==================== design 1
===== src/rtl/gf_exp_seq_pkg.sv =====
// Shared definitions for the GF(2^8) exponent sequencer.
package gf_exp_seq_pkg;

    typedef enum logic [1:0] {
        IDLE = 2'd0,
        RUN  = 2'd1,
        DONE = 2'd2
    } state_t;

    // Multiplicative group order of GF(2^8); exponents live in 0..254.
    localparam int unsigned GF_ORDER_M1 = 255;

    // Primitive polynomial x^8 + x^4 + x^3 + x^2 + 1.
    localparam logic [8:0] GF_POLY = 9'h11D;

    // Multiply a field element by alpha (x), reducing by the primitive polynomial.
    function automatic logic [7:0] gf_mul_alpha(input logic [7:0] x);
        return {x[6:0], 1'b0} ^ (x[7] ? GF_POLY[7:0] : 8'h00);
    endfunction

endpackage


===== src/rtl/gf_exp_seq_if.sv =====
// Request/response bundle for the exponent sequencer: run request in, beat stream out.
interface gf_exp_seq_if #(
    parameter int CNT_W = 9
);
    logic             start;
    logic [7:0]       base;
    logic [7:0]       stride;
    logic [CNT_W-1:0] count;
    logic             busy;
    logic             out_valid;
    logic             out_ready;
    logic [7:0]       out_exp;
    logic [7:0]       out_data;
    logic             out_last;
    logic             done;

    // Requester / sink side.
    modport master (
        output start, base, stride, count, out_ready,
        input  busy, out_valid, out_exp, out_data, out_last, done
    );

    // Sequencer side.
    modport slave (
        input  start, base, stride, count, out_ready,
        output busy, out_valid, out_exp, out_data, out_last, done
    );
endinterface


===== src/rtl/gf_exp_seq_gf_exp.sv =====
// Combinational exponent lookup: data = alpha^exp_in in GF(2^8).
module gf_exp_seq_gf_exp
    import gf_exp_seq_pkg::*;
(
    input  logic [7:0] exp_in,
    output logic [7:0] data
);

    // Table is built at elaboration by repeated multiplication by alpha;
    // entry 255 wraps back to 1, which keeps the table total.
    function automatic logic [255:0][7:0] build_tbl();
        logic [255:0][7:0] t;
        logic [7:0]        a;
        a = 8'h01;
        for (int i = 0; i < 256; i++) begin
            t[i] = a;
            a    = gf_mul_alpha(a);
        end
        return t;
    endfunction

    localparam logic [255:0][7:0] EXP_TBL = build_tbl();

    assign data = EXP_TBL[exp_in];

endmodule


===== src/rtl/gf_exp_seq.sv =====
// Emits a run of alpha^(base + k*stride mod 255) beats over a valid/ready stream.
module gf_exp_seq
    import gf_exp_seq_pkg::*;
#(
    parameter int CNT_W = 9
) (
    input  logic        clk,
    input  logic        rst,
    gf_exp_seq_if.slave bus
);

    state_t           state;
    logic [7:0]       exp_r;
    logic [7:0]       stride_r;
    logic [CNT_W-1:0] remaining;
    logic             busy_r;
    logic             valid_r;
    logic             last_r;
    logic             done_r;
    logic [7:0]       data_w;

    // 0xFF is congruent to 0 mod 255; every other 8-bit value is already reduced.
    function automatic logic [7:0] reduce255(input logic [7:0] x);
        return (x == 8'hFF) ? 8'h00 : x;
    endfunction

    // Add two reduced exponents modulo 255 using a 9-bit sum and one conditional subtract.
    function automatic logic [7:0] mod_add(input logic [7:0] a, input logic [7:0] b);
        logic [8:0] sum;
        sum = {1'b0, a} + {1'b0, b};
        if (sum >= 9'(GF_ORDER_M1)) begin
            sum = sum - 9'(GF_ORDER_M1);
        end
        return sum[7:0];
    endfunction

    // Run-control FSM with registered status outputs and beat state.
    always_ff @(posedge clk) begin
        if (rst) begin
            state     <= IDLE;
            exp_r     <= 8'h00;
            stride_r  <= 8'h00;
            remaining <= '0;
            busy_r    <= 1'b0;
            valid_r   <= 1'b0;
            last_r    <= 1'b0;
            done_r    <= 1'b0;
        end else begin
            done_r <= 1'b0;
            case (state)
                IDLE: begin
                    if (bus.start) begin
                        busy_r <= 1'b1;
                        if (bus.count == '0) begin
                            state  <= DONE;
                            done_r <= 1'b1;
                        end else begin
                            state     <= RUN;
                            valid_r   <= 1'b1;
                            exp_r     <= reduce255(bus.base);
                            stride_r  <= reduce255(bus.stride);
                            remaining <= bus.count;
                            last_r    <= (bus.count == CNT_W'(1));
                        end
                    end
                end
                RUN: begin
                    if (bus.out_ready) begin
                        exp_r     <= mod_add(exp_r, stride_r);
                        remaining <= remaining - CNT_W'(1);
                        if (remaining == CNT_W'(1)) begin
                            state   <= DONE;
                            valid_r <= 1'b0;
                            last_r  <= 1'b0;
                            done_r  <= 1'b1;
                        end else begin
                            last_r <= (remaining == CNT_W'(2));
                        end
                    end
                end
                DONE: begin
                    state  <= IDLE;
                    busy_r <= 1'b0;
                end
                default: begin
                    state   <= IDLE;
                    busy_r  <= 1'b0;
                    valid_r <= 1'b0;
                    last_r  <= 1'b0;
                end
            endcase
        end
    end

    gf_exp_seq_gf_exp u_gf_exp (
        .exp_in (exp_r),
        .data   (data_w)
    );

    assign bus.busy      = busy_r;
    assign bus.out_valid = valid_r;
    assign bus.out_exp   = exp_r;
    assign bus.out_data  = data_w;
    assign bus.out_last  = last_r;
    assign bus.done      = done_r;

endmodule

===== src/flat_wrapper.sv =====
// flat-port wrapper written by rule: the top's interface ports become plain ports
module gf_exp_seq_flat import gf_exp_seq_pkg::*;
#(
    parameter int CNT_W = 9
)
  (clk, rst, bus_start, bus_base, bus_stride, bus_count, bus_out_ready, bus_busy, bus_out_valid, bus_out_exp, bus_out_data, bus_out_last, bus_done);
  gf_exp_seq_if #(.CNT_W(CNT_W)) bus_i ();
  input  logic clk;
  input  logic rst;
  input wire logic [$bits(bus_i.start)-1:0] bus_start;
  input wire logic [$bits(bus_i.base)-1:0] bus_base;
  input wire logic [$bits(bus_i.stride)-1:0] bus_stride;
  input wire logic [$bits(bus_i.count)-1:0] bus_count;
  input wire logic [$bits(bus_i.out_ready)-1:0] bus_out_ready;
  output wire logic [$bits(bus_i.busy)-1:0] bus_busy;
  output wire logic [$bits(bus_i.out_valid)-1:0] bus_out_valid;
  output wire logic [$bits(bus_i.out_exp)-1:0] bus_out_exp;
  output wire logic [$bits(bus_i.out_data)-1:0] bus_out_data;
  output wire logic [$bits(bus_i.out_last)-1:0] bus_out_last;
  output wire logic [$bits(bus_i.done)-1:0] bus_done;
  assign bus_i.start = bus_start;
  assign bus_i.base = bus_base;
  assign bus_i.stride = bus_stride;
  assign bus_i.count = bus_count;
  assign bus_i.out_ready = bus_out_ready;
  assign bus_busy = bus_i.busy;
  assign bus_out_valid = bus_i.out_valid;
  assign bus_out_exp = bus_i.out_exp;
  assign bus_out_data = bus_i.out_data;
  assign bus_out_last = bus_i.out_last;
  assign bus_done = bus_i.done;
  gf_exp_seq #(.CNT_W(CNT_W)) u_core (.clk(clk), .rst(rst), .bus(bus_i));
endmodule

===== config.mk =====
export PLATFORM = sky130hd
export DESIGN_NAME = gf_exp_seq_flat
export DESIGN_NICKNAME = d
export VERILOG_FILES = /design/src/rtl/gf_exp_seq_pkg.sv /design/src/rtl/gf_exp_seq_if.sv /design/src/rtl/gf_exp_seq_gf_exp.sv /design/src/rtl/gf_exp_seq.sv /design/src/flat_wrapper.sv
export SDC_FILE = /design/constraint.sdc
export NUM_CORES = 1
export LEC_CHECK = 0
export CAP_MARGIN = 25
export CELL_PAD_IN_SITES_DETAIL_PLACEMENT = 1
export CELL_PAD_IN_SITES_GLOBAL_PLACEMENT = 1
export CORE_ASPECT_RATIO = 1.5
export CORE_MARGIN = 3
export CORE_UTILIZATION = 43
export CTS_CLUSTER_SIZE = 10
export DETAILED_ROUTE_END_ITERATION = 12
export MAX_ROUTING_LAYER = met4
export PLACE_DENSITY = 0.89
export SETUP_SLACK_MARGIN = 0.3
export SLEW_MARGIN = 10
export SYNTH_ARGS = -nofsm -noshare
export SYNTH_HDL_FRONTEND = slang
export SYNTH_HIERARCHICAL = 1
export SYNTH_SLANG_ARGS = --single-unit

===== constraint.sdc =====
create_clock -name clk -period 3.7 [get_ports clk]
set_input_delay 0.37 -clock clk [delete_from_list [all_inputs] [get_ports clk]]
set_output_delay 0.37 -clock clk [all_outputs]
set_load 0.1 [all_outputs]

==================== design 2
**src/rtl/bcd_serial_adder_ctrl_pkg.sv**
```systemverilog
// Shared types and constants for the digit-serial BCD adder.
// The FSM state encoding and the BCD digit limits live here.
package bcd_serial_adder_ctrl_pkg;

  typedef enum logic [1:0] {
    S_IDLE = 2'd0,
    S_RUN  = 2'd1,
    S_DONE = 2'd2
  } state_t;

  localparam logic [3:0] BCD_MAX  = 4'd9;
  localparam logic [3:0] BCD_CORR = 4'd6;

  function automatic logic digit_invalid(input logic [3:0] d);
    return d > BCD_MAX;
  endfunction

endpackage

```
**src/rtl/bcd_serial_adder_ctrl_if.sv**
```systemverilog
// Request/result bundle of the serial BCD adder.
// The master requests an addition; the slave is the sequencer.
interface bcd_serial_adder_ctrl_if #(parameter int DIGITS = 3);

  logic                  start;
  logic [4*DIGITS-1:0]   A;
  logic [4*DIGITS-1:0]   B;
  logic                  Cin;
  logic [4*DIGITS-1:0]   Y;
  logic                  Cout;
  logic                  busy;
  logic                  done;
  logic                  err;

  modport master (
    output start, A, B, Cin,
    input  Y, Cout, busy, done, err
  );

  modport slave (
    input  start, A, B, Cin,
    output Y, Cout, busy, done, err
  );

endinterface

```
**src/rtl/bcd_serial_adder_ctrl_digit_adder.sv**
```systemverilog
// Single-digit BCD adder, purely combinational.
// A binary sum above nine gets the +6 correction and produces a decimal carry.
module bcd_digit_adder
  import bcd_serial_adder_ctrl_pkg::*;
(
  input  logic [3:0] a,
  input  logic [3:0] b,
  input  logic       cin,
  output logic [3:0] y,
  output logic       cout
);

  logic [4:0] s;

  always_comb begin
    s    = {1'b0, a} + {1'b0, b} + {4'b0000, cin};
    y    = s[3:0];
    cout = 1'b0;
    if (s > {1'b0, BCD_MAX}) begin
      y    = s[3:0] + BCD_CORR;
      cout = 1'b1;
    end
  end

endmodule

```
**src/rtl/bcd_serial_adder_ctrl.sv**
```systemverilog
// Digit-serial BCD addition sequencer: one shared digit adder, LSD first,
// result and carry published together with a one-cycle done pulse.
module bcd_serial_adder_ctrl
  import bcd_serial_adder_ctrl_pkg::*;
#(
  parameter int DIGITS = 3
) (
  input  logic                      clk,
  input  logic                      rst,
  bcd_serial_adder_ctrl_if.slave    bus
);

  localparam int W  = 4 * DIGITS;
  localparam int CW = (DIGITS > 1) ? $clog2(DIGITS) : 1;
  localparam logic [CW-1:0] LAST = CW'(DIGITS - 1);

  state_t          state;
  logic [W-1:0]    op_a;
  logic [W-1:0]    op_b;
  logic [W-1:0]    res;
  logic [W-1:0]    y_q;
  logic [CW-1:0]   cnt;
  logic            c;
  logic            cout_q;
  logic            busy_q;
  logic            done_q;
  logic            err_q;

  logic [3:0]      dsum;
  logic            dcarry;
  logic [W-1:0]    next_res;
  logic            digit_bad;

  bcd_digit_adder u_digit (
    .a    (op_a[3:0]),
    .b    (op_b[3:0]),
    .cin  (c),
    .y    (dsum),
    .cout (dcarry)
  );

  // Each new digit enters at the MSD end so the LSD ends up in [3:0] after DIGITS shifts.
  assign next_res  = (res >> 4) | (W'(dsum) << (W - 4));
  assign digit_bad = digit_invalid(op_a[3:0]) | digit_invalid(op_b[3:0]);

  always_ff @(posedge clk) begin
    if (rst) begin
      state  <= S_IDLE;
      op_a   <= '0;
      op_b   <= '0;
      res    <= '0;
      y_q    <= '0;
      cnt    <= '0;
      c      <= 1'b0;
      cout_q <= 1'b0;
      busy_q <= 1'b0;
      done_q <= 1'b0;
      err_q  <= 1'b0;
    end else begin
      done_q <= 1'b0;
      case (state)
        S_IDLE, S_DONE: begin
          state <= S_IDLE;
          if (bus.start) begin
            op_a   <= bus.A;
            op_b   <= bus.B;
            c      <= bus.Cin;
            res    <= '0;
            cnt    <= '0;
            err_q  <= 1'b0;
            busy_q <= 1'b1;
            state  <= S_RUN;
          end
        end
        S_RUN: begin
          res   <= next_res;
          op_a  <= op_a >> 4;
          op_b  <= op_b >> 4;
          c     <= dcarry;
          cnt   <= cnt + 1'b1;
          err_q <= err_q | digit_bad;
          // Outputs are published only here, so a partial sum is never visible.
          if (cnt == LAST) begin
            y_q    <= next_res;
            cout_q <= dcarry;
            busy_q <= 1'b0;
            done_q <= 1'b1;
            state  <= S_DONE;
          end
        end
        default: state <= S_IDLE;
      endcase
    end
  end

  assign bus.Y    = y_q;
  assign bus.Cout = cout_q;
  assign bus.busy = busy_q;
  assign bus.done = done_q;
  assign bus.err  = err_q;

endmodule

```
**src/flat_wrapper.sv**
```systemverilog
// flat-port wrapper written by rule: the top's interface ports become plain ports
module bcd_serial_adder_ctrl_flat import bcd_serial_adder_ctrl_pkg::*;
#(
  parameter int DIGITS = 3
)
  (clk, rst, bus_start, bus_A, bus_B, bus_Cin, bus_Y, bus_Cout, bus_busy, bus_done, bus_err);
  bcd_serial_adder_ctrl_if #(.DIGITS(DIGITS)) bus_i ();
  input  logic clk;
  input  logic rst;
  input wire logic [$bits(bus_i.start)-1:0] bus_start;
  input wire logic [$bits(bus_i.A)-1:0] bus_A;
  input wire logic [$bits(bus_i.B)-1:0] bus_B;
  input wire logic [$bits(bus_i.Cin)-1:0] bus_Cin;
  output wire logic [$bits(bus_i.Y)-1:0] bus_Y;
  output wire logic [$bits(bus_i.Cout)-1:0] bus_Cout;
  output wire logic [$bits(bus_i.busy)-1:0] bus_busy;
  output wire logic [$bits(bus_i.done)-1:0] bus_done;
  output wire logic [$bits(bus_i.err)-1:0] bus_err;
  assign bus_i.start = bus_start;
  assign bus_i.A = bus_A;
  assign bus_i.B = bus_B;
  assign bus_i.Cin = bus_Cin;
  assign bus_Y = bus_i.Y;
  assign bus_Cout = bus_i.Cout;
  assign bus_busy = bus_i.busy;
  assign bus_done = bus_i.done;
  assign bus_err = bus_i.err;
  bcd_serial_adder_ctrl #(.DIGITS(DIGITS)) u_core (.clk(clk), .rst(rst), .bus(bus_i));
endmodule
```
**config.mk**
```make
export PLATFORM = sky130hd
export DESIGN_NAME = bcd_serial_adder_ctrl_flat
export DESIGN_NICKNAME = d
export VERILOG_FILES = /design/src/rtl/bcd_serial_adder_ctrl_pkg.sv /design/src/rtl/bcd_serial_adder_ctrl_if.sv /design/src/rtl/bcd_serial_adder_ctrl_digit_adder.sv /design/src/rtl/bcd_serial_adder_ctrl.sv /design/src/flat_wrapper.sv
export SDC_FILE = /design/constraint.sdc
export NUM_CORES = 1
export LEC_CHECK = 0
export CAP_MARGIN = 40
export CORE_ASPECT_RATIO = 0.9
export CORE_UTILIZATION = 46
export CTS_CLUSTER_DIAMETER = 50
export DETAILED_ROUTE_END_ITERATION = 8
export PLACE_DENSITY_LB_ADDON = 0.3
export SETUP_SLACK_MARGIN = 0.2
export SLEW_MARGIN = 25
export SYNTH_ARGS = -nofsm -noshare
export SYNTH_HDL_FRONTEND = slang
export SYNTH_SLANG_ARGS = --single-unit
```
**constraint.sdc**
```tcl
create_clock -name clk -period 2.9 [get_ports clk]
set_input_delay 0.29 -clock clk [delete_from_list [all_inputs] [get_ports clk]]
set_output_delay 0.29 -clock clk [all_outputs]
set_load 0.03 [all_outputs]
```
==================== design 3
## src/rtl/debounce.sv

```systemverilog
// Pushbutton/switch debouncer: commits a level change on q only after STABLE
// consecutive samples of the new level. Define DEBOUNCE_SYNC_EN to add a 2-flop input synchronizer.
module debounce #(
    parameter int STABLE = 4,
    parameter int CW     = 8
) (
    input  logic clk,
    input  logic reset,
    input  logic d_raw,
    output logic q,
    output logic busy
);

    typedef enum logic [1:0] {
        ST_LOW  = 2'b00,
        ST_RISE = 2'b01,
        ST_HIGH = 2'b10,
        ST_FALL = 2'b11
    } state_t;

    localparam logic [CW-1:0] LP_LAST = CW'(STABLE - 1);
    localparam logic [CW-1:0] LP_ONE  = CW'(1);
    localparam logic [CW-1:0] LP_ZERO = CW'(0);

    logic w_s;

`ifdef DEBOUNCE_SYNC_EN
    logic r_sync1;
    logic r_sync2;

    // Two-flop chain bringing the asynchronous level into the clk domain
    always_ff @(posedge clk or negedge reset) begin
        if (!reset) begin
            r_sync1 <= 1'b0;
            r_sync2 <= 1'b0;
        end else begin
            r_sync1 <= d_raw;
            r_sync2 <= r_sync1;
        end
    end

    assign w_s = r_sync2;
`else
    assign w_s = d_raw;
`endif

    state_t        r_state;
    logic [CW-1:0] r_cnt;
    logic          r_q;
    logic          r_busy;

    // Qualification FSM; q/busy are registered alongside the state they decode
    always_ff @(posedge clk or negedge reset) begin
        if (!reset) begin
            r_state <= ST_LOW;
            r_cnt   <= LP_ZERO;
            r_q     <= 1'b0;
            r_busy  <= 1'b0;
        end else begin
            case (r_state)
                ST_LOW: begin
                    if (w_s) begin
                        r_state <= ST_RISE;
                        r_cnt   <= LP_ONE;
                        r_q     <= 1'b0;
                        r_busy  <= 1'b1;
                    end else begin
                        r_state <= ST_LOW;
                        r_cnt   <= LP_ZERO;
                        r_q     <= 1'b0;
                        r_busy  <= 1'b0;
                    end
                end
                ST_RISE: begin
                    if (!w_s) begin
                        r_state <= ST_LOW;
                        r_cnt   <= LP_ZERO;
                        r_q     <= 1'b0;
                        r_busy  <= 1'b0;
                    end else if (r_cnt == LP_LAST) begin
                        r_state <= ST_HIGH;
                        r_cnt   <= LP_ZERO;
                        r_q     <= 1'b1;
                        r_busy  <= 1'b0;
                    end else begin
                        r_state <= ST_RISE;
                        r_cnt   <= r_cnt + LP_ONE;
                        r_q     <= 1'b0;
                        r_busy  <= 1'b1;
                    end
                end
                ST_HIGH: begin
                    if (!w_s) begin
                        r_state <= ST_FALL;
                        r_cnt   <= LP_ONE;
                        r_q     <= 1'b1;
                        r_busy  <= 1'b1;
                    end else begin
                        r_state <= ST_HIGH;
                        r_cnt   <= r_cnt;
                        r_q     <= 1'b1;
                        r_busy  <= 1'b0;
                    end
                end
                ST_FALL: begin
                    if (w_s) begin
                        r_state <= ST_HIGH;
                        r_cnt   <= LP_ZERO;
                        r_q     <= 1'b1;
                        r_busy  <= 1'b0;
                    end else if (r_cnt == LP_LAST) begin
                        r_state <= ST_LOW;
                        r_cnt   <= LP_ZERO;
                        r_q     <= 1'b0;
                        r_busy  <= 1'b0;
                    end else begin
                        r_state <= ST_FALL;
                        r_cnt   <= r_cnt + LP_ONE;
                        r_q     <= 1'b1;
                        r_busy  <= 1'b1;
                    end
                end
                default: begin
                    r_state <= ST_LOW;
                    r_cnt   <= LP_ZERO;
                    r_q     <= 1'b0;
                    r_busy  <= 1'b0;
                end
            endcase
        end
    end

    assign q    = r_q;
    assign busy = r_busy;

endmodule

```

## config.mk

```make
export PLATFORM = sky130hd
export DESIGN_NAME = debounce
export DESIGN_NICKNAME = d
export VERILOG_FILES = /design/src/rtl/debounce.sv
export SDC_FILE = /design/constraint.sdc
export NUM_CORES = 1
export LEC_CHECK = 0
export ABC_AREA = 0
export CORE_AREA = 2 2 39 41
export CTS_CLUSTER_SIZE = 16
export DETAILED_ROUTE_END_ITERATION = 7
export DIE_AREA = 0 0 41 43
export PLACE_DENSITY = 0.63
export SLEW_MARGIN = 15
export SYNTH_ARGS = -nofsm -noshare
export SYNTH_HDL_FRONTEND = slang
export SYNTH_SLANG_ARGS = --single-unit
```

## constraint.sdc

```tcl
create_clock -name clk -period 5.1 [get_ports clk]
set_input_delay 1.02 -clock clk [delete_from_list [all_inputs] [get_ports clk]]
set_output_delay 1.02 -clock clk [all_outputs]
set_load 0.005 [all_outputs]
```


==> notes/layouts.md <==
Pictures saved along the way, in no particular order.

Floorplan with the power grid.
(a)
Scale bar: 20 microns. Pins as bars on the die edge. Tap cells in grey.
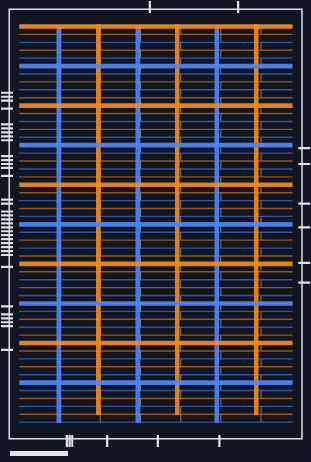
(b)
Scale bar: 10 microns. Pins as bars on the die edge. Tap cells in grey.
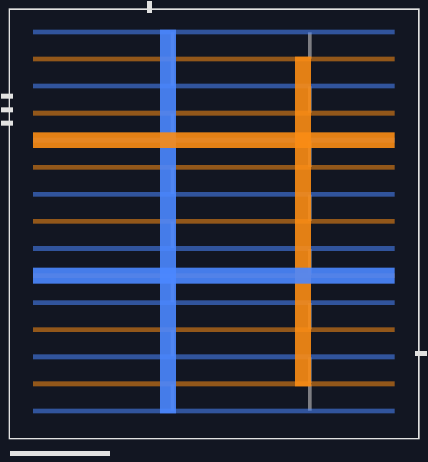
(c)
Scale bar: 20 microns. Pins as bars on the die edge. Tap cells in grey.
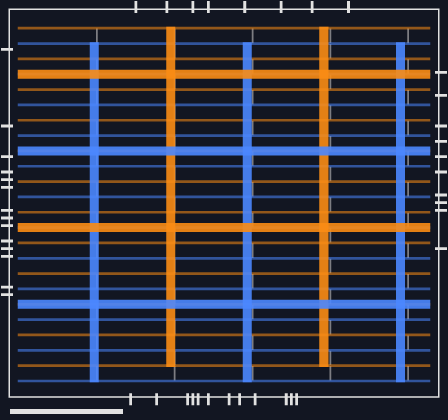
| from | picture |
|---|---|
| design 3 | (b) |
| design 2 | (c) |
| design 1 | (a) |

Fig. 1: design 2, cells coloured by class
Scale bar: 20 microns.
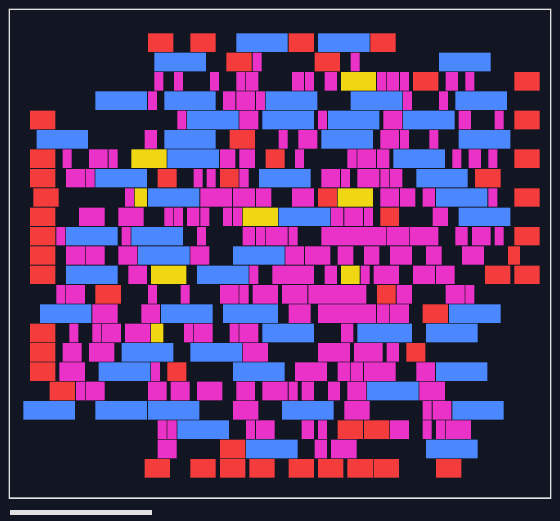
colour	class	cells
red	remaining buffers and delay cells	51
blue	registers	53
magenta	remaining logic cells	177
yellow	clock drivers and dummy loads	8

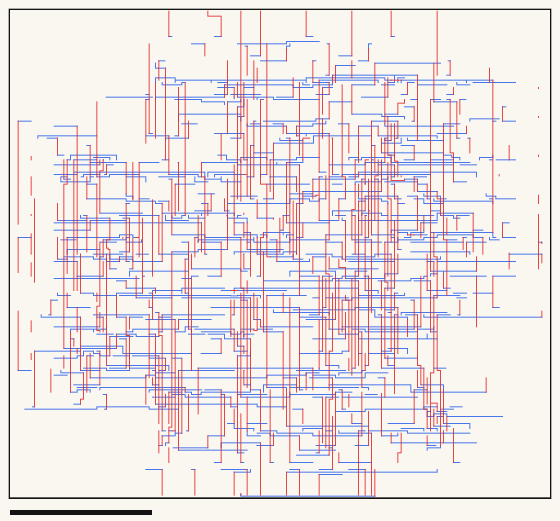
Fig. 2. Metal layers overlaid (design 2).
Scale bar: 20 microns. Only two layers are drawn.
colour	layer	wire length
red	M2	2280 microns
blue	M1	2370 microns

==> notes.md, design 2 <==
flow finished, numbers: max frequency 380 MHz, Layout Nets 323, RR Startpoint u_core.op_a[0]$_SDFFE_PP0P_, first-pass iteration count of the detailed router 4, Clk pwr share 25.6%, Post-synth top cells dfxtp_1, nor2_1, nand2_1, Antenna Cells 0, Syn Inst Count 251, crit path capture type flop, Slew HR 52.7%, worst skew pair latency 0.30 ns, syn_nets 286, P&R area growth vs syn 26.2%, async set-reset flop share out of synthesis 0%, Crit path largest cell delay 0.54 ns, hold_ws 0.448 ns, CTS clk-pin slew, worst paths 0.10 ns, Pint 1120 uW, H-Tree Depth 2, Final Hold Violation Tally 0, XORs/XNORs by Area 0.387%, sequential cell area fraction in the yosys report 46.9%, placed cells 342, outcome complete, no violations, cell with the most instances after synthesis dfxtp_1, Final Instance Count excl. Fillers 351, worst slew pin tran 0.709 ns, Net Sw Frac 28.8%, Critical Path AT 2.81 ns, DR iter-0 viols 108
==> design 2: repair_timing <==
item | CTS | global route
endpoints found under the setup margin | 2 | 7
pin swaps | 0 | 3
setup buffers | 0 | 1
resized | 2 | 4
==> design 2: layout make-up <==
| class | count | area [sq um] |
|---|---|---|
| Fill cell | 411 | 1720 |
| Tap cell | 62 | 77.6 |
| Multi-Input combinational cell | 174 | 1130 |
| Timing Repair Buffer | 51 | 485 |
| Sequential cell | 53 | 1060 |
| Inverter | 3 | 11.3 |
| Clock buffer | 5 | 68.8 |
| Clock inverter | 3 | 17.5 |
==> design 2: cells in the final DEF, fill, tap and decap left out, types with 2 or more instances in the layout <==
cell,instances
nand3b_1,2
dfxtp_2,2
a211oi_1,18
ha_1,4
dfxtp_1,51
fa_2,2
clkbuf_8,5
a22oi_1,14
nand2_1,20
inv_1,3
nor2_1,44
mux2i_1,17
a21oi_1,18
clkdlybuf4s50_1,42
nor2b_1,3
buf_4,8
o21ai_0,3
clkinv_2,2
nor3_1,3
==> design 2: per-layer routing <==
layer,part of all wire [%],GRT usage [%]
met2,47,34.7
met5,0,0
met4,0.43,7.45
met3,3.4,3.42
met1,49,26.5
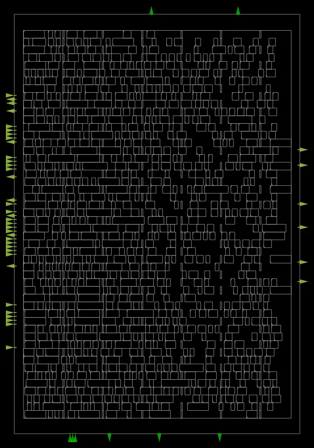
Fig. 3. Placement view (design 1).
Final Instance Count excl. Fillers: 1024
num tapcells: 156
flip-flops: 31

==> notes.md, design 1 <==
flow finished, numbers: buffer and inverter count on the worst path 2, Initial Util 44.7%, VDD IR-drop max 0.483 mV, placed cells 1004, die span in y 147 microns, combinational gates 710, outcome complete, no violations, I/O pin total 49, Pins Over Slew Limit 0, gr usage total 41.4%, clk sink count 31, R2R depth 9, CTS clk-pin slew, worst paths 0.06 ns, die area 14700 sq um, GR Layer Usage met3 5.56%, initial antenna violation count 0, Root Driver clkbuf_16, met2 routed WL 14.7 mm, core box area 12800 sq um, met1 usage 44.3%, crit path capture type output pin, # rows 50
design 1: worst max path at each step:
| stage | from | to | slack, ns |
|---|---|---|---|
| global placement | u_core/bus.out_exp[0]$_SDFFE_PP0P_ | bus_out_data[4] | 0.19 |
| floorplan | u_core/bus.out_exp[1]$_SDFFE_PP0P_ | bus_out_data[6] | -0.15 |
| finish | u_core/bus.out_exp[0]$_SDFFE_PP0P_ | bus_out_data[2] | 0.38 |
| global route | u_core/bus.out_exp[0]$_SDFFE_PP0P_ | bus_out_data[6] | 0.30 |
| detailed placement | u_core/bus.out_exp[0]$_SDFFE_PP0P_ | bus_out_data[4] | 0.25 |
| CTS | u_core/bus.out_exp[1]$_SDFFE_PP0P_ | bus_out_data[2] | 0.33 |
design 1: what timing repair did:
item,CTS,global route
hold buffers,0,0
resized,8,8
setup buffers,5,7
setup endpoints to repair,7,7
pin swaps,1,1
design 1: where the power goes:
group          internal (uW)  leakage (uW)  switching, uW  total (uW)
Combinational            831       0.00222           1590        2420
Clock                    314     0.0000812            157         471
Sequential               368      0.000259           76.5         445
Total                   1510       0.00256           1820        3330
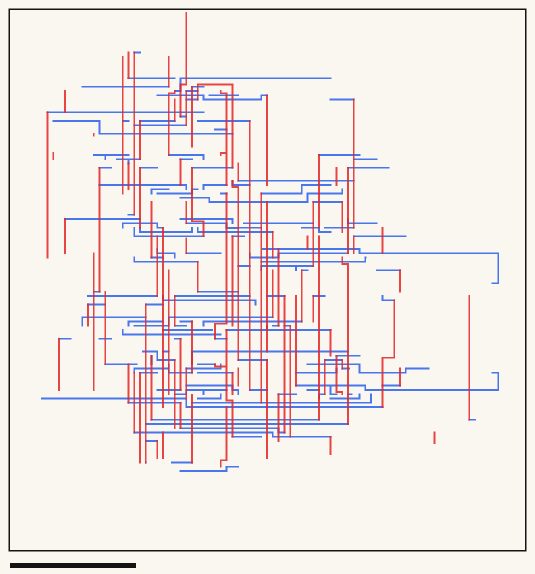
Fig. 4. Metal layers overlaid (design 3).
Scale bar: 10 microns. Only two layers are drawn.
colour	layer	wire length
red	M2	504 microns
blue	M1	561 microns

==> notes.md, design 3 <==
flow finished, numbers: Critical Path, Cell by Cell clkdlybuf4s50_1, Syn Inst Count 54, kind of cell adding the most delay to the critical path buffers and inverters, Die Wd 41 microns, post-route ant nets 0, M1 wire length 560 microns, sw power 107 uW, area fraction in mux cells 2.68%, Cell variety after synth 30, Seq power 124 uW, CTS clk-pin slew, worst paths 0.06 ns, WL final 1.10 mm, endpoints failing setup 0, cell with the most instances after synthesis dfrtp_1, Reg power frac 43.7%, syn_nets 58, TritonCTS Buffers 3, Slew HR 68.7%, drt via density 5.70, aoi share 15.2%, most frequent cells in the layout dfrtp_1, nand3_1, nand2_1, nor2_1, clkdlybuf4s50_1, hold_buf cts 0, Root Driver clkbuf_4, met1 usage 23.6%, share of cells above drive strength 1 16.4%, highest routed layer met4, Net Sw Frac 37.6%, outcome complete, no violations
==> design 3: final timing paths <==
kind,startpoint,endpoint,cells after the start
setup / recovery,busy$_DFF_PN0_,busy,1
hold / removal,r_cnt[0]$_DFFE_PN0P_,r_cnt[0]$_DFFE_PN0P_,1
setup reg to reg,r_cnt[0]$_DFFE_PN0P_,q$_DFF_PN0_,5
hold reg to reg,r_cnt[0]$_DFFE_PN0P_,r_cnt[0]$_DFFE_PN0P_,1
max in group asynchronous,reset,q$_DFF_PN0_,1
min in group asynchronous,reset,r_cnt[3]$_DFFE_PN0P_,1
==> design 3: kinds of logic (layout without fill, tap and decap cells) <==
logic type | after synthesis | after routing
AND-OR/OR-AND | 11 | 11
XOR/XNOR | 3 | 3
adder cells (fa/ha/maj) | 1 | 1
buffers and inverters | 1 | 8
flip-flops | 10 | 10
multiplexers | 1 | 1
AND/OR/NAND/NOR | 27 | 27
==> design 3: layout make-up <==
class,count,area share [%]
sequential,10,38.9
inverter,1,0.584
multi-input combinational,43,47.7
tap,16,3.11
timing repair buffer,4,6.23
clock buffer,3,3.50
==> design 3: flip-flops by register name, summed over array words and instances (netlist names) <==
register  count
r_cnt         8
q             1
busy          1

==================== design 4
Fig. 5: design 4, routed clock nets over the placement
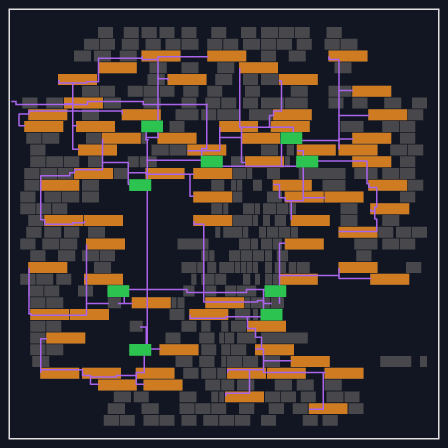

File: config.mk
export PLATFORM = sky130hd
export DESIGN_NAME = prco_lsu
export DESIGN_NICKNAME = d
export VERILOG_FILES = /design/src/rtl/prco_lsu_pkg.sv /design/src/rtl/prco_lsu_wait_timer.sv /design/src/rtl/prco_lsu.sv
export SDC_FILE = /design/constraint.sdc
export NUM_CORES = 1
export LEC_CHECK = 0
export CORE_MARGIN = 2
export CORE_UTILIZATION = 35
export CTS_CLUSTER_SIZE = 30
export DETAILED_ROUTE_END_ITERATION = 12
export PLACE_DENSITY = 0.8
export SLEW_MARGIN = 15
export SYNTH_ARGS = -nofsm -noshare
export SYNTH_HDL_FRONTEND = slang
export SYNTH_HIERARCHICAL = 1
export SYNTH_SLANG_ARGS = --single-unit
File: constraint.sdc
create_clock -name i_clk -period 2.6 [get_ports i_clk]
set_clock_uncertainty 0.15 [all_clocks]
set_input_delay 0.52 -clock i_clk [delete_from_list [all_inputs] [get_ports i_clk]]
set_output_delay 0.52 -clock i_clk [all_outputs]
set_load 0.005 [all_outputs]
File: src/rtl/prco_lsu_pkg.sv
// -----------------------------------------------------------------------------
// prco_lsu_pkg
// Shared constants for the PRCO load/store/writeback stage:
//   - PRCO_OP_* opcode encodings (5-bit ISA opcode field)
//   - LSU FSM state encodings
//   - q_fault bit indices
//   - helper deciding whether a register-path opcode writes the register file
// -----------------------------------------------------------------------------
package prco_lsu_pkg;

  localparam int PRCO_OP_W = 5;

  localparam logic [PRCO_OP_W-1:0] PRCO_OP_NOP   = 5'd0;
  localparam logic [PRCO_OP_W-1:0] PRCO_OP_MOV   = 5'd1;
  localparam logic [PRCO_OP_W-1:0] PRCO_OP_MOVI  = 5'd2;
  localparam logic [PRCO_OP_W-1:0] PRCO_OP_ADD   = 5'd3;
  localparam logic [PRCO_OP_W-1:0] PRCO_OP_ADDI  = 5'd4;
  localparam logic [PRCO_OP_W-1:0] PRCO_OP_SUBI  = 5'd5;
  localparam logic [PRCO_OP_W-1:0] PRCO_OP_CMP   = 5'd6;
  localparam logic [PRCO_OP_W-1:0] PRCO_OP_JMP   = 5'd7;
  localparam logic [PRCO_OP_W-1:0] PRCO_OP_LW    = 5'd8;
  localparam logic [PRCO_OP_W-1:0] PRCO_OP_SW    = 5'd9;
  localparam logic [PRCO_OP_W-1:0] PRCO_OP_READ  = 5'd10;
  localparam logic [PRCO_OP_W-1:0] PRCO_OP_WRITE = 5'd11;

  typedef enum logic [1:0] {
    LSU_IDLE  = 2'd0,
    LSU_STORE = 2'd1,
    LSU_LOAD  = 2'd2
  } lsu_state_t;

  localparam int LSU_F_TIMEOUT = 0;
  localparam int LSU_F_PROTO   = 1;

  // Wait counter width; covers the full 1..255 timeout range.
  localparam int LSU_CNT_W = 8;

  // Register-path opcodes that produce a register-file write.
  function automatic logic lsu_writes_reg(input logic [PRCO_OP_W-1:0] op);
    logic wr;
    case (op)
      PRCO_OP_MOV, PRCO_OP_MOVI, PRCO_OP_ADD,
      PRCO_OP_ADDI, PRCO_OP_SUBI, PRCO_OP_READ: wr = 1'b1;
      default:                                  wr = 1'b0;
    endcase
    return wr;
  endfunction

endpackage

File: src/rtl/prco_lsu_wait_timer.sv
// -----------------------------------------------------------------------------
// prco_lsu_wait_timer
// Counts memory wait cycles for an in-flight RAM access.
// Ports:
//   i_clk, i_rst_n : clock, async active-low reset
//   i_clr          : reset the count to zero (new access / access finished)
//   i_inc          : one more cycle spent waiting for i_mem_ready
//   q_expired      : the current wait cycle is the P_TIMEOUT-th one, so an
//                    increment now would make the count reach P_TIMEOUT
// -----------------------------------------------------------------------------
module prco_lsu_wait_timer
  import prco_lsu_pkg::*;
#(
  parameter int P_TIMEOUT = 15
) (
  input  logic i_clk,
  input  logic i_rst_n,
  input  logic i_clr,
  input  logic i_inc,
  output logic q_expired
);

  localparam logic [LSU_CNT_W-1:0] L_LAST = LSU_CNT_W'(P_TIMEOUT - 1);

  logic [LSU_CNT_W-1:0] r_count;

  // Clear has priority so a finishing access and a new acceptance never
  // leave a stale count behind.
  always_ff @(posedge i_clk or negedge i_rst_n) begin
    if (!i_rst_n) begin
      r_count <= '0;
    end else if (i_clr) begin
      r_count <= '0;
    end else if (i_inc) begin
      r_count <= r_count + 1'b1;
    end
  end

  // Flag one cycle early so the abort happens on the edge where the count
  // would reach P_TIMEOUT, i.e. after exactly P_TIMEOUT wait cycles.
  assign q_expired = (r_count == L_LAST);

endmodule

File: src/rtl/prco_lsu.sv
// -----------------------------------------------------------------------------
// prco_lsu
// Load/store and writeback stage following the PRCO ALU.
// Ports:
//   i_clk, i_rst_n          : clock, async active-low reset
//   i_ce_ram / i_ce_reg     : one-cycle valid pulses for memory / register ops
//   i_op, i_result          : opcode and ALU result (address or write value)
//   i_store_data, i_rd      : SW store value, destination register index
//   q_mem_addr/wdata/we/re  : data-RAM request, held until i_mem_ready
//   i_mem_rdata/i_mem_ready : data-RAM response
//   q_reg_we/sel/data       : one-cycle register-file write
//   q_done                  : one-cycle retire pulse
//   q_busy                  : memory access in flight, upstream stalls
//   q_fault                 : sticky [0] timeout, [1] protocol violation
// -----------------------------------------------------------------------------
module prco_lsu
  import prco_lsu_pkg::*;
#(
  parameter int P_ADDR_W  = 16,
  parameter int P_TIMEOUT = 15
) (
  input  logic                 i_clk,
  input  logic                 i_rst_n,
  input  logic                 i_ce_ram,
  input  logic                 i_ce_reg,
  input  logic [PRCO_OP_W-1:0] i_op,
  input  logic [15:0]          i_result,
  input  logic [15:0]          i_store_data,
  input  logic [2:0]           i_rd,
  output logic [P_ADDR_W-1:0]  q_mem_addr,
  output logic [15:0]          q_mem_wdata,
  output logic                 q_mem_we,
  output logic                 q_mem_re,
  input  logic [15:0]          i_mem_rdata,
  input  logic                 i_mem_ready,
  output logic                 q_reg_we,
  output logic [2:0]           q_reg_sel,
  output logic [15:0]          q_reg_data,
  output logic                 q_done,
  output logic                 q_busy,
  output logic [1:0]           q_fault
);

  lsu_state_t          r_state;
  logic [P_ADDR_W-1:0] r_mem_addr;
  logic [15:0]         r_mem_wdata;
  logic                r_mem_we;
  logic                r_mem_re;
  logic [2:0]          r_rd;
  logic                r_reg_we;
  logic [2:0]          r_reg_sel;
  logic [15:0]         r_reg_data;
  logic                r_done;
  logic [1:0]          r_fault;

  lsu_state_t          w_state_nxt;
  logic [P_ADDR_W-1:0] w_mem_addr_nxt;
  logic [15:0]         w_mem_wdata_nxt;
  logic                w_mem_we_nxt;
  logic                w_mem_re_nxt;
  logic [2:0]          w_rd_nxt;
  logic                w_reg_we_nxt;
  logic [2:0]          w_reg_sel_nxt;
  logic [15:0]         w_reg_data_nxt;
  logic                w_done_nxt;
  logic [1:0]          w_fault_nxt;
  logic                w_tmr_clr;
  logic                w_tmr_inc;
  logic                w_tmr_expired;

  prco_lsu_wait_timer #(
    .P_TIMEOUT (P_TIMEOUT)
  ) u_wait_timer (
    .i_clk     (i_clk),
    .i_rst_n   (i_rst_n),
    .i_clr     (w_tmr_clr),
    .i_inc     (w_tmr_inc),
    .q_expired (w_tmr_expired)
  );

  // Next-state and next-output logic. Strobes (reg_we, done) default low so
  // they can only ever be high for a single cycle; request, address and
  // data default to holding so an in-flight access stays stable.
  always_comb begin
    w_state_nxt     = r_state;
    w_mem_addr_nxt  = r_mem_addr;
    w_mem_wdata_nxt = r_mem_wdata;
    w_mem_we_nxt    = r_mem_we;
    w_mem_re_nxt    = r_mem_re;
    w_rd_nxt        = r_rd;
    w_reg_we_nxt    = 1'b0;
    w_reg_sel_nxt   = r_reg_sel;
    w_reg_data_nxt  = r_reg_data;
    w_done_nxt      = 1'b0;
    w_fault_nxt     = r_fault;
    w_tmr_clr       = 1'b0;
    w_tmr_inc       = 1'b0;

    case (r_state)
      LSU_IDLE: begin
        if (i_ce_ram) begin
          // RAM path wins a collision; the register request is lost.
          if (i_ce_reg) begin
            w_fault_nxt[LSU_F_PROTO] = 1'b1;
          end
          w_mem_addr_nxt  = i_result[P_ADDR_W-1:0];
          w_mem_wdata_nxt = i_store_data;
          w_rd_nxt        = i_rd;
          w_tmr_clr       = 1'b1;
          if (i_op == PRCO_OP_SW) begin
            w_mem_we_nxt = 1'b1;
            w_state_nxt  = LSU_STORE;
          end else begin
            w_mem_re_nxt = 1'b1;
            w_state_nxt  = LSU_LOAD;
          end
        end else if (i_ce_reg) begin
          w_done_nxt = 1'b1;
          if (lsu_writes_reg(i_op)) begin
            w_reg_we_nxt   = 1'b1;
            w_reg_sel_nxt  = i_rd;
            w_reg_data_nxt = i_result;
          end
        end
      end

      LSU_STORE, LSU_LOAD: begin
        // New work while occupied is a protocol error and is not accepted.
        if (i_ce_ram || i_ce_reg) begin
          w_fault_nxt[LSU_F_PROTO] = 1'b1;
        end
        if (i_mem_ready) begin
          w_mem_we_nxt = 1'b0;
          w_mem_re_nxt = 1'b0;
          w_done_nxt   = 1'b1;
          w_tmr_clr    = 1'b1;
          w_state_nxt  = LSU_IDLE;
          if (r_state == LSU_LOAD) begin
            w_reg_we_nxt   = 1'b1;
            w_reg_sel_nxt  = r_rd;
            w_reg_data_nxt = i_mem_rdata;
          end
        end else if (w_tmr_expired) begin
          w_mem_we_nxt               = 1'b0;
          w_mem_re_nxt               = 1'b0;
          w_done_nxt                 = 1'b1;
          w_fault_nxt[LSU_F_TIMEOUT] = 1'b1;
          w_tmr_clr                  = 1'b1;
          w_state_nxt                = LSU_IDLE;
        end else begin
          w_tmr_inc = 1'b1;
        end
      end

      default: begin
        w_state_nxt  = LSU_IDLE;
        w_mem_we_nxt = 1'b0;
        w_mem_re_nxt = 1'b0;
        w_tmr_clr    = 1'b1;
      end
    endcase
  end

  // State and registered outputs. Async reset drops any in-flight access
  // immediately, without a register write or retire pulse.
  always_ff @(posedge i_clk or negedge i_rst_n) begin
    if (!i_rst_n) begin
      r_state     <= LSU_IDLE;
      r_mem_addr  <= '0;
      r_mem_wdata <= '0;
      r_mem_we    <= 1'b0;
      r_mem_re    <= 1'b0;
      r_rd        <= '0;
      r_reg_we    <= 1'b0;
      r_reg_sel   <= '0;
      r_reg_data  <= '0;
      r_done      <= 1'b0;
      r_fault     <= '0;
    end else begin
      r_state     <= w_state_nxt;
      r_mem_addr  <= w_mem_addr_nxt;
      r_mem_wdata <= w_mem_wdata_nxt;
      r_mem_we    <= w_mem_we_nxt;
      r_mem_re    <= w_mem_re_nxt;
      r_rd        <= w_rd_nxt;
      r_reg_we    <= w_reg_we_nxt;
      r_reg_sel   <= w_reg_sel_nxt;
      r_reg_data  <= w_reg_data_nxt;
      r_done      <= w_done_nxt;
      r_fault     <= w_fault_nxt;
    end
  end

  assign q_mem_addr  = r_mem_addr;
  assign q_mem_wdata = r_mem_wdata;
  assign q_mem_we    = r_mem_we;
  assign q_mem_re    = r_mem_re;
  assign q_reg_we    = r_reg_we;
  assign q_reg_sel   = r_reg_sel;
  assign q_reg_data  = r_reg_data;
  assign q_done      = r_done;
  assign q_busy      = (r_state != LSU_IDLE);
  assign q_fault     = r_fault;

endmodule

==================== design 5
==> src/rtl/rf_pkg.sv <==
// Shared defaults and address/word types for the multi-port register file.
package rf_pkg;

    localparam int XLEN_DEF  = 32;
    localparam int NREGS_DEF = 32;

    // Address width for a register count; never narrower than one bit.
    function automatic int addr_width(input int nregs);
        return (nregs > 1) ? $clog2(nregs) : 1;
    endfunction

    localparam int DEF_AW = addr_width(NREGS_DEF);

    typedef logic [DEF_AW-1:0]   reg_addr_t;
    typedef logic [XLEN_DEF-1:0] xword_t;

endpackage

==> src/rtl/rf_scoreboard.sv <==
// Busy-bit scoreboard: one pending-producer bit per register, set by an
// accepted reservation and cleared by any enabled write to that register.
module rf_scoreboard
    import rf_pkg::*;
#(
    parameter int NREGS  = NREGS_DEF,
    parameter int AW     = addr_width(NREGS),
    parameter int NUM_RD = 2,
    parameter int NUM_WR = 1,
    parameter int BYPASS = 1
) (
    input  logic                 clk_i,
    input  logic                 rst_ni,
    input  logic [NUM_RD*AW-1:0] raddr_i,
    input  logic [NUM_WR-1:0]    we_i,
    input  logic [NUM_WR*AW-1:0] waddr_i,
    input  logic                 rsv_valid_i,
    input  logic [AW-1:0]        rsv_addr_i,
    output logic                 rsv_ready_o,
    output logic [NUM_RD-1:0]    rbusy_o
);

    logic [NREGS-1:0] busy_q;
    logic [NREGS-1:0] busy_d;
    logic [NREGS-1:0] clr;

    // One-hot-ish set of registers being written this cycle (x0 excluded).
    always_comb begin
        clr = '0;
        for (int k = 0; k < NUM_WR; k++) begin
            if (we_i[k] && (waddr_i[k*AW +: AW] != '0))
                clr[waddr_i[k*AW +: AW]] = 1'b1;
        end
    end

    // A WAW stall only when the destination is busy and not being retired now.
    always_comb begin
        rsv_ready_o = !busy_q[rsv_addr_i] || clr[rsv_addr_i] || (rsv_addr_i == '0);
    end

    // Read-side hazard flag; a same-cycle forwarded write resolves it when bypassing.
    always_comb begin
        rbusy_o = '0;
        for (int r = 0; r < NUM_RD; r++) begin
            rbusy_o[r] = busy_q[raddr_i[r*AW +: AW]] &&
                         !((BYPASS != 0) && clr[raddr_i[r*AW +: AW]]);
        end
    end

    // Clear on write first, then set on reserve so a new producer wins the tie.
    always_comb begin
        busy_d = busy_q & ~clr;
        if (rsv_valid_i && rsv_ready_o && (rsv_addr_i != '0))
            busy_d[rsv_addr_i] = 1'b1;
        busy_d[0] = 1'b0;
    end

    // Busy vector state; reset drops every outstanding reservation.
    always_ff @(posedge clk_i or negedge rst_ni) begin
        if (!rst_ni) busy_q <= '0;
        else         busy_q <= busy_d;
    end

endmodule

==> src/rtl/rf_riscv_mp.sv <==
// Multi-port integer register file: async reads with optional write bypass,
// sync writes with highest-port-wins merging, and a reservation scoreboard.
module rf_riscv_mp
    import rf_pkg::*;
#(
    parameter int XLEN   = XLEN_DEF,
    parameter int NREGS  = NREGS_DEF,
    parameter int NUM_RD = 2,
    parameter int NUM_WR = 1,
    parameter int BYPASS = 1,
    parameter int AW     = addr_width(NREGS)
) (
    input  logic                   clk_i,
    input  logic                   rst_ni,
    input  logic [NUM_RD*AW-1:0]   raddr_i,
    output logic [NUM_RD*XLEN-1:0] rdata_o,
    output logic [NUM_RD-1:0]      rbusy_o,
    input  logic [NUM_WR-1:0]      we_i,
    input  logic [NUM_WR*AW-1:0]   waddr_i,
    input  logic [NUM_WR*XLEN-1:0] wdata_i,
    input  logic                   rsv_valid_i,
    input  logic [AW-1:0]          rsv_addr_i,
    output logic                   rsv_ready_o
);

    logic [NREGS-1:0][XLEN-1:0] regs_q;
    logic [NREGS-1:0][XLEN-1:0] regs_d;

    // Apply write ports in ascending order so the highest index wins a collision.
    always_comb begin
        regs_d = regs_q;
        for (int k = 0; k < NUM_WR; k++) begin
            if (we_i[k] && (waddr_i[k*AW +: AW] != '0))
                regs_d[waddr_i[k*AW +: AW]] = wdata_i[k*XLEN +: XLEN];
        end
        regs_d[0] = '0;
    end

    // Storage array; x0 is held at zero by the merge above.
    always_ff @(posedge clk_i or negedge rst_ni) begin
        if (!rst_ni) regs_q <= '0;
        else         regs_q <= regs_d;
    end

    // Per-port read mux with forwarding; output forced to zero while reset is held
    // so a forwarded write cannot leak through during reset.
    always_comb begin
        rdata_o = '0;
        for (int r = 0; r < NUM_RD; r++) begin
            logic [AW-1:0]   ra;
            logic [XLEN-1:0] val;
            ra  = raddr_i[r*AW +: AW];
            val = regs_q[ra];
            if (BYPASS != 0) begin
                for (int k = 0; k < NUM_WR; k++) begin
                    if (we_i[k] && (waddr_i[k*AW +: AW] == ra))
                        val = wdata_i[k*XLEN +: XLEN];
                end
            end
            if ((ra == '0) || !rst_ni)
                val = '0;
            rdata_o[r*XLEN +: XLEN] = val;
        end
    end

    rf_scoreboard #(
        .NREGS  (NREGS),
        .AW     (AW),
        .NUM_RD (NUM_RD),
        .NUM_WR (NUM_WR),
        .BYPASS (BYPASS)
    ) u_sb (
        .clk_i       (clk_i),
        .rst_ni      (rst_ni),
        .raddr_i     (raddr_i),
        .we_i        (we_i),
        .waddr_i     (waddr_i),
        .rsv_valid_i (rsv_valid_i),
        .rsv_addr_i  (rsv_addr_i),
        .rsv_ready_o (rsv_ready_o),
        .rbusy_o     (rbusy_o)
    );

endmodule

==> config.mk <==
export PLATFORM = sky130hd
export DESIGN_NAME = rf_riscv_mp
export DESIGN_NICKNAME = d
export VERILOG_FILES = /design/src/rtl/rf_pkg.sv /design/src/rtl/rf_scoreboard.sv /design/src/rtl/rf_riscv_mp.sv
export SDC_FILE = /design/constraint.sdc
export NUM_CORES = 2
export LEC_CHECK = 0
export CELL_PAD_IN_SITES_DETAIL_PLACEMENT = 0
export CELL_PAD_IN_SITES_GLOBAL_PLACEMENT = 1
export CORE_AREA = 2 2 347 349
export CTS_CLUSTER_DIAMETER = 30
export CTS_CLUSTER_SIZE = 28
export DETAILED_ROUTE_END_ITERATION = 16
export DIE_AREA = 0 0 349 351
export GPL_TIMING_DRIVEN = 0
export PLACE_DENSITY_LB_ADDON = 0.1
export RECOVER_POWER = 50
export SLEW_MARGIN = 20
export SYNTH_ARGS = -nofsm -noshare
export SYNTH_HDL_FRONTEND = slang
export SYNTH_HIERARCHICAL = 1
export SYNTH_SLANG_ARGS = --single-unit
==> constraint.sdc <==
create_clock -name clk_i -period 2.9 [get_ports clk_i]
set_input_delay 0.58 -clock clk_i [delete_from_list [all_inputs] [get_ports clk_i]]
set_output_delay 0.58 -clock clk_i [all_outputs]
set_load 0.02 [all_outputs]

==> gallery <==
Floorplan with the power grid.
image #1
Scale bar: 100 microns. Pins as bars on the die edge. Tap cells in grey.
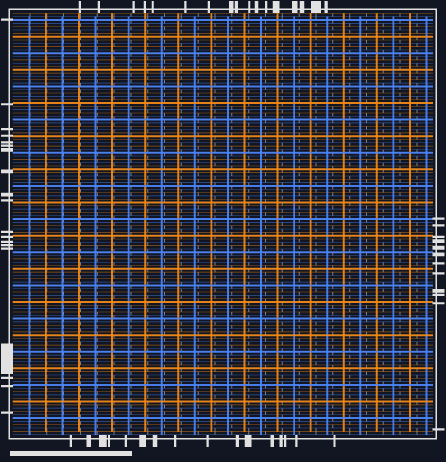
image #2
Scale bar: 20 microns. Pins as bars on the die edge. Tap cells in grey.
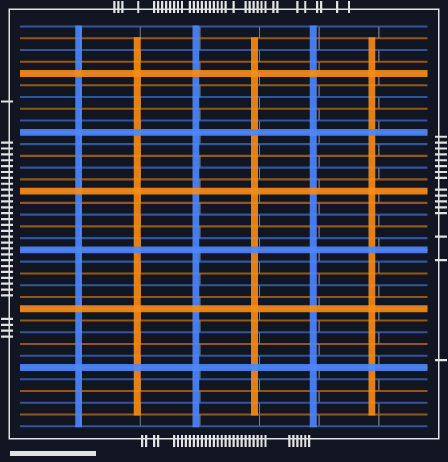
| from | picture |
|---|---|
| design 4 | image #2 |
| design 5 | image #1 |
Of these, largest die: image #1

Fig. 6: design 4, metal layers overlaid
Scale bar: 20 microns. Only two layers are drawn.
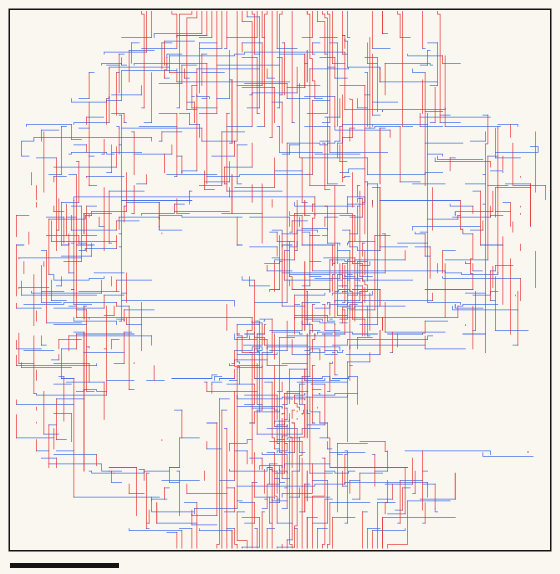
colour	layer	wire length
red	M2	3700 microns
blue	M1	3130 microns

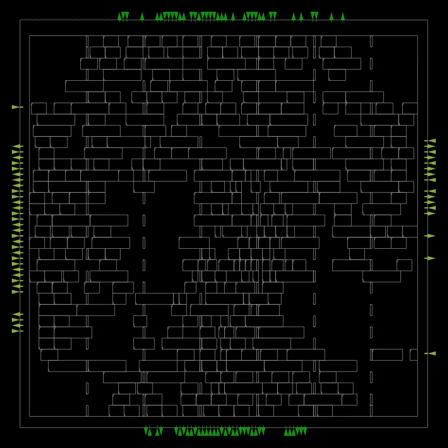
Fig. 7. Placement view (design 4).
fillcell total: 738
num tapcells: 108
core box area: 8720 sq um
final core occ: 54.1%
# rows: 34

Notes on Fig. 5 above:
[purple] clock wires | length: 885 microns
[green] clock-net drivers | count: 9
[orange] flip-flops | count: 70
flops lie	all over the die
routed clock nets	10

==> notes.md, design 4 <==
flow finished, numbers: outcome complete, no violations, sw power 1440 uW, Worst Hold Class in -> async, VDD IR-drop max 0.462 mV, H-Tree Depth 3, Avg WL per Cell 15.7 microns, post-route ant nets 0, met1 usage 19.7%, fa+ha+maj area frac 1.98%, critical setup path kind reg -> out, TritonCTS Buffers 9, flop share of the area 37.1%, LEAKAGE 0.00198 uW, Slew HR 71.0%, comb. cell area 1300 sq um, die span in y 99.0 microns, largest net degree at the start of global routing 71, drt drc 0, Crit path largest cell delay 0.55 ns, Post-Syn Area 3160 sq um, Die Wd 99.0 microns, GR Layer Usage met3 4.75%
## design 4: Yosys cell counts
library cell and instances:
buf_4 1, clkbuf_1 4, nand2_1 6, o31ai_1 2, a32o_1 2, o211a_1 2, nand3_2 1, nand4b_1 2
xnor2_1 1, buf_12 1, inv_1 8, ha_1 5, nand4_1 2, buf_2 3, buf_6 2, xor2_1 3
a31oi_1 2, or4_2 1, mux2_4 10, or3_1 1, nor4_1 2, or4_1 2, a21oi_1 7, nand3_1 3
or3_2 1, o211ai_1 1, nor2_1 9, mux2_2 63, dfrtp_1 70, a31o_2 1, nand3b_1 1, o21ba_1 1
and2_1 1, o21ai_0 6, a211oi_1 1
## design 4: state kept, by name (all words and copies together) (netlist names), 2 cells and up
name,cells
q_fault,2
q_mem_addr,16
q_mem_wdata,16
q_reg_data,16
q_reg_sel,3
r_rd,3
r_state,2
u_wait_timer/r_count,8
## design 4: per-layer routing
layer  wire length, microns  vias up  part of all wire, %
met5                      0        -                    0
met4                    113        0                  1.5
met3                    431       15                  5.8
met2                   3700       80                   50
met1                   3130     1153                   42
li1                       -     1078                    -
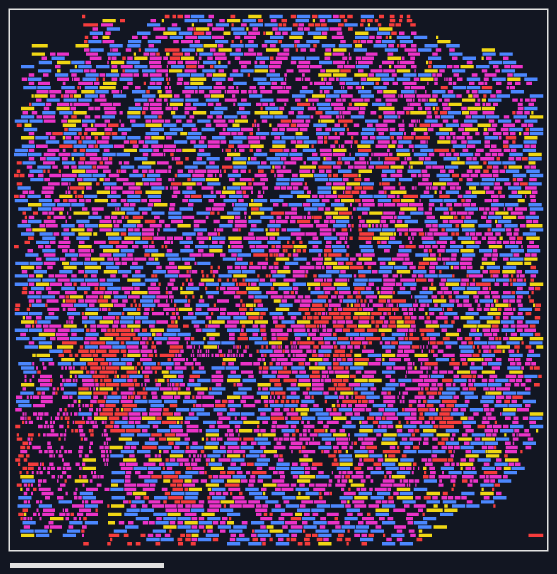
Fig. 8. Cells coloured by class (design 5).
Scale bar: 100 microns.
colour	class	cells
yellow	clock drivers and dummy loads	498
magenta	remaining logic cells	2578
blue	registers	1023
red	remaining buffers and delay cells	934

==> notes.md, design 5 <==
flow finished, numbers: outcome finished, violations left, failing checks capacitance limit, slew limit, setup timing, comb. cell area 31700 sq um, cell with the most instances after synthesis mux2_2, RR Startpoint u_sb/busy_q[9]$_DFF_PN0_, Top logic family multiplexers, Avg Synthesized Cell Area 14.0 sq um, Pins Over Slew Limit 647, WL final 295 mm, met2 routed WL 118 mm, max cap viols 14, drt via density 7.24, endpoints failing setup 404, vias in the first global route 46209, final worst slack -1.03 ns, Setup Skew 0.0104 ns, Leading cell kind combinational gates, die span in y 351 microns, PostCTS Resize Cnt 1479, Detailed Place HPWL 188 mm, yosys simple share 3.77%, Syn Inst Count 4036, # port buffers 115, combinational gates 2563
==> design 5: sequential cells by signal, indices dropped and copies added (netlist names) <==
signal,cells
u_sb/busy_q,31
regs_q,992
==> design 5: metrics by stage <==
stage	TNS (ns)	setup slack, ns	cells	instance area, sq um
after CTS	-27.80	-0.795	6474	77800
final	-117.36	-1.03	6591	79000
after global placement	-	-49.35	5699	59800
after detailed placement	-1004.20	-3.67	5721	60500
after global routing	-89.03	-0.909	6582	79000
after floorplan	0	0.00786	4036	56700
==> design 5: power breakdown <==
part	switching (uW)	total [uW]	internal, uW
sequential	2240	19400	17100
combinational	6160	13000	6810
clock	9580	32100	22500
==> design 5: worst paths after layout <==
check	slack, ns	to
worst max-delay path	-1.03	rdata_o[34]
worst min-delay path	0.34	u_sb/busy_q[15]$_DFF_PN0_
worst max register to register	0.37	u_sb/busy_q[30]$_DFF_PN0_
worst min register to register	0.52	regs_q[205]$_DFFE_PN0P_
max in group asynchronous	-0.38	regs_q[804]$_DFFE_PN0P_
min in group asynchronous	0.47	regs_q[928]$_DFFE_PN0P_
==> design 5: critical path, delay by kind of cell (launching register included) <==
family          cells  cell delay (ns)
compound gates      2             1.11
flops               1             0.39
mux                 2             0.73
buf+inv             1             0.24

==================== design 6
**config.mk**
```make
export PLATFORM = sky130hd
export DESIGN_NAME = flit_requester_flat
export DESIGN_NICKNAME = d
export VERILOG_FILES = /design/src/rtl/flit_requester_if.sv /design/src/rtl/flit_requester.sv /design/src/flat_wrapper.sv
export SDC_FILE = /design/constraint.sdc
export NUM_CORES = 1
export LEC_CHECK = 0
export CAP_MARGIN = 15
export CORE_MARGIN = 2
export CORE_UTILIZATION = 45
export DETAILED_ROUTE_END_ITERATION = 8
export PLACE_DENSITY = 0.62
export SLEW_MARGIN = 5
export SYNTH_ARGS = -nofsm -noshare
export SYNTH_HDL_FRONTEND = slang
export SYNTH_SLANG_ARGS = --single-unit
```
**constraint.sdc**
```tcl
create_clock -name clk -period 12.93 [get_ports clk]
set_input_delay 3.2325 -clock clk [delete_from_list [all_inputs] [get_ports clk]]
set_output_delay 3.2325 -clock clk [all_outputs]
set_load 0.01 [all_outputs]
```
**src/rtl/flit_requester_if.sv**
```systemverilog
// Flit requester bus: upstream flit handshake, arbiter req/grant and the
// downstream flit outputs with the preempt / sequence-error pulses.
interface flit_requester_if #(
  parameter int DATA_W = 32
);
  logic              in_valid;
  logic              in_ready;
  logic [2:0]        in_flit_id;
  logic [11:0]       in_length;
  logic [DATA_W-1:0] in_data;
  logic              grant;
  logic              req;
  logic              out_valid;
  logic [2:0]        out_flit_id;
  logic [11:0]       out_length;
  logic [DATA_W-1:0] out_data;
  logic              preempt;
  logic              err_seq;

  // The requester itself drives the ready, request and flit outputs.
  modport master (
    input  in_valid, in_flit_id, in_length, in_data, grant,
    output in_ready, req, out_valid, out_flit_id, out_length, out_data,
           preempt, err_seq
  );

  // The environment: upstream flit source, arbiter and downstream sink.
  modport slave (
    output in_valid, in_flit_id, in_length, in_data, grant,
    input  in_ready, req, out_valid, out_flit_id, out_length, out_data,
           preempt, err_seq
  );
endinterface

```
**src/rtl/flit_requester.sv**
```systemverilog
// Flit requester: buffers incoming flits in a small FIFO, requests the
// arbiter once a header sits at the head, streams the packet while granted,
// and recovers from a lost grant by re-requesting and resuming at the same
// flit. Stray non-header flits arriving between packets are discarded.
module flit_requester #(
  parameter int DATA_W = 32,
  parameter int DEPTH  = 8
) (
  input logic              clk,
  input logic              rst,
  flit_requester_if.master bus
);

  localparam int AW = $clog2(DEPTH);
  localparam int EW = 3 + 12 + DATA_W;
  localparam logic [2:0] ID_HDR  = 3'b001;
  localparam logic [2:0] ID_TAIL = 3'b100;
  localparam logic [AW:0] PTR_ONE = {{AW{1'b0}}, 1'b1};

  typedef enum logic [1:0] {IDLE, REQ, SEND} state_t;

  state_t        state;
  logic [EW-1:0] mem [DEPTH];
  logic [AW:0]   wr_ptr;
  logic [AW:0]   rd_ptr;
  logic [EW-1:0] head;
  logic [2:0]    head_id;
  logic          full;
  logic          empty;
  logic          wr_en;
  logic          transfer;
  logic          discard;
  logic          pop;

  // The extra wrap bit tells a full FIFO apart from an empty one when the
  // index bits of both pointers coincide.
  assign full  = (wr_ptr[AW] != rd_ptr[AW]) && (wr_ptr[AW-1:0] == rd_ptr[AW-1:0]);
  assign empty = (wr_ptr == rd_ptr);
  assign wr_en = bus.in_valid && !full;

  assign head    = mem[rd_ptr[AW-1:0]];
  assign head_id = head[EW-1 -: 3];

  // A flit leaves the FIFO either by going downstream or by being dropped
  // as a stray non-header while no packet is in progress.
  assign transfer = (state == SEND) && bus.grant && !empty;
  assign discard  = (state == IDLE) && !empty && (head_id != ID_HDR);
  assign pop      = transfer || discard;

  assign bus.in_ready    = !full;
  assign bus.out_valid   = transfer;
  assign bus.out_flit_id = head_id;
  assign bus.out_length  = head[DATA_W +: 12];
  assign bus.out_data    = head[DATA_W-1:0];

  // Storage array; contents need no reset because the pointers define validity.
  always_ff @(posedge clk) begin
    if (wr_en) begin
      mem[wr_ptr[AW-1:0]] <= {bus.in_flit_id, bus.in_length, bus.in_data};
    end
  end

  // FIFO pointers; reset empties the FIFO and discards any partial packet.
  always_ff @(posedge clk or negedge rst) begin
    if (!rst) begin
      wr_ptr <= '0;
      rd_ptr <= '0;
    end else begin
      if (wr_en) wr_ptr <= wr_ptr + PTR_ONE;
      if (pop)   rd_ptr <= rd_ptr + PTR_ONE;
    end
  end

  // Packet FSM with registered req and one-cycle preempt / err_seq pulses.
  always_ff @(posedge clk or negedge rst) begin
    if (!rst) begin
      state   <= IDLE;
      bus.req     <= 1'b0;
      bus.preempt <= 1'b0;
      bus.err_seq <= 1'b0;
    end else begin
      bus.preempt <= 1'b0;
      bus.err_seq <= 1'b0;
      case (state)
        IDLE: begin
          bus.req <= 1'b0;
          if (!empty) begin
            if (head_id == ID_HDR) begin
              state   <= REQ;
              bus.req <= 1'b1;
            end else begin
              bus.err_seq <= 1'b1;
            end
          end
        end
        REQ: begin
          bus.req <= 1'b1;
          if (bus.grant) state <= SEND;
        end
        SEND: begin
          if (!bus.grant) begin
            state       <= REQ;
            bus.req     <= 1'b1;
            bus.preempt <= 1'b1;
          end else if (!empty && (head_id == ID_TAIL)) begin
            state   <= IDLE;
            bus.req <= 1'b0;
          end else begin
            bus.req <= 1'b1;
          end
        end
        default: begin
          state   <= IDLE;
          bus.req <= 1'b0;
        end
      endcase
    end
  end

endmodule

```
**src/flat_wrapper.sv**
```systemverilog
// flat-port wrapper written by rule: the top's interface ports become plain ports
module flit_requester_flat 
#(
  parameter int DATA_W = 32,
  parameter int DEPTH  = 8
)
  (clk, rst, bus_in_valid, bus_in_flit_id, bus_in_length, bus_in_data, bus_grant, bus_in_ready, bus_req, bus_out_valid, bus_out_flit_id, bus_out_length, bus_out_data, bus_preempt, bus_err_seq);
  flit_requester_if #(.DATA_W(DATA_W)) bus_i ();
  input logic clk;
  input logic rst;
  input wire logic [$bits(bus_i.in_valid)-1:0] bus_in_valid;
  input wire logic [$bits(bus_i.in_flit_id)-1:0] bus_in_flit_id;
  input wire logic [$bits(bus_i.in_length)-1:0] bus_in_length;
  input wire logic [$bits(bus_i.in_data)-1:0] bus_in_data;
  input wire logic [$bits(bus_i.grant)-1:0] bus_grant;
  output wire logic [$bits(bus_i.in_ready)-1:0] bus_in_ready;
  output wire logic [$bits(bus_i.req)-1:0] bus_req;
  output wire logic [$bits(bus_i.out_valid)-1:0] bus_out_valid;
  output wire logic [$bits(bus_i.out_flit_id)-1:0] bus_out_flit_id;
  output wire logic [$bits(bus_i.out_length)-1:0] bus_out_length;
  output wire logic [$bits(bus_i.out_data)-1:0] bus_out_data;
  output wire logic [$bits(bus_i.preempt)-1:0] bus_preempt;
  output wire logic [$bits(bus_i.err_seq)-1:0] bus_err_seq;
  assign bus_i.in_valid = bus_in_valid;
  assign bus_i.in_flit_id = bus_in_flit_id;
  assign bus_i.in_length = bus_in_length;
  assign bus_i.in_data = bus_in_data;
  assign bus_i.grant = bus_grant;
  assign bus_in_ready = bus_i.in_ready;
  assign bus_req = bus_i.req;
  assign bus_out_valid = bus_i.out_valid;
  assign bus_out_flit_id = bus_i.out_flit_id;
  assign bus_out_length = bus_i.out_length;
  assign bus_out_data = bus_i.out_data;
  assign bus_preempt = bus_i.preempt;
  assign bus_err_seq = bus_i.err_seq;
  flit_requester #(.DATA_W(DATA_W), .DEPTH(DEPTH)) u_core (.clk(clk), .rst(rst), .bus(bus_i));
endmodule
```
==================== design 7
`src/rtl/solver_pkg.sv`:
```
// Shared definitions for the generation solver: FSM encodings, edge topology
// constants and the width/rule helpers used by gen_solver and row_stepper.
package solver_pkg;

  localparam logic [2:0] ST_IDLE    = 3'd0;
  localparam logic [2:0] ST_RD_LAST = 3'd1;
  localparam logic [2:0] ST_RD_0    = 3'd2;
  localparam logic [2:0] ST_RD_1    = 3'd3;
  localparam logic [2:0] ST_WR_CUR  = 3'd4;
  localparam logic [2:0] ST_RD_NEXT = 3'd5;

  localparam logic EDGE_TORUS = 1'b0;
  localparam logic EDGE_DEAD  = 1'b1;

  function automatic int pop_width(input int width, input int height);
    return $clog2(width * height + 1);
  endfunction

  // Life kernel: bit 1 of mid is the cell itself, the other eight bits are its neighbours.
  function automatic logic life_rule(input logic [2:0] top, input logic [2:0] mid,
                                     input logic [2:0] bot);
    int n;
    n = int'(top[0]) + int'(top[1]) + int'(top[2]) + int'(mid[0]) + int'(mid[2]) +
        int'(bot[0]) + int'(bot[1]) + int'(bot[2]);
    return (n == 3) || (mid[1] && (n == 2));
  endfunction

endpackage

```
`src/rtl/row_stepper.sv`:
```
// Combinational next-generation computation for one row from its three-row window,
// with column wrap (torus) or zero padding (dead edges) at the row ends.
module row_stepper
  import solver_pkg::*;
#(
  parameter int ARENA_WIDTH = 10
) (
  input  logic                   edge_mode,
  input  logic [ARENA_WIDTH-1:0] prev_row,
  input  logic [ARENA_WIDTH-1:0] cur_row,
  input  logic [ARENA_WIDTH-1:0] next_row,
  output logic [ARENA_WIDTH-1:0] new_row
);

  logic                   dead;
  logic [ARENA_WIDTH+1:0] prev_ext;
  logic [ARENA_WIDTH+1:0] cur_ext;
  logic [ARENA_WIDTH+1:0] next_ext;

  // Each row gains a pad column on both sides so every cell sees a uniform 3-wide window.
  function automatic logic [ARENA_WIDTH+1:0] extend(input logic [ARENA_WIDTH-1:0] row,
                                                    input logic pad_zero);
    return {pad_zero ? 1'b0 : row[0], row, pad_zero ? 1'b0 : row[ARENA_WIDTH-1]};
  endfunction

  assign dead     = (edge_mode == EDGE_DEAD);
  assign prev_ext = extend(prev_row, dead);
  assign cur_ext  = extend(cur_row, dead);
  assign next_ext = extend(next_row, dead);

  for (genvar c = 0; c < ARENA_WIDTH; c++) begin : g_cell
    assign new_row[c] = life_rule(prev_ext[c+2:c], cur_ext[c+2:c], next_ext[c+2:c]);
  end

endmodule

```
`src/rtl/gen_solver.sv`:
```
// Multi-generation Game-of-Life engine updating the arena row memory in place.
// Optional live-cell count output enabled by defining SOLVER_POPCOUNT_EN.
module gen_solver
  import solver_pkg::*;
#(
  parameter int ARENA_WIDTH  = 10,
  parameter int ARENA_HEIGHT = 10,
  parameter int ROW_ADDR_W   = 8,
  parameter int GEN_W        = 32
) (
  input  logic                   clk,
  input  logic                   reset_n,
  input  logic                   start,
  input  logic [GEN_W-1:0]       generations_count,
  input  logic                   edge_mode,
  input  logic                   stop_on_stable,
  input  logic                   abort,
  output logic                   ready,
  output logic                   done,
  output logic                   stable,
  output logic [GEN_W-1:0]       gens_completed,
  output logic [ROW_ADDR_W-1:0]  arena_row_select,
  input  logic [ARENA_WIDTH-1:0] arena_columns,
  output logic [ARENA_WIDTH-1:0] arena_columns_new,
  output logic                   arena_columns_write
`ifdef SOLVER_POPCOUNT_EN
  ,
  output logic [solver_pkg::pop_width(ARENA_WIDTH, ARENA_HEIGHT)-1:0] population
`endif
);

  localparam logic [ROW_ADDR_W-1:0] LAST_ROW = ROW_ADDR_W'(ARENA_HEIGHT - 1);

  logic [2:0]             state;
  logic [ROW_ADDR_W-1:0]  cur_idx;
  logic [GEN_W-1:0]       remaining;
  logic [GEN_W-1:0]       gens_q;
  logic                   edge_q;
  logic                   stop_q;
  logic                   abort_seen;
  logic                   changed;
  logic                   done_q;
  logic                   stable_q;
  logic [ARENA_WIDTH-1:0] prev_row;
  logic [ARENA_WIDTH-1:0] cur_row;
  logic [ARENA_WIDTH-1:0] next_row;
  logic [ARENA_WIDTH-1:0] row0_saved;
  logic [ARENA_WIDTH-1:0] new_row;

  logic gen_last;
  logic row_changed;
  logic settled;
  logic finish;

`ifdef SOLVER_POPCOUNT_EN
  localparam int POP_W = pop_width(ARENA_WIDTH, ARENA_HEIGHT);
  logic [POP_W-1:0] pop_acc;
  logic [POP_W-1:0] pop_row;
  logic [POP_W-1:0] population_q;

  assign pop_row    = POP_W'($countones(new_row));
  assign population = population_q;
`endif

  row_stepper #(.ARENA_WIDTH(ARENA_WIDTH)) u_stepper (
    .edge_mode (edge_q),
    .prev_row  (prev_row),
    .cur_row   (cur_row),
    .next_row  (next_row),
    .new_row   (new_row)
  );

  assign ready               = (state == ST_IDLE);
  assign done                = done_q;
  assign stable              = stable_q;
  assign gens_completed      = gens_q;
  assign arena_columns_new   = new_row;
  assign arena_columns_write = (state == ST_WR_CUR);

  assign gen_last    = (cur_idx == LAST_ROW);
  assign row_changed = (new_row != cur_row);
  assign settled     = stop_q && !(changed || row_changed);
  assign finish      = (remaining == GEN_W'(1)) || abort_seen || abort || settled;

  always_comb begin
    arena_row_select = '0;
    case (state)
      ST_RD_LAST: arena_row_select = LAST_ROW;
      ST_RD_1:    arena_row_select = ROW_ADDR_W'(1);
      ST_WR_CUR:  arena_row_select = cur_idx;
      ST_RD_NEXT: if (!gen_last) arena_row_select = cur_idx + 1'b1;
      default:    arena_row_select = '0;
    endcase
  end

  always_ff @(posedge clk or negedge reset_n) begin
    if (!reset_n) begin
      state      <= ST_IDLE;
      cur_idx    <= '0;
      remaining  <= '0;
      gens_q     <= '0;
      edge_q     <= EDGE_TORUS;
      stop_q     <= 1'b0;
      abort_seen <= 1'b0;
      changed    <= 1'b0;
      done_q     <= 1'b0;
      stable_q   <= 1'b0;
      prev_row   <= '0;
      cur_row    <= '0;
      next_row   <= '0;
      row0_saved <= '0;
`ifdef SOLVER_POPCOUNT_EN
      pop_acc      <= '0;
      population_q <= '0;
`endif
    end else begin
      done_q <= 1'b0;
      if (state != ST_IDLE && abort) abort_seen <= 1'b1;
      case (state)
        ST_IDLE: begin
          if (start) begin
            if (generations_count != '0) begin
              remaining  <= generations_count;
              edge_q     <= edge_mode;
              stop_q     <= stop_on_stable;
              stable_q   <= 1'b0;
              gens_q     <= '0;
              cur_idx    <= '0;
              abort_seen <= 1'b0;
              changed    <= 1'b0;
`ifdef SOLVER_POPCOUNT_EN
              pop_acc    <= '0;
`endif
              state      <= ST_RD_LAST;
            end else begin
              done_q <= 1'b1;
            end
          end
        end
        ST_RD_LAST: begin
          prev_row <= (edge_q == EDGE_DEAD) ? '0 : arena_columns;
          state    <= ST_RD_0;
        end
        ST_RD_0: begin
          cur_row    <= arena_columns;
          row0_saved <= arena_columns;
          state      <= ST_RD_1;
        end
        ST_RD_1: begin
          next_row <= arena_columns;
          state    <= ST_WR_CUR;
        end
        ST_WR_CUR: begin
          prev_row <= cur_row;
          cur_row  <= next_row;
          if (!gen_last) begin
            if (row_changed) changed <= 1'b1;
`ifdef SOLVER_POPCOUNT_EN
            pop_acc <= pop_acc + pop_row;
`endif
            cur_idx <= cur_idx + 1'b1;
            state   <= ST_RD_NEXT;
          end else begin
            // Generation boundary: the arena is consistent, so this is the only exit point.
            if (gens_q != '1) gens_q <= gens_q + 1'b1;
            remaining  <= remaining - 1'b1;
            cur_idx    <= '0;
            changed    <= 1'b0;
            abort_seen <= 1'b0;
`ifdef SOLVER_POPCOUNT_EN
            population_q <= pop_acc + pop_row;
            pop_acc      <= '0;
`endif
            if (finish) begin
              stable_q <= settled;
              done_q   <= 1'b1;
              state    <= ST_IDLE;
            end else begin
              state <= ST_RD_LAST;
            end
          end
        end
        ST_RD_NEXT: begin
          // Row 0 is already overwritten when the last row needs it as bottom neighbour.
          if (gen_last) next_row <= (edge_q == EDGE_DEAD) ? '0 : row0_saved;
          else          next_row <= arena_columns;
          state <= ST_WR_CUR;
        end
        default: state <= ST_IDLE;
      endcase
    end
  end

endmodule

```
`config.mk`:
```
export PLATFORM = sky130hd
export DESIGN_NAME = gen_solver
export DESIGN_NICKNAME = d
export VERILOG_FILES = /design/src/rtl/solver_pkg.sv /design/src/rtl/row_stepper.sv /design/src/rtl/gen_solver.sv
export SDC_FILE = /design/constraint.sdc
export NUM_CORES = 1
export LEC_CHECK = 0
export CORE_MARGIN = 2
export CORE_UTILIZATION = 35
export DETAILED_ROUTE_END_ITERATION = 16
export PLACE_DENSITY_LB_ADDON = 0.08
export SLEW_MARGIN = 20
export SYNTH_ARGS = -nofsm -noshare
export SYNTH_HDL_FRONTEND = slang
export SYNTH_SLANG_ARGS = --single-unit
```
`constraint.sdc`:
```
create_clock -name clk -period 7.6 [get_ports clk]
set_input_delay 1.14 -clock clk [delete_from_list [all_inputs] [get_ports clk]]
set_output_delay 1.14 -clock clk [all_outputs]
set_load 0.02 [all_outputs]
```

## Gallery

Routed clock nets over the placement.
panel A
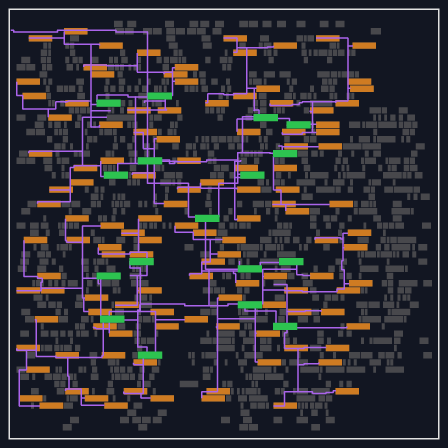
panel B
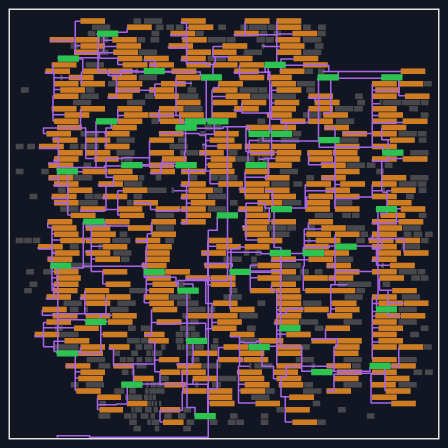
Panel B is design 6.
Panel A is design 7.
- most sequential cells: panel B

Fig. 9: design 7, metal layers overlaid
Scale bar: 50 microns. Only two layers are drawn.
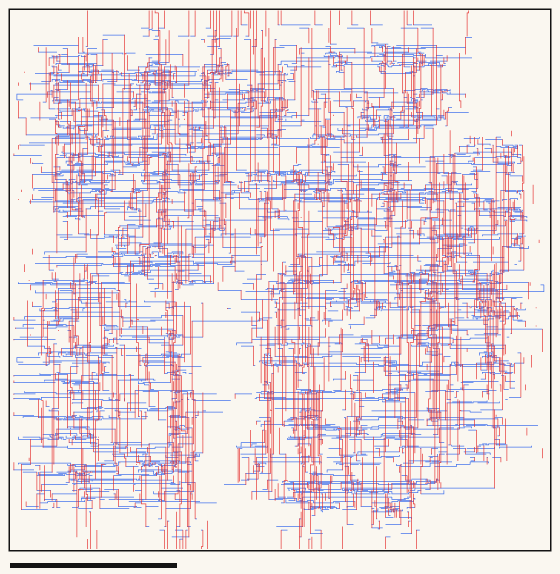
colour	layer	wire length
red	M2	11600 microns
blue	M1	11600 microns

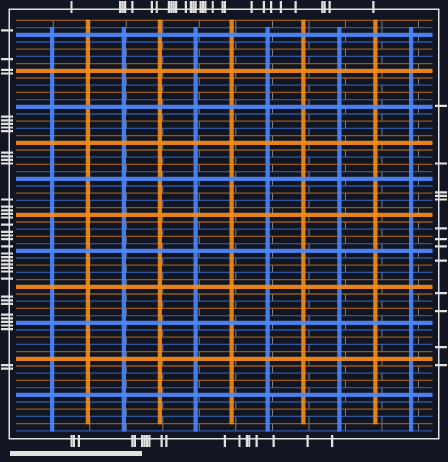
Fig. 10. Floorplan with the power grid (design 7).
Scale bar: 50 microns. Pins as bars on the die edge. Tap cells in grey.
colour	net
orange	VDD
blue	VSS
met4 straps	11
tap cells	324
rows	57
met1 rails	58
signal pins	102

==> notes.md, design 7 <==
flow finished, numbers: Detailed Place HPWL 17.5 mm, Comb power 4110 uW, min-delay src row0_saved[3]$_DFFE_PN0P_, Pins Over Slew Limit 0, Tot Pwr 6060 uW, clk_buf instances 23, Seq power 1130 uW, Final Hold Violation Tally 0, cell with the most instances after synthesis dfrtp_1, syn_nets 1126, GR Layer Usage met3 4.47%, via count 7619, setup_tns 0 ns, crit path capture type output pin, Synth flops 121, drt via density 5.39, Cell variety after synth 59, kind of cell adding the most delay to the critical path adder cells, outcome complete, no violations, vias in the first global route 7660, Top pwr grp combinational cells
[design 7: placed cells by master (no fill, tap or decap), types with 4 or more instances in the layout]
cell type,Yosys,layout
o21ai_0,72,71
xnor2_1,15,15
nand2_1,61,61
and3_1,11,11
nand3b_1,4,4
o31ai_1,11,11
nor2_1,92,90
ha_1,35,35
nor2b_1,11,11
a211oi_1,22,22
a22oi_1,15,15
a21oi_1,70,69
inv_1,98,98
dfrtp_1,121,121
o22ai_1,22,22
nand3_1,25,25
and2_1,8,8
nor3b_1,29,29
nor3_1,23,23
mux2_2,11,11
nor4_1,29,29
nor4b_1,6,6
clkbuf_16,0,17
buf_4,0,8
or4_1,4,4
mux2i_1,5,5
nand2b_1,11,11
clkinv_2,0,4
clkdlybuf4s50_1,0,100
xor2_1,14,14
a31oi_1,5,5
fa_1,40,40
o2bb2ai_1,4,4
and4_1,6,6
o21a_1,4,4
nand4_1,22,22
or3_1,6,6
[design 7: state kept, by name, summed over array words and instances, names as in the netlist, 3 cells and up]
register        flops
cur_row            10
cur_idx             8
prev_row           10
gens_completed     32
next_row           10
state               3
remaining          32
row0_saved         10
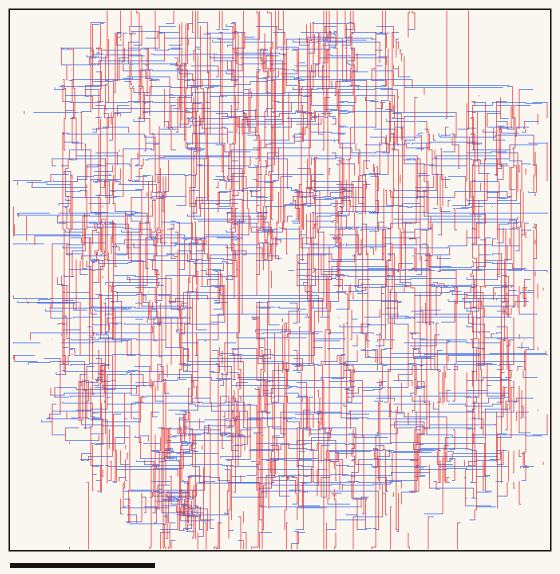
Fig. 11. Metal layers overlaid (design 6).
Scale bar: 50 microns. Only two layers are drawn.
colour	layer	wire length
blue	M1	11500 microns
red	M2	15000 microns

==> notes.md, design 6 <==
flow finished, numbers: outcome complete, no violations, nonclk inv count 2, num tapcells 442, H-Tree Depth 2, clock group power 1070 uW, max frequency 126 MHz, Place WS 5.02 ns, Yosys Instances 611, most instantiated logic cell after routing edfxtp_1, min-delay src u_core.wr_ptr[3]$_DFFE_PN0P_, GR Layer Usage met3 2.97%, grt met2 use 30.6%, die span in y 186 microns, core box area 32500 sq um, Root Driver clkbuf_16, drt via density 5.37, Seq power 1710 uW, fillcell total 2480, TritonCTS Buffers 40, max cap viols 0, prevailing post-synth register cell edfxtp_1, crit path capture type output pin, VDD IR-drop max 0.109 mV, hold path depth 1, cell area after placement 16400 sq um, highest routed layer met4, I/O pin total 103
design 6: Yosys cell counts, types with 2 or more instances:
master and instances:
clkbuf_1 6, ha_1 2, mux2i_4 2, mux2_2 44, nand2b_1 4, edfxtp_1 376, xnor2_1 5, buf_1 8
mux4_1 2, nand2_1 4, nor2_1 9, nor3_1 2, mux2_4 2, xor2_1 6, nand3_1 2, mux4_2 92
dfrtp_1 13, buf_2 10, buf_6 2, o21ai_1 2, inv_1 2
design 6: critical path, cell delays in order:
cell,delay (ns)
clkdlybuf4s50_1,0.55
nor3b_4,0.30
clkdlybuf4s50_1,0.60
design 6: logic make-up (layout without fill, tap and decap cells):
| kind of cell | after synthesis | in the layout | synth area share (%) |
|---|---|---|---|
| flip-flops | 389 | 389 | 78.2 |
| multiplexers | 143 | 143 | 18.2 |
| AND/OR/NAND/NOR | 30 | 30 | 1.15 |
| buffers and inverters | 30 | 187 | 1.12 |
| XOR/XNOR | 11 | 11 | 0.649 |
| AND-OR/OR-AND | 6 | 6 | 0.438 |
| adder cells (fa/ha/maj) | 2 | 2 | 0.169 |

==================== design 8
Fig. 12: design 8, floorplan with the power grid
Scale bar: 20 microns. Pins as bars on the die edge. Tap cells in grey.
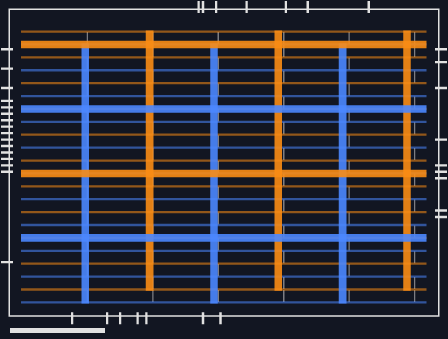

===== src/rtl/minifloat_accum.sv =====
// minifloat_accum: decode a stream of 7-bit minifloat codes and hand off a saturating per-packet sum
module minifloat_accum #(
  parameter int SUM_W = 16,
  parameter int CNT_W = 8
) (
  input  logic             clk,
  input  logic             rst,
  input  logic [6:0]       in_code,
  input  logic             in_valid,
  input  logic             in_last,
  output logic             in_ready,
  output logic [SUM_W-1:0] sum_out,
  output logic [CNT_W-1:0] cnt_out,
  output logic             ovf_out,
  output logic             sum_valid,
  input  logic             sum_ready
);
  typedef enum logic {ACC, HOLD} state_t;
  state_t r_state, w_next;
  logic [SUM_W-1:0] r_acc, w_acc_nxt;
  logic [CNT_W-1:0] r_cnt, w_cnt_nxt;
  logic r_ovf, w_ovf_nxt, w_accept;
  logic [10:0] w_val;
  logic [2:0] w_shift;
  logic [SUM_W:0] w_sum;
  assign w_shift   = in_code[6:4] - 3'd1;
  assign w_val     = in_code[6:4] == 3'd0 ? {7'd0, in_code[3:0]} : 11'({1'b1, in_code[3:0]}) << w_shift;
  assign w_sum     = {1'b0, r_acc} + (SUM_W+1)'(w_val);
  assign w_acc_nxt = w_sum[SUM_W] ? '1 : w_sum[SUM_W-1:0];
  assign w_ovf_nxt = r_ovf | w_sum[SUM_W];
  assign w_cnt_nxt = &r_cnt ? r_cnt : r_cnt + CNT_W'(1);
  assign in_ready  = r_state == ACC;
  assign sum_valid = r_state == HOLD;
  assign w_accept  = in_valid & in_ready;
  // next state: leave ACC on an accepted last beat, leave HOLD when downstream takes the result
  always_comb begin
    w_next = r_state;
    if (r_state == ACC) w_next = w_accept && in_last ? HOLD : ACC;
    else w_next = sum_ready ? ACC : HOLD;
  end
  // accumulate accepted beats, capture the result on the last beat, clear on handoff
  always_ff @(posedge clk) begin
    if (rst) begin
      r_state <= ACC;
      r_acc   <= '0;
      r_cnt   <= '0;
      r_ovf   <= 1'b0;
      sum_out <= '0;
      cnt_out <= '0;
      ovf_out <= 1'b0;
    end else begin
      r_state <= w_next;
      if (w_accept) begin
        r_acc <= w_acc_nxt;
        r_cnt <= w_cnt_nxt;
        r_ovf <= w_ovf_nxt;
        if (in_last) begin
          sum_out <= w_acc_nxt;
          cnt_out <= w_cnt_nxt;
          ovf_out <= w_ovf_nxt;
        end
      end else if (r_state == HOLD && sum_ready) begin
        r_acc <= '0;
        r_cnt <= '0;
        r_ovf <= 1'b0;
      end
    end
  end
endmodule

===== config.mk =====
export PLATFORM = sky130hd
export DESIGN_NAME = minifloat_accum
export DESIGN_NICKNAME = d
export VERILOG_FILES = /design/src/rtl/minifloat_accum.sv
export SDC_FILE = /design/constraint.sdc
export NUM_CORES = 1
export LEC_CHECK = 0
export ABC_AREA = 0
export CAP_MARGIN = 30
export CORE_ASPECT_RATIO = 0.7
export CORE_MARGIN = 2
export CORE_UTILIZATION = 60
export DETAILED_ROUTE_END_ITERATION = 8
export GPL_TIMING_DRIVEN = 0
export PLACE_DENSITY_LB_ADDON = 0.05
export SLEW_MARGIN = 30
export SYNTH_ARGS = -nofsm -noshare
export SYNTH_HDL_FRONTEND = slang
export SYNTH_SLANG_ARGS = --single-unit

===== constraint.sdc =====
create_clock -name clk -period 11.5 [get_ports clk]
set_input_delay 3.45 -clock clk [delete_from_list [all_inputs] [get_ports clk]]
set_output_delay 3.45 -clock clk [all_outputs]
set_load 0.02 [all_outputs]

==================== design 9
File: config.mk
export PLATFORM = sky130hd
export DESIGN_NAME = alu_result_buffer
export DESIGN_NICKNAME = d
export VERILOG_FILES = /design/src/rtl/alu_pkg.sv /design/src/rtl/sat_counter.sv /design/src/rtl/alu_result_buffer.sv
export SDC_FILE = /design/constraint.sdc
export NUM_CORES = 1
export LEC_CHECK = 0
export CORE_AREA = 2 2 116 118
export DETAILED_ROUTE_END_ITERATION = 6
export DIE_AREA = 0 0 118 120
export PLACE_DENSITY_LB_ADDON = 0.05
export SETUP_SLACK_MARGIN = 0.2
export SYNTH_ARGS = -nofsm -noshare
export SYNTH_HDL_FRONTEND = slang
export SYNTH_SLANG_ARGS = --single-unit
File: constraint.sdc
create_clock -name clk -period 3.64 [get_ports clk]
set_input_delay 0.728 -clock clk [delete_from_list [all_inputs] [get_ports clk]]
set_output_delay 0.728 -clock clk [all_outputs]
set_load 0.05 [all_outputs]
File: src/rtl/alu_pkg.sv
// Shared ALU definitions used by the compare units and the result buffer.
//   ALU_WIDTH   : native ALU datapath width
//   alu_entry_t : one buffered result {result, zero, neg}
//   ALU_ZERO / ALU_ONES : all-zeros / all-ones result words
package alu_pkg;

  localparam int unsigned ALU_WIDTH = 32;

  typedef struct packed {
    logic [ALU_WIDTH-1:0] result;
    logic                 zero;
    logic                 neg;
  } alu_entry_t;

  localparam logic [ALU_WIDTH-1:0] ALU_ZERO = '0;
  localparam logic [ALU_WIDTH-1:0] ALU_ONES = '1;

endpackage

File: src/rtl/sat_counter.sv
// Saturating up-counter with synchronous clear.
//   clk, rst_n : clock, asynchronous active-low reset
//   inc        : increment by one (ignored once count is all ones)
//   clr        : synchronous clear, takes priority over inc
//   count      : current value
module sat_counter #(
  parameter int unsigned W = 16
) (
  input  logic         clk,
  input  logic         rst_n,
  input  logic         inc,
  input  logic         clr,
  output logic [W-1:0] count
);

  logic [W-1:0] count_q, count_d;

  always_comb begin
    count_d = count_q;
    if (clr) begin
      count_d = '0;
    end else if (inc && (count_q != '1)) begin
      count_d = count_q + W'(1);
    end
  end

  always_ff @(posedge clk or negedge rst_n) begin
    if (!rst_n) begin
      count_q <= '0;
    end else begin
      count_q <= count_d;
    end
  end

  assign count = count_q;

endmodule

File: src/rtl/alu_result_buffer.sv
// Registered output stage behind the ALU: a DEPTH-entry FIFO of
// {result, zero, neg} with valid/ready on both sides, a zero-flag
// consistency check and saturating retirement statistics.
//   in_valid/in_ready/in_result/in_zero : upstream push interface
//   out_valid/out_ready/out_result/out_zero/out_neg : consumer pop interface
//   fill       : occupied entries
//   stat_clr   : synchronous clear of stat_total, stat_zero, err_flag
//   stat_total : retired results (saturating)
//   stat_zero  : retired results with zero flag set (saturating)
//   err_flag   : sticky, set when a pushed zero flag disagrees with its result
module alu_result_buffer
  import alu_pkg::*;
#(
  parameter int unsigned WIDTH = ALU_WIDTH,
  parameter int unsigned DEPTH = 4,
  parameter int unsigned CNT_W = 16
) (
  input  logic                       clk,
  input  logic                       rst_n,
  input  logic                       in_valid,
  output logic                       in_ready,
  input  logic [WIDTH-1:0]           in_result,
  input  logic                       in_zero,
  output logic                       out_valid,
  input  logic                       out_ready,
  output logic [WIDTH-1:0]           out_result,
  output logic                       out_zero,
  output logic                       out_neg,
  output logic [$clog2(DEPTH+1)-1:0] fill,
  input  logic                       stat_clr,
  output logic [CNT_W-1:0]           stat_total,
  output logic [CNT_W-1:0]           stat_zero,
  output logic                       err_flag
);

  localparam int unsigned PTR_W  = $clog2(DEPTH);
  localparam int unsigned FILL_W = $clog2(DEPTH+1);

  typedef struct packed {
    logic [WIDTH-1:0] result;
    logic             zero;
    logic             neg;
  } entry_t;

  entry_t            mem_q [DEPTH];
  logic [PTR_W-1:0]  wr_ptr_q, wr_ptr_d;
  logic [PTR_W-1:0]  rd_ptr_q, rd_ptr_d;
  logic [FILL_W-1:0] fill_q, fill_d;
  logic              err_q, err_d;

  logic   push, pop, mismatch;
  entry_t head;

  assign in_ready  = (fill_q != FILL_W'(DEPTH));
  assign out_valid = (fill_q != '0);
  assign push      = in_valid & in_ready;
  assign pop       = out_valid & out_ready;
  assign mismatch  = in_zero != (in_result == '0);
  assign head      = mem_q[rd_ptr_q];

  // Head fields are gated so stale storage never leaks out when empty.
  assign out_result = out_valid ? head.result : '0;
  assign out_zero   = out_valid & head.zero;
  assign out_neg    = out_valid & head.neg;
  assign fill       = fill_q;
  assign err_flag   = err_q;

  always_comb begin
    wr_ptr_d = wr_ptr_q;
    rd_ptr_d = rd_ptr_q;
    fill_d   = fill_q;
    err_d    = err_q;
    // DEPTH is a power of two, so pointer overflow is the modulo wrap.
    if (push) wr_ptr_d = wr_ptr_q + PTR_W'(1);
    if (pop)  rd_ptr_d = rd_ptr_q + PTR_W'(1);
    if (push && !pop)      fill_d = fill_q + FILL_W'(1);
    else if (pop && !push) fill_d = fill_q - FILL_W'(1);
    if (stat_clr)              err_d = 1'b0;
    else if (push && mismatch) err_d = 1'b1;
  end

  always_ff @(posedge clk or negedge rst_n) begin
    if (!rst_n) begin
      wr_ptr_q <= '0;
      rd_ptr_q <= '0;
      fill_q   <= '0;
      err_q    <= 1'b0;
    end else begin
      wr_ptr_q <= wr_ptr_d;
      rd_ptr_q <= rd_ptr_d;
      fill_q   <= fill_d;
      err_q    <= err_d;
    end
  end

  // Storage needs no reset: an empty buffer hides every entry.
  always_ff @(posedge clk) begin
    if (push) begin
      mem_q[wr_ptr_q] <= '{result: in_result, zero: in_zero,
                           neg: in_result[WIDTH-1]};
    end
  end

  sat_counter #(.W(CNT_W)) u_total (
    .clk   (clk),
    .rst_n (rst_n),
    .inc   (pop),
    .clr   (stat_clr),
    .count (stat_total)
  );

  sat_counter #(.W(CNT_W)) u_zero (
    .clk   (clk),
    .rst_n (rst_n),
    .inc   (pop & head.zero),
    .clr   (stat_clr),
    .count (stat_zero)
  );

endmodule

==================== design 10
--- src/rtl/hazard_scoreboard.sv ---
// Forwarding and load-use stall controller that sits beside the ID stage.
// It tracks the destination of every in-flight instruction past ID and picks the youngest producer for each operand.
module hazard_scoreboard #(
  parameter int DEPTH    = 3,
  parameter int LOAD_LAT = 1,
  parameter int RA_W     = 5,
  parameter int SEL_W    = 2
) (
  input  logic             clk,
  input  logic             rst,
  input  logic             id_valid,
  input  logic [RA_W-1:0]  id_rs,
  input  logic [RA_W-1:0]  id_rt,
  input  logic             id_rs_used,
  input  logic             id_rt_used,
  input  logic             id_wr_en,
  input  logic [RA_W-1:0]  id_wraddr,
  input  logic             id_is_load,
  input  logic             flush,
  output logic [SEL_W-1:0] fwd_a,
  output logic [SEL_W-1:0] fwd_b,
  output logic             stall,
  output logic [15:0]      stall_cnt
);

  // Entry k holds the instruction k+1 stages past ID (0 = EXE).
  logic [DEPTH-1:0] valid_q, valid_d;
  logic [DEPTH-1:0] wr_en_q, wr_en_d;
  logic [DEPTH-1:0] load_q,  load_d;
  logic [RA_W-1:0]  wraddr_q [DEPTH];
  logic [RA_W-1:0]  wraddr_d [DEPTH];
  logic [15:0]      cnt_q, cnt_d;

  logic [DEPTH-1:0] match_a, match_b;
  logic             haz_a, haz_b;
  logic [SEL_W-1:0] sel_a, sel_b;

  always_comb begin
    for (int k = 0; k < DEPTH; k++) begin
      match_a[k] = id_rs_used && valid_q[k] && wr_en_q[k] &&
                   (wraddr_q[k] == id_rs) && (id_rs != '0);
      match_b[k] = id_rt_used && valid_q[k] && wr_en_q[k] &&
                   (wraddr_q[k] == id_rt) && (id_rt != '0);
    end
  end

  // Scanning from oldest to youngest lets the youngest match overwrite the rest.
  always_comb begin
    sel_a = '0;
    sel_b = '0;
    haz_a = 1'b0;
    haz_b = 1'b0;
    for (int k = DEPTH - 1; k >= 0; k--) begin
      if (match_a[k]) begin
        sel_a = SEL_W'(k + 1);
        haz_a = load_q[k] && (k < LOAD_LAT);
      end
      if (match_b[k]) begin
        sel_b = SEL_W'(k + 1);
        haz_b = load_q[k] && (k < LOAD_LAT);
      end
    end
  end

  assign fwd_a     = sel_a;
  assign fwd_b     = sel_b;
  assign stall     = id_valid && (haz_a || haz_b) && !flush;
  assign stall_cnt = cnt_q;

  // Downstream stages never stall, so the tracker always shifts.
  always_comb begin
    valid_d[0]  = id_valid && !stall && !flush;
    wr_en_d[0]  = id_wr_en;
    load_d[0]   = id_is_load;
    wraddr_d[0] = id_wraddr;
    for (int k = 1; k < DEPTH; k++) begin
      valid_d[k]  = valid_q[k-1];
      wr_en_d[k]  = wr_en_q[k-1];
      load_d[k]   = load_q[k-1];
      wraddr_d[k] = wraddr_q[k-1];
    end
  end

  always_comb begin
    cnt_d = cnt_q;
    if (stall && (cnt_q != 16'hFFFF)) begin
      cnt_d = cnt_q + 16'd1;
    end
  end

  always_ff @(posedge clk) begin
    if (rst) begin
      valid_q <= '0;
      wr_en_q <= '0;
      load_q  <= '0;
      cnt_q   <= '0;
      for (int k = 0; k < DEPTH; k++) begin
        wraddr_q[k] <= '0;
      end
    end else begin
      valid_q <= valid_d;
      wr_en_q <= wr_en_d;
      load_q  <= load_d;
      cnt_q   <= cnt_d;
      for (int k = 0; k < DEPTH; k++) begin
        wraddr_q[k] <= wraddr_d[k];
      end
    end
  end

endmodule
--- config.mk ---
export PLATFORM = sky130hd
export DESIGN_NAME = hazard_scoreboard
export DESIGN_NICKNAME = d
export VERILOG_FILES = /design/src/rtl/hazard_scoreboard.sv
export SDC_FILE = /design/constraint.sdc
export NUM_CORES = 1
export LEC_CHECK = 0
export CAP_MARGIN = 20
export CORE_MARGIN = 2
export CORE_UTILIZATION = 30
export CTS_CLUSTER_SIZE = 24
export DETAILED_ROUTE_END_ITERATION = 10
export HOLD_SLACK_MARGIN = 0.12
export PLACE_DENSITY = 0.64
export SYNTH_ARGS = -nofsm -noshare
export SYNTH_HDL_FRONTEND = slang
export SYNTH_SLANG_ARGS = --single-unit
--- constraint.sdc ---
create_clock -name clk -period 2.85 [get_ports clk]
set_clock_uncertainty 0.05 [all_clocks]
set_input_delay 0.7125 -clock clk [delete_from_list [all_inputs] [get_ports clk]]
set_output_delay 0.7125 -clock clk [all_outputs]
set_load 0.03 [all_outputs]
==================== design 11
[src/rtl/bin_to_bcd_seq.sv]
// bin_to_bcd_seq: sequential 14-bit binary to 4-digit BCD converter (double dabble)
module bin_to_bcd_seq #(
  parameter logic [3:0] BLANK_CODE = 4'hF
) (
  input  logic        clk,
  input  logic        reset,
  input  logic        start,
  input  logic [13:0] bin_in,
  output logic        busy,
  output logic        done,
  output logic        overflow,
  output logic [3:0]  digit1,
  output logic [3:0]  digit2,
  output logic [3:0]  digit3,
  output logic [3:0]  digit4
);
  typedef enum logic {IDLE, SHIFT} state_t;
  state_t      state;
  logic [13:0] shift_reg;
  logic [15:0] scratch;
  logic [3:0]  iter;
  logic        ovf_cap;
  logic [15:0] adj;
  logic [29:0] shifted;
  // add-3 correction on every BCD nibble, then one left shift of the whole chain
  always_comb begin
    adj[3:0]   = scratch[3:0]   >= 4'd5 ? scratch[3:0]   + 4'd3 : scratch[3:0];
    adj[7:4]   = scratch[7:4]   >= 4'd5 ? scratch[7:4]   + 4'd3 : scratch[7:4];
    adj[11:8]  = scratch[11:8]  >= 4'd5 ? scratch[11:8]  + 4'd3 : scratch[11:8];
    adj[15:12] = scratch[15:12] >= 4'd5 ? scratch[15:12] + 4'd3 : scratch[15:12];
    shifted    = {adj, shift_reg} << 1;
  end
  // FSM: capture on start, 14 shift iterations, commit digits on the last one
  always_ff @(posedge clk or posedge reset) begin
    if (reset) begin
      state     <= IDLE;
      shift_reg <= '0;
      scratch   <= '0;
      iter      <= '0;
      ovf_cap   <= 1'b0;
      busy      <= 1'b0;
      done      <= 1'b0;
      overflow  <= 1'b0;
      digit1    <= '0;
      digit2    <= '0;
      digit3    <= '0;
      digit4    <= '0;
    end else begin
      done <= 1'b0;
      if (state == IDLE) begin
        if (start) begin
          shift_reg <= bin_in;
          scratch   <= '0;
          iter      <= '0;
          ovf_cap   <= bin_in > 14'd9999;
          busy      <= 1'b1;
          state     <= SHIFT;
        end
      end else begin
        scratch   <= shifted[29:14];
        shift_reg <= shifted[13:0];
        iter      <= iter + 4'd1;
        if (iter == 4'd13) begin
          state    <= IDLE;
          busy     <= 1'b0;
          done     <= 1'b1;
          overflow <= ovf_cap;
          digit1   <= ovf_cap ? BLANK_CODE : shifted[17:14];
          digit2   <= ovf_cap ? BLANK_CODE : shifted[21:18];
          digit3   <= ovf_cap ? BLANK_CODE : shifted[25:22];
          digit4   <= ovf_cap ? BLANK_CODE : shifted[29:26];
        end
      end
    end
  end
endmodule

[config.mk]
export PLATFORM = sky130hd
export DESIGN_NAME = bin_to_bcd_seq
export DESIGN_NICKNAME = d
export VERILOG_FILES = /design/src/rtl/bin_to_bcd_seq.sv
export SDC_FILE = /design/constraint.sdc
export NUM_CORES = 1
export LEC_CHECK = 0
export ABC_AREA = 1
export CAP_MARGIN = 20
export CORE_ASPECT_RATIO = 1.5
export CORE_MARGIN = 2
export CORE_UTILIZATION = 45
export DETAILED_ROUTE_END_ITERATION = 6
export GPL_ROUTABILITY_DRIVEN = 0
export PLACE_DENSITY_LB_ADDON = 0.12
export SLEW_MARGIN = 40
export SYNTH_ARGS = -nofsm -noshare
export SYNTH_HDL_FRONTEND = slang
export SYNTH_SLANG_ARGS = --single-unit
[constraint.sdc]
create_clock -name clk -period 2.3 [get_ports clk]
set_input_delay 0.345 -clock clk [delete_from_list [all_inputs] [get_ports clk]]
set_output_delay 0.345 -clock clk [all_outputs]
set_load 0.03 [all_outputs]
Fig. 13: design 9, metal layers overlaid
Scale bar: 20 microns. Only two layers are drawn.
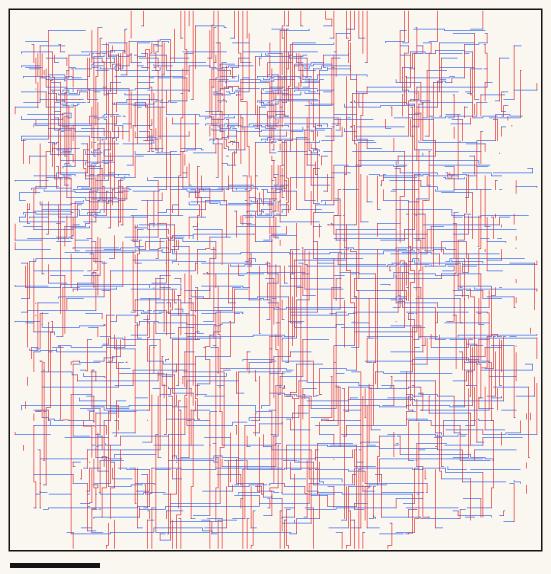
colour	layer	wire length
blue	M1	6480 microns
red	M2	7550 microns

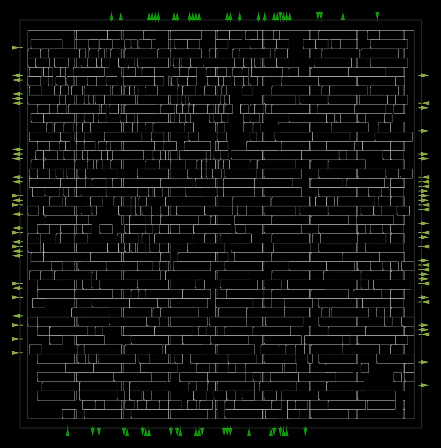
Fig. 14. Placement view (design 9).
fillcell total: 865
# rows: 42
flop share of the area: 53.4%
num tapcells: 176
Final Instance Count excl. Fillers: 778

==> notes.md, design 9 <==
flow finished, numbers: Max FO, Critical Path 30, Dominant cell area share 53.7%, wire length on met3 773 microns, Final period util 91.1%, synth warn 0, largest net degree at the start of global routing 41, Tot Pwr 7770 uW, GRT Max-Usage Layer met2, Pint 4860 uW, outcome complete, no violations, clk buf depth 2, flip-flops 172, placed cells 746, Max stage delay cell, worst path or3_2, max frequency 301 MHz, max cap viols 0, Setup crit start fill[2]$_DFFE_PN0P_, clk sink count 172, Final Instance Area 9300 sq um, initial antenna violation count 0, Avg Synthesized Cell Area 15.9 sq um, Setup Skew 0.00865 ns, PwrDens 835 nW/um^2, async set-reset flop share out of synthesis 23.3%, Critical Path AT 2.59 ns, critical setup path kind reg -> out, nonclk inv count 15
[design 9: registers in the layout, indices dropped and copies added (netlist names)]
register       count
mem_q            132
fill               3
err_flag           1
wr_ptr_q           2
u_total.count     16
u_zero.count      16
rd_ptr_q           2
[design 9: kinds of logic (layout without fill, tap and decap cells)]
| family | after synthesis | after routing | synth area share [%] |
|---|---|---|---|
| compound gates | 48 | 48 | 4.17 |
| simple gates | 152 | 152 | 12.6 |
| mux | 45 | 45 | 11.9 |
| flops | 172 | 172 | 67.2 |
| xor+xnor | 6 | 6 | 0.712 |
| fa+ha+maj | 8 | 8 | 1.46 |
| buf+inv | 34 | 171 | 1.97 |
[design 9: cells in the mapped netlist, types with 11 or more instances]
master	instances
clkbuf_1	11
and2_1	35
mux4_2	33
edfxtp_1	132
a21oi_1	20
nand2_1	17
o31ai_1	15
dfrtp_1	40
or4_1	14
inv_1	15
nor2_1	17
nor4_1	12
[design 9: power by group through the flow]
stage               clock network (uW)  logic [uW]  registers [uW]
finish                            1850        3280            2640
global route                      1950        3460            2680
CTS                               1870        3330            2650
detailed placement                   0        3310            2680
global placement                     0        3280            2660
floorplan                            0        2240            2730
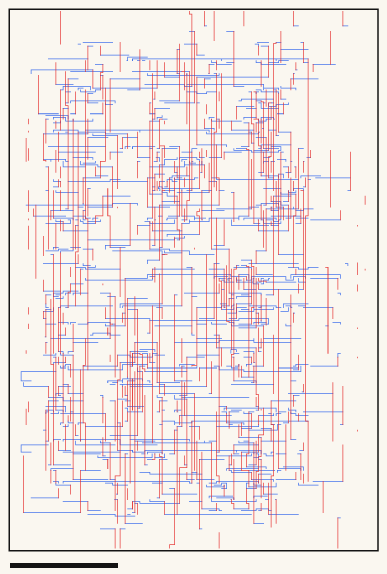
Fig. 15. Metal layers overlaid (design 11).
Scale bar: 20 microns. Only two layers are drawn.
colour	layer	wire length
red	M2	2830 microns
blue	M1	2360 microns

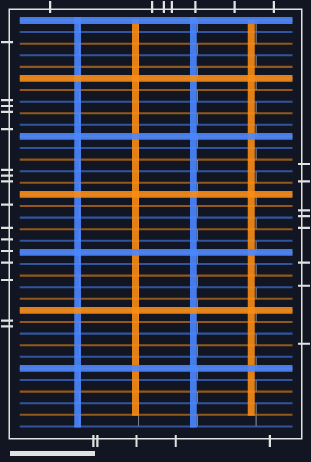
Fig. 16. Floorplan with the power grid (design 11).
Scale bar: 20 microns. Pins as bars on the die edge. Tap cells in grey.
colour	net
orange	VDD
blue	VSS
met4 straps	4
signal pins	36
rows	35
tap cells	74

==> notes.md, design 11 <==
flow finished, numbers: aoi share 7.59%, drt via density 4.94, die span in y 100 microns, Comb power frac 51.7%, Yosys Instances 341, Setup Skew 0.00730 ns, Setup crit start digit1[0]$_DFFE_PP0P_, CTS clk-pin slew, worst paths 0.09 ns, prevailing post-synth register cell dfrtp_1, initial antenna violation count 0, Final Instance Area 3280 sq um, XORs/XNORs by Area 0.314%, # port buffers 35, Top logic family simple AND/OR/NAND/NOR gates, most instantiated logic cell after routing nand2_1, Max FO, Critical Path 2, outcome complete, no violations, gr usage total 18.6%, synth warn 0, Detailed Place HPWL 3.97 mm, worst skew pair latency 0.31 ns, drt drc 0, area leader, netlist dfrtp_1, Max stage delay cell, worst path clkdlybuf4s50_1, worst slew pin tran 0.443 ns
[design 11: cell families (layout without fill, tap and decap cells)]
kind of cell	after synthesis	after routing
and+or+nand+nor	183	183
buffers and inverters	57	94
DFF	55	55
AOI/OAI and AO/OA	35	35
adders and majority gates	10	10
xor gates and xnor gates	1	1
[design 11: area by class of cell]
type	instances	area [sq um]	area share (%)
Tap cell	74	92.6	2.82
Multi-Input combinational cell	229	1140	34.8
Clock buffer	6	82.6	2.52
Inverter	47	181	5.53
Sequential cell	55	1380	41.9
Timing Repair Buffer	40	400	12.2
Clock inverter	1	5.00	0.152
[design 11: worst max-delay path by stage]
stage                                     to  depth (start not counted)
finish                             digit1[0]                          1
global route                       digit1[0]                          1
CTS                                digit1[0]                          1
detailed placement     digit2[1]$_DFFE_PP0P_                          9
global placement    shift_reg[0]$_DFFE_PP0P_                          5
floorplan                   busy$_DFFE_PP0P_                          1
[design 11: per-layer routing]
| layer | wire [microns] | global-route usage, % | vias up |
|---|---|---|---|
| met1 | 2360 | 22.8 | 1035 |
| met4 | 123 | 6.62 | 0 |
| met5 | 0 | 0 | - |
| met3 | 172 | 4.04 | 11 |
| li1 | - | - | 1151 |
| met2 | 2830 | 31.6 | 35 |
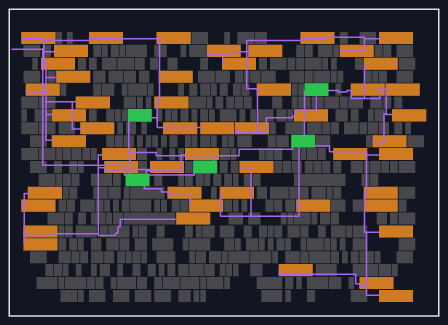
Fig. 17. Routed clock nets over the placement (design 8).
[purple] clock wires | length: 621 microns
[orange] flip-flops | count: 51
[green] clock-net drivers | count: 5
routed clock nets	6

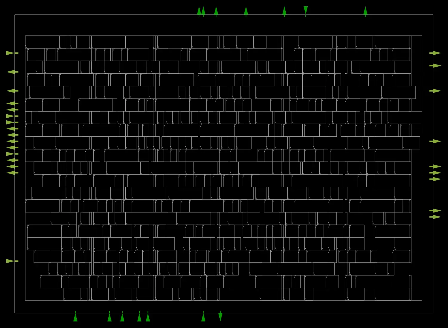
Fig. 18. Placement view (design 8).
# rows: 21
flip-flops: 51
final core occ: 76.0%
Final Instance Count excl. Fillers: 529
num tapcells: 69

About Fig. 12:
colour	net
blue	VSS
orange	VDD
tap cells	69
met5 straps	4
signal pins	39
met4 straps	6

==> notes.md, design 8 <==
flow finished, numbers: outcome complete, no violations, Net Sw Frac 30.0%, Pins Over Slew Limit 0, area fraction in mux cells 3.04%, largest net degree at the start of global routing 16, vias in the first global route 2937, Detailed Place HPWL 6.37 mm, hold_buf cts 0, Max FO, Critical Path 10, worst skew pair latency 0.31 ns, global route overflow 0, Slew HR 37.7%, max cap viols 0, Die Wd 90.3 microns, worst slew pin tran 0.934 ns
## design 8: state kept, by name, summed over array words and instances, names as in the netlist
| register | count |
|---|---|
| r_acc | 16 |
| r_cnt | 8 |
| sum_out | 16 |
| r_ovf | 1 |
| cnt_out | 8 |
| ovf_out | 1 |
| sum_valid | 1 |
## design 8: critical path: stages
cell and delay, ns:
clkbuf_1 0.29, inv_1 0.17, ha_1 0.30, clkbuf_1 0.32, mux2_2 0.24, nor2_1 0.04
a21oi_1 0.21, inv_1 0.08, o31ai_1 0.35, ha_1 0.39, nand2_1 0.12, nor2_1 0.05
a2111oi_0 0.54, o21ai_0 0.36, a211oi_1 0.30, nor3_1 0.08
## design 8: worst max path at each step
stage                          endpoint  slack, ns  depth (start not counted)
4_1_cts        sum_out[15]$_SDFFE_PP0P_       4.50                         16
5_1_grt        sum_out[15]$_SDFFE_PP0P_       3.91                         16
3_5_place_dp   sum_out[15]$_SDFFE_PP0P_       4.18                         16
3_3_place_gp     r_acc[10]$_SDFFE_PP0P_       4.24                         16
2_1_floorplan    r_acc[10]$_SDFFE_PP0P_       4.62                         16
6_report       sum_out[15]$_SDFFE_PP0P_       4.40                         16
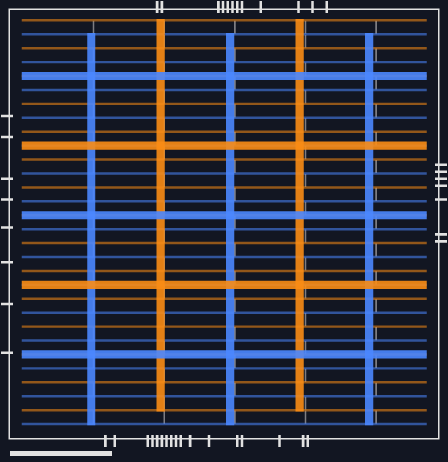
Fig. 19. Floorplan with the power grid (design 10).
Scale bar: 20 microns. Pins as bars on the die edge. Tap cells in grey.
colour	net
blue	VSS
orange	VDD
met4 straps	5
met1 rails	30
tap cells	77

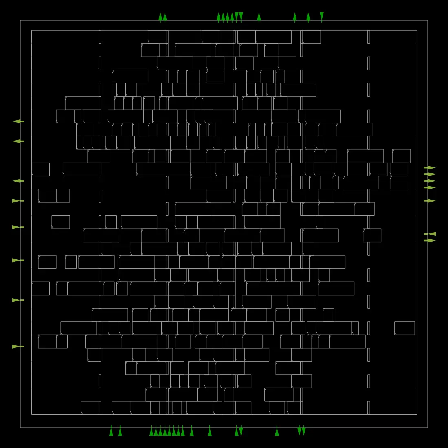
Fig. 20. Placement view (design 10).
# rows: 29
final core occ: 44.6%
flip-flops: 38
num tapcells: 77

==> notes.md, design 10 <==
flow finished, numbers: outcome finished, violations left, failing checks setup timing, final worst slack -0.0320 ns, Post-synth EDFFs 0, drt drc 0, aoi share 12.9%, endpoints failing setup 1, hold_ws 0.439 ns, Worst Setup EP fwd_b[0], share of cells above drive strength 1 26.6%, largest net degree at the start of global routing 41, CTS clk-pin slew, worst paths 0.07 ns, RSZ-0062 raised after global routing yes, Worst EP required 2.09 ns, worst slew pin tran 0.398 ns, most frequent cells in the layout dfxtp_1, clkdlybuf4s50_1, nor2b_1, Comb power frac 10.3%, Detailed Place HPWL 3.53 mm, grt met2 use 22.4%, Dominant cell area share 40.0%, area fraction in mux cells 0.789%, hold_buf cts 0, Startpoint Class input port
## design 10: power by group through the flow
stage | clock network, uW | registers (uW) | logic [uW]
after floorplan | 0 | 563 | 55.9
after global placement | 0 | 567 | 119
after detailed placement | 0 | 567 | 120
after CTS | 561 | 555 | 123
after global routing | 583 | 558 | 136
final | 547 | 556 | 127
## design 10: critical path: cells and delay by family
kind	cells	cell delay, ns
compound gates	1	0.19
xor+xnor	1	0.15
simple gates	2	0.65
buf+inv	3	0.41
## design 10: final cells by class
type                       instances  area, sq um  area share [%]
tap                               77         96.3            3.46
clock inverter                     3         68.8            2.47
inverter                           3         11.3           0.404
multi-input combinational        153         1200            43.2
sequential                        38          761            27.3
timing repair buffer              65          576            20.7
clock buffer                       5         68.8            2.47
## design 10: state kept, by name (all words and copies together) (netlist names)
| signal | count |
|---|---|
| load_q | 1 |
| valid_q | 3 |
| wraddr_q | 15 |
| stall_cnt | 16 |
| wr_en_q | 3 |
## design 10: what timing repair did
item / in CTS / in global routing
resized: 58 / 11
pin swaps: 13 / 12
setup buffers: 2 / 0
endpoints found under the setup margin: 5 / 5


==> gallery <==
Cells coloured by class.
picture 1
Scale bar: 20 microns.
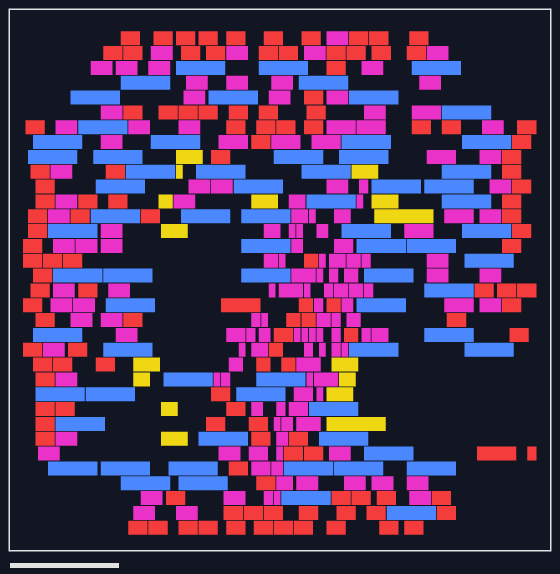
picture 2
Scale bar: 20 microns.
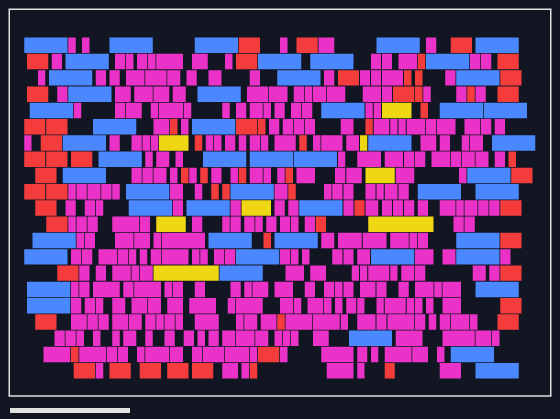
picture 3
Scale bar: 20 microns.
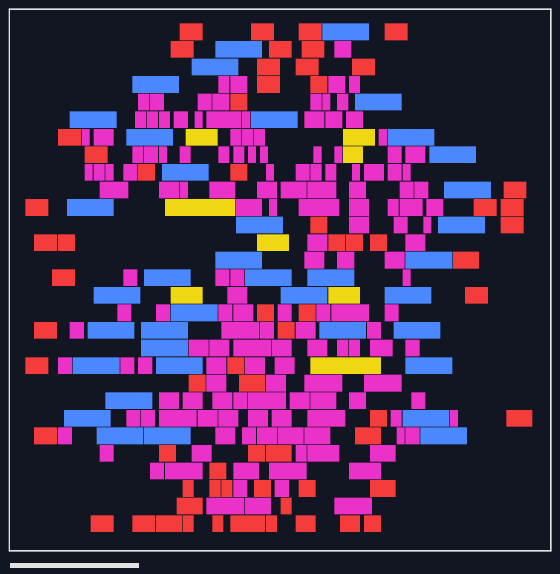
picture 4
Scale bar: 10 microns.
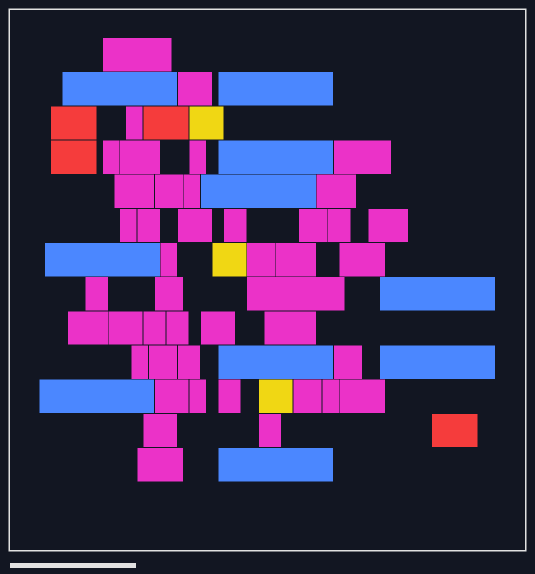
picture 5
Scale bar: 50 microns.
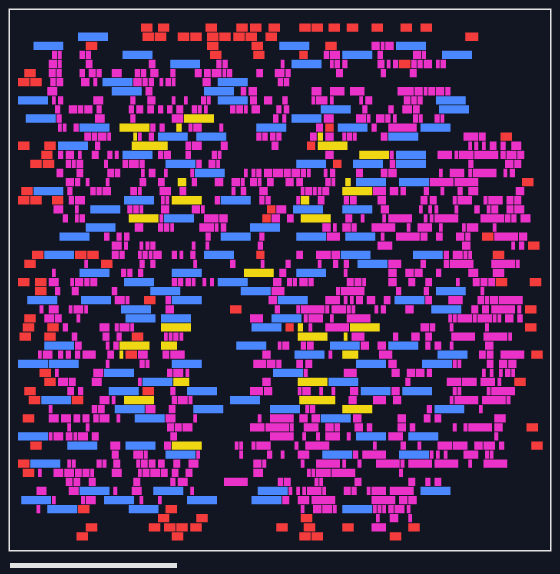
picture 6
Scale bar: 20 microns.
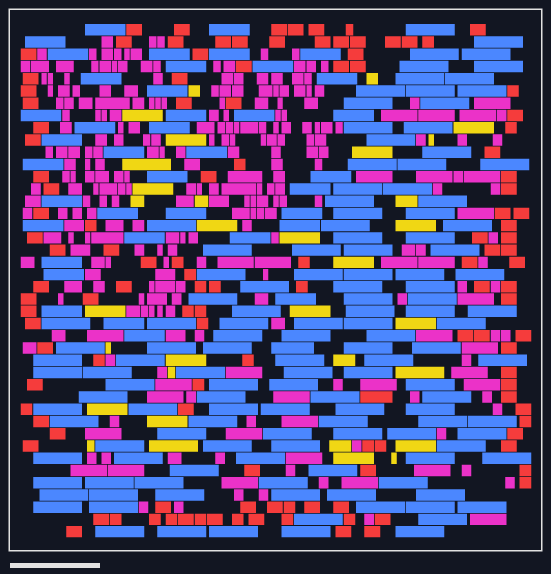
- picture 2 = design 8
- picture 1 = design 4
- picture 5 = design 7
- picture 3 = design 10
- picture 4 = design 3
- picture 6 = design 9
The one with the fewest cells is picture 4.
The one with the largest die is picture 5.


==> layout pictures side by side <==
Cells coloured by class.
Plate I
Scale bar: 50 microns.
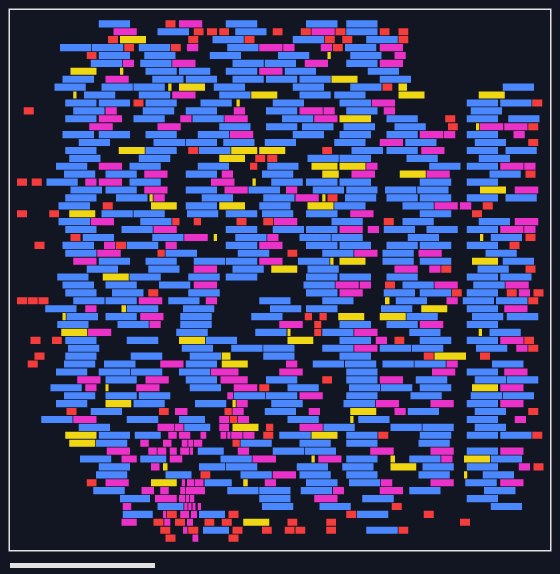
Plate II
Scale bar: 20 microns.
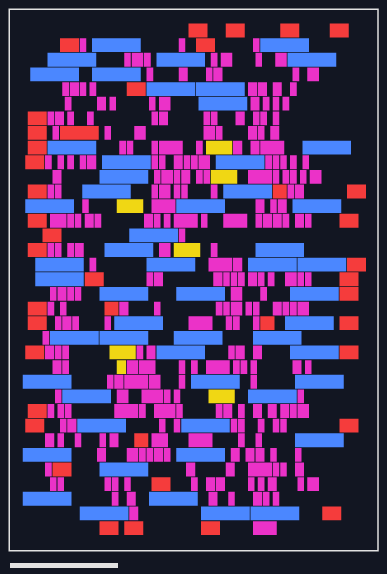
Plate III
Scale bar: 20 microns.
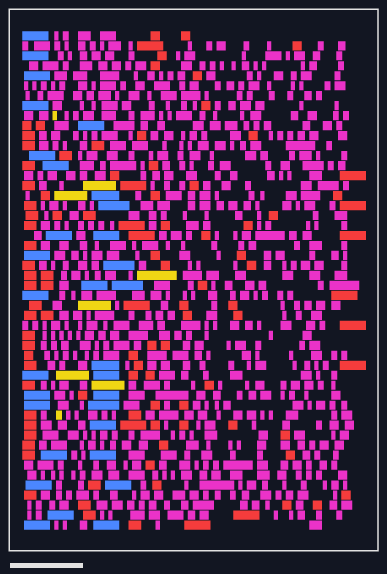
| from | picture |
|---|---|
| design 1 | Plate III |
| design 11 | Plate II |
| design 6 | Plate I |
The one with the most sequential cells is Plate I.
The one with the largest die is Plate I.

Key to Plate I:
colour	class	cells
yellow	clock drivers and dummy loads	71
red	remaining buffers and delay cells	114
magenta	remaining logic cells	194
blue	registers	389

Power is estimated from default activity; no workload was simulated.
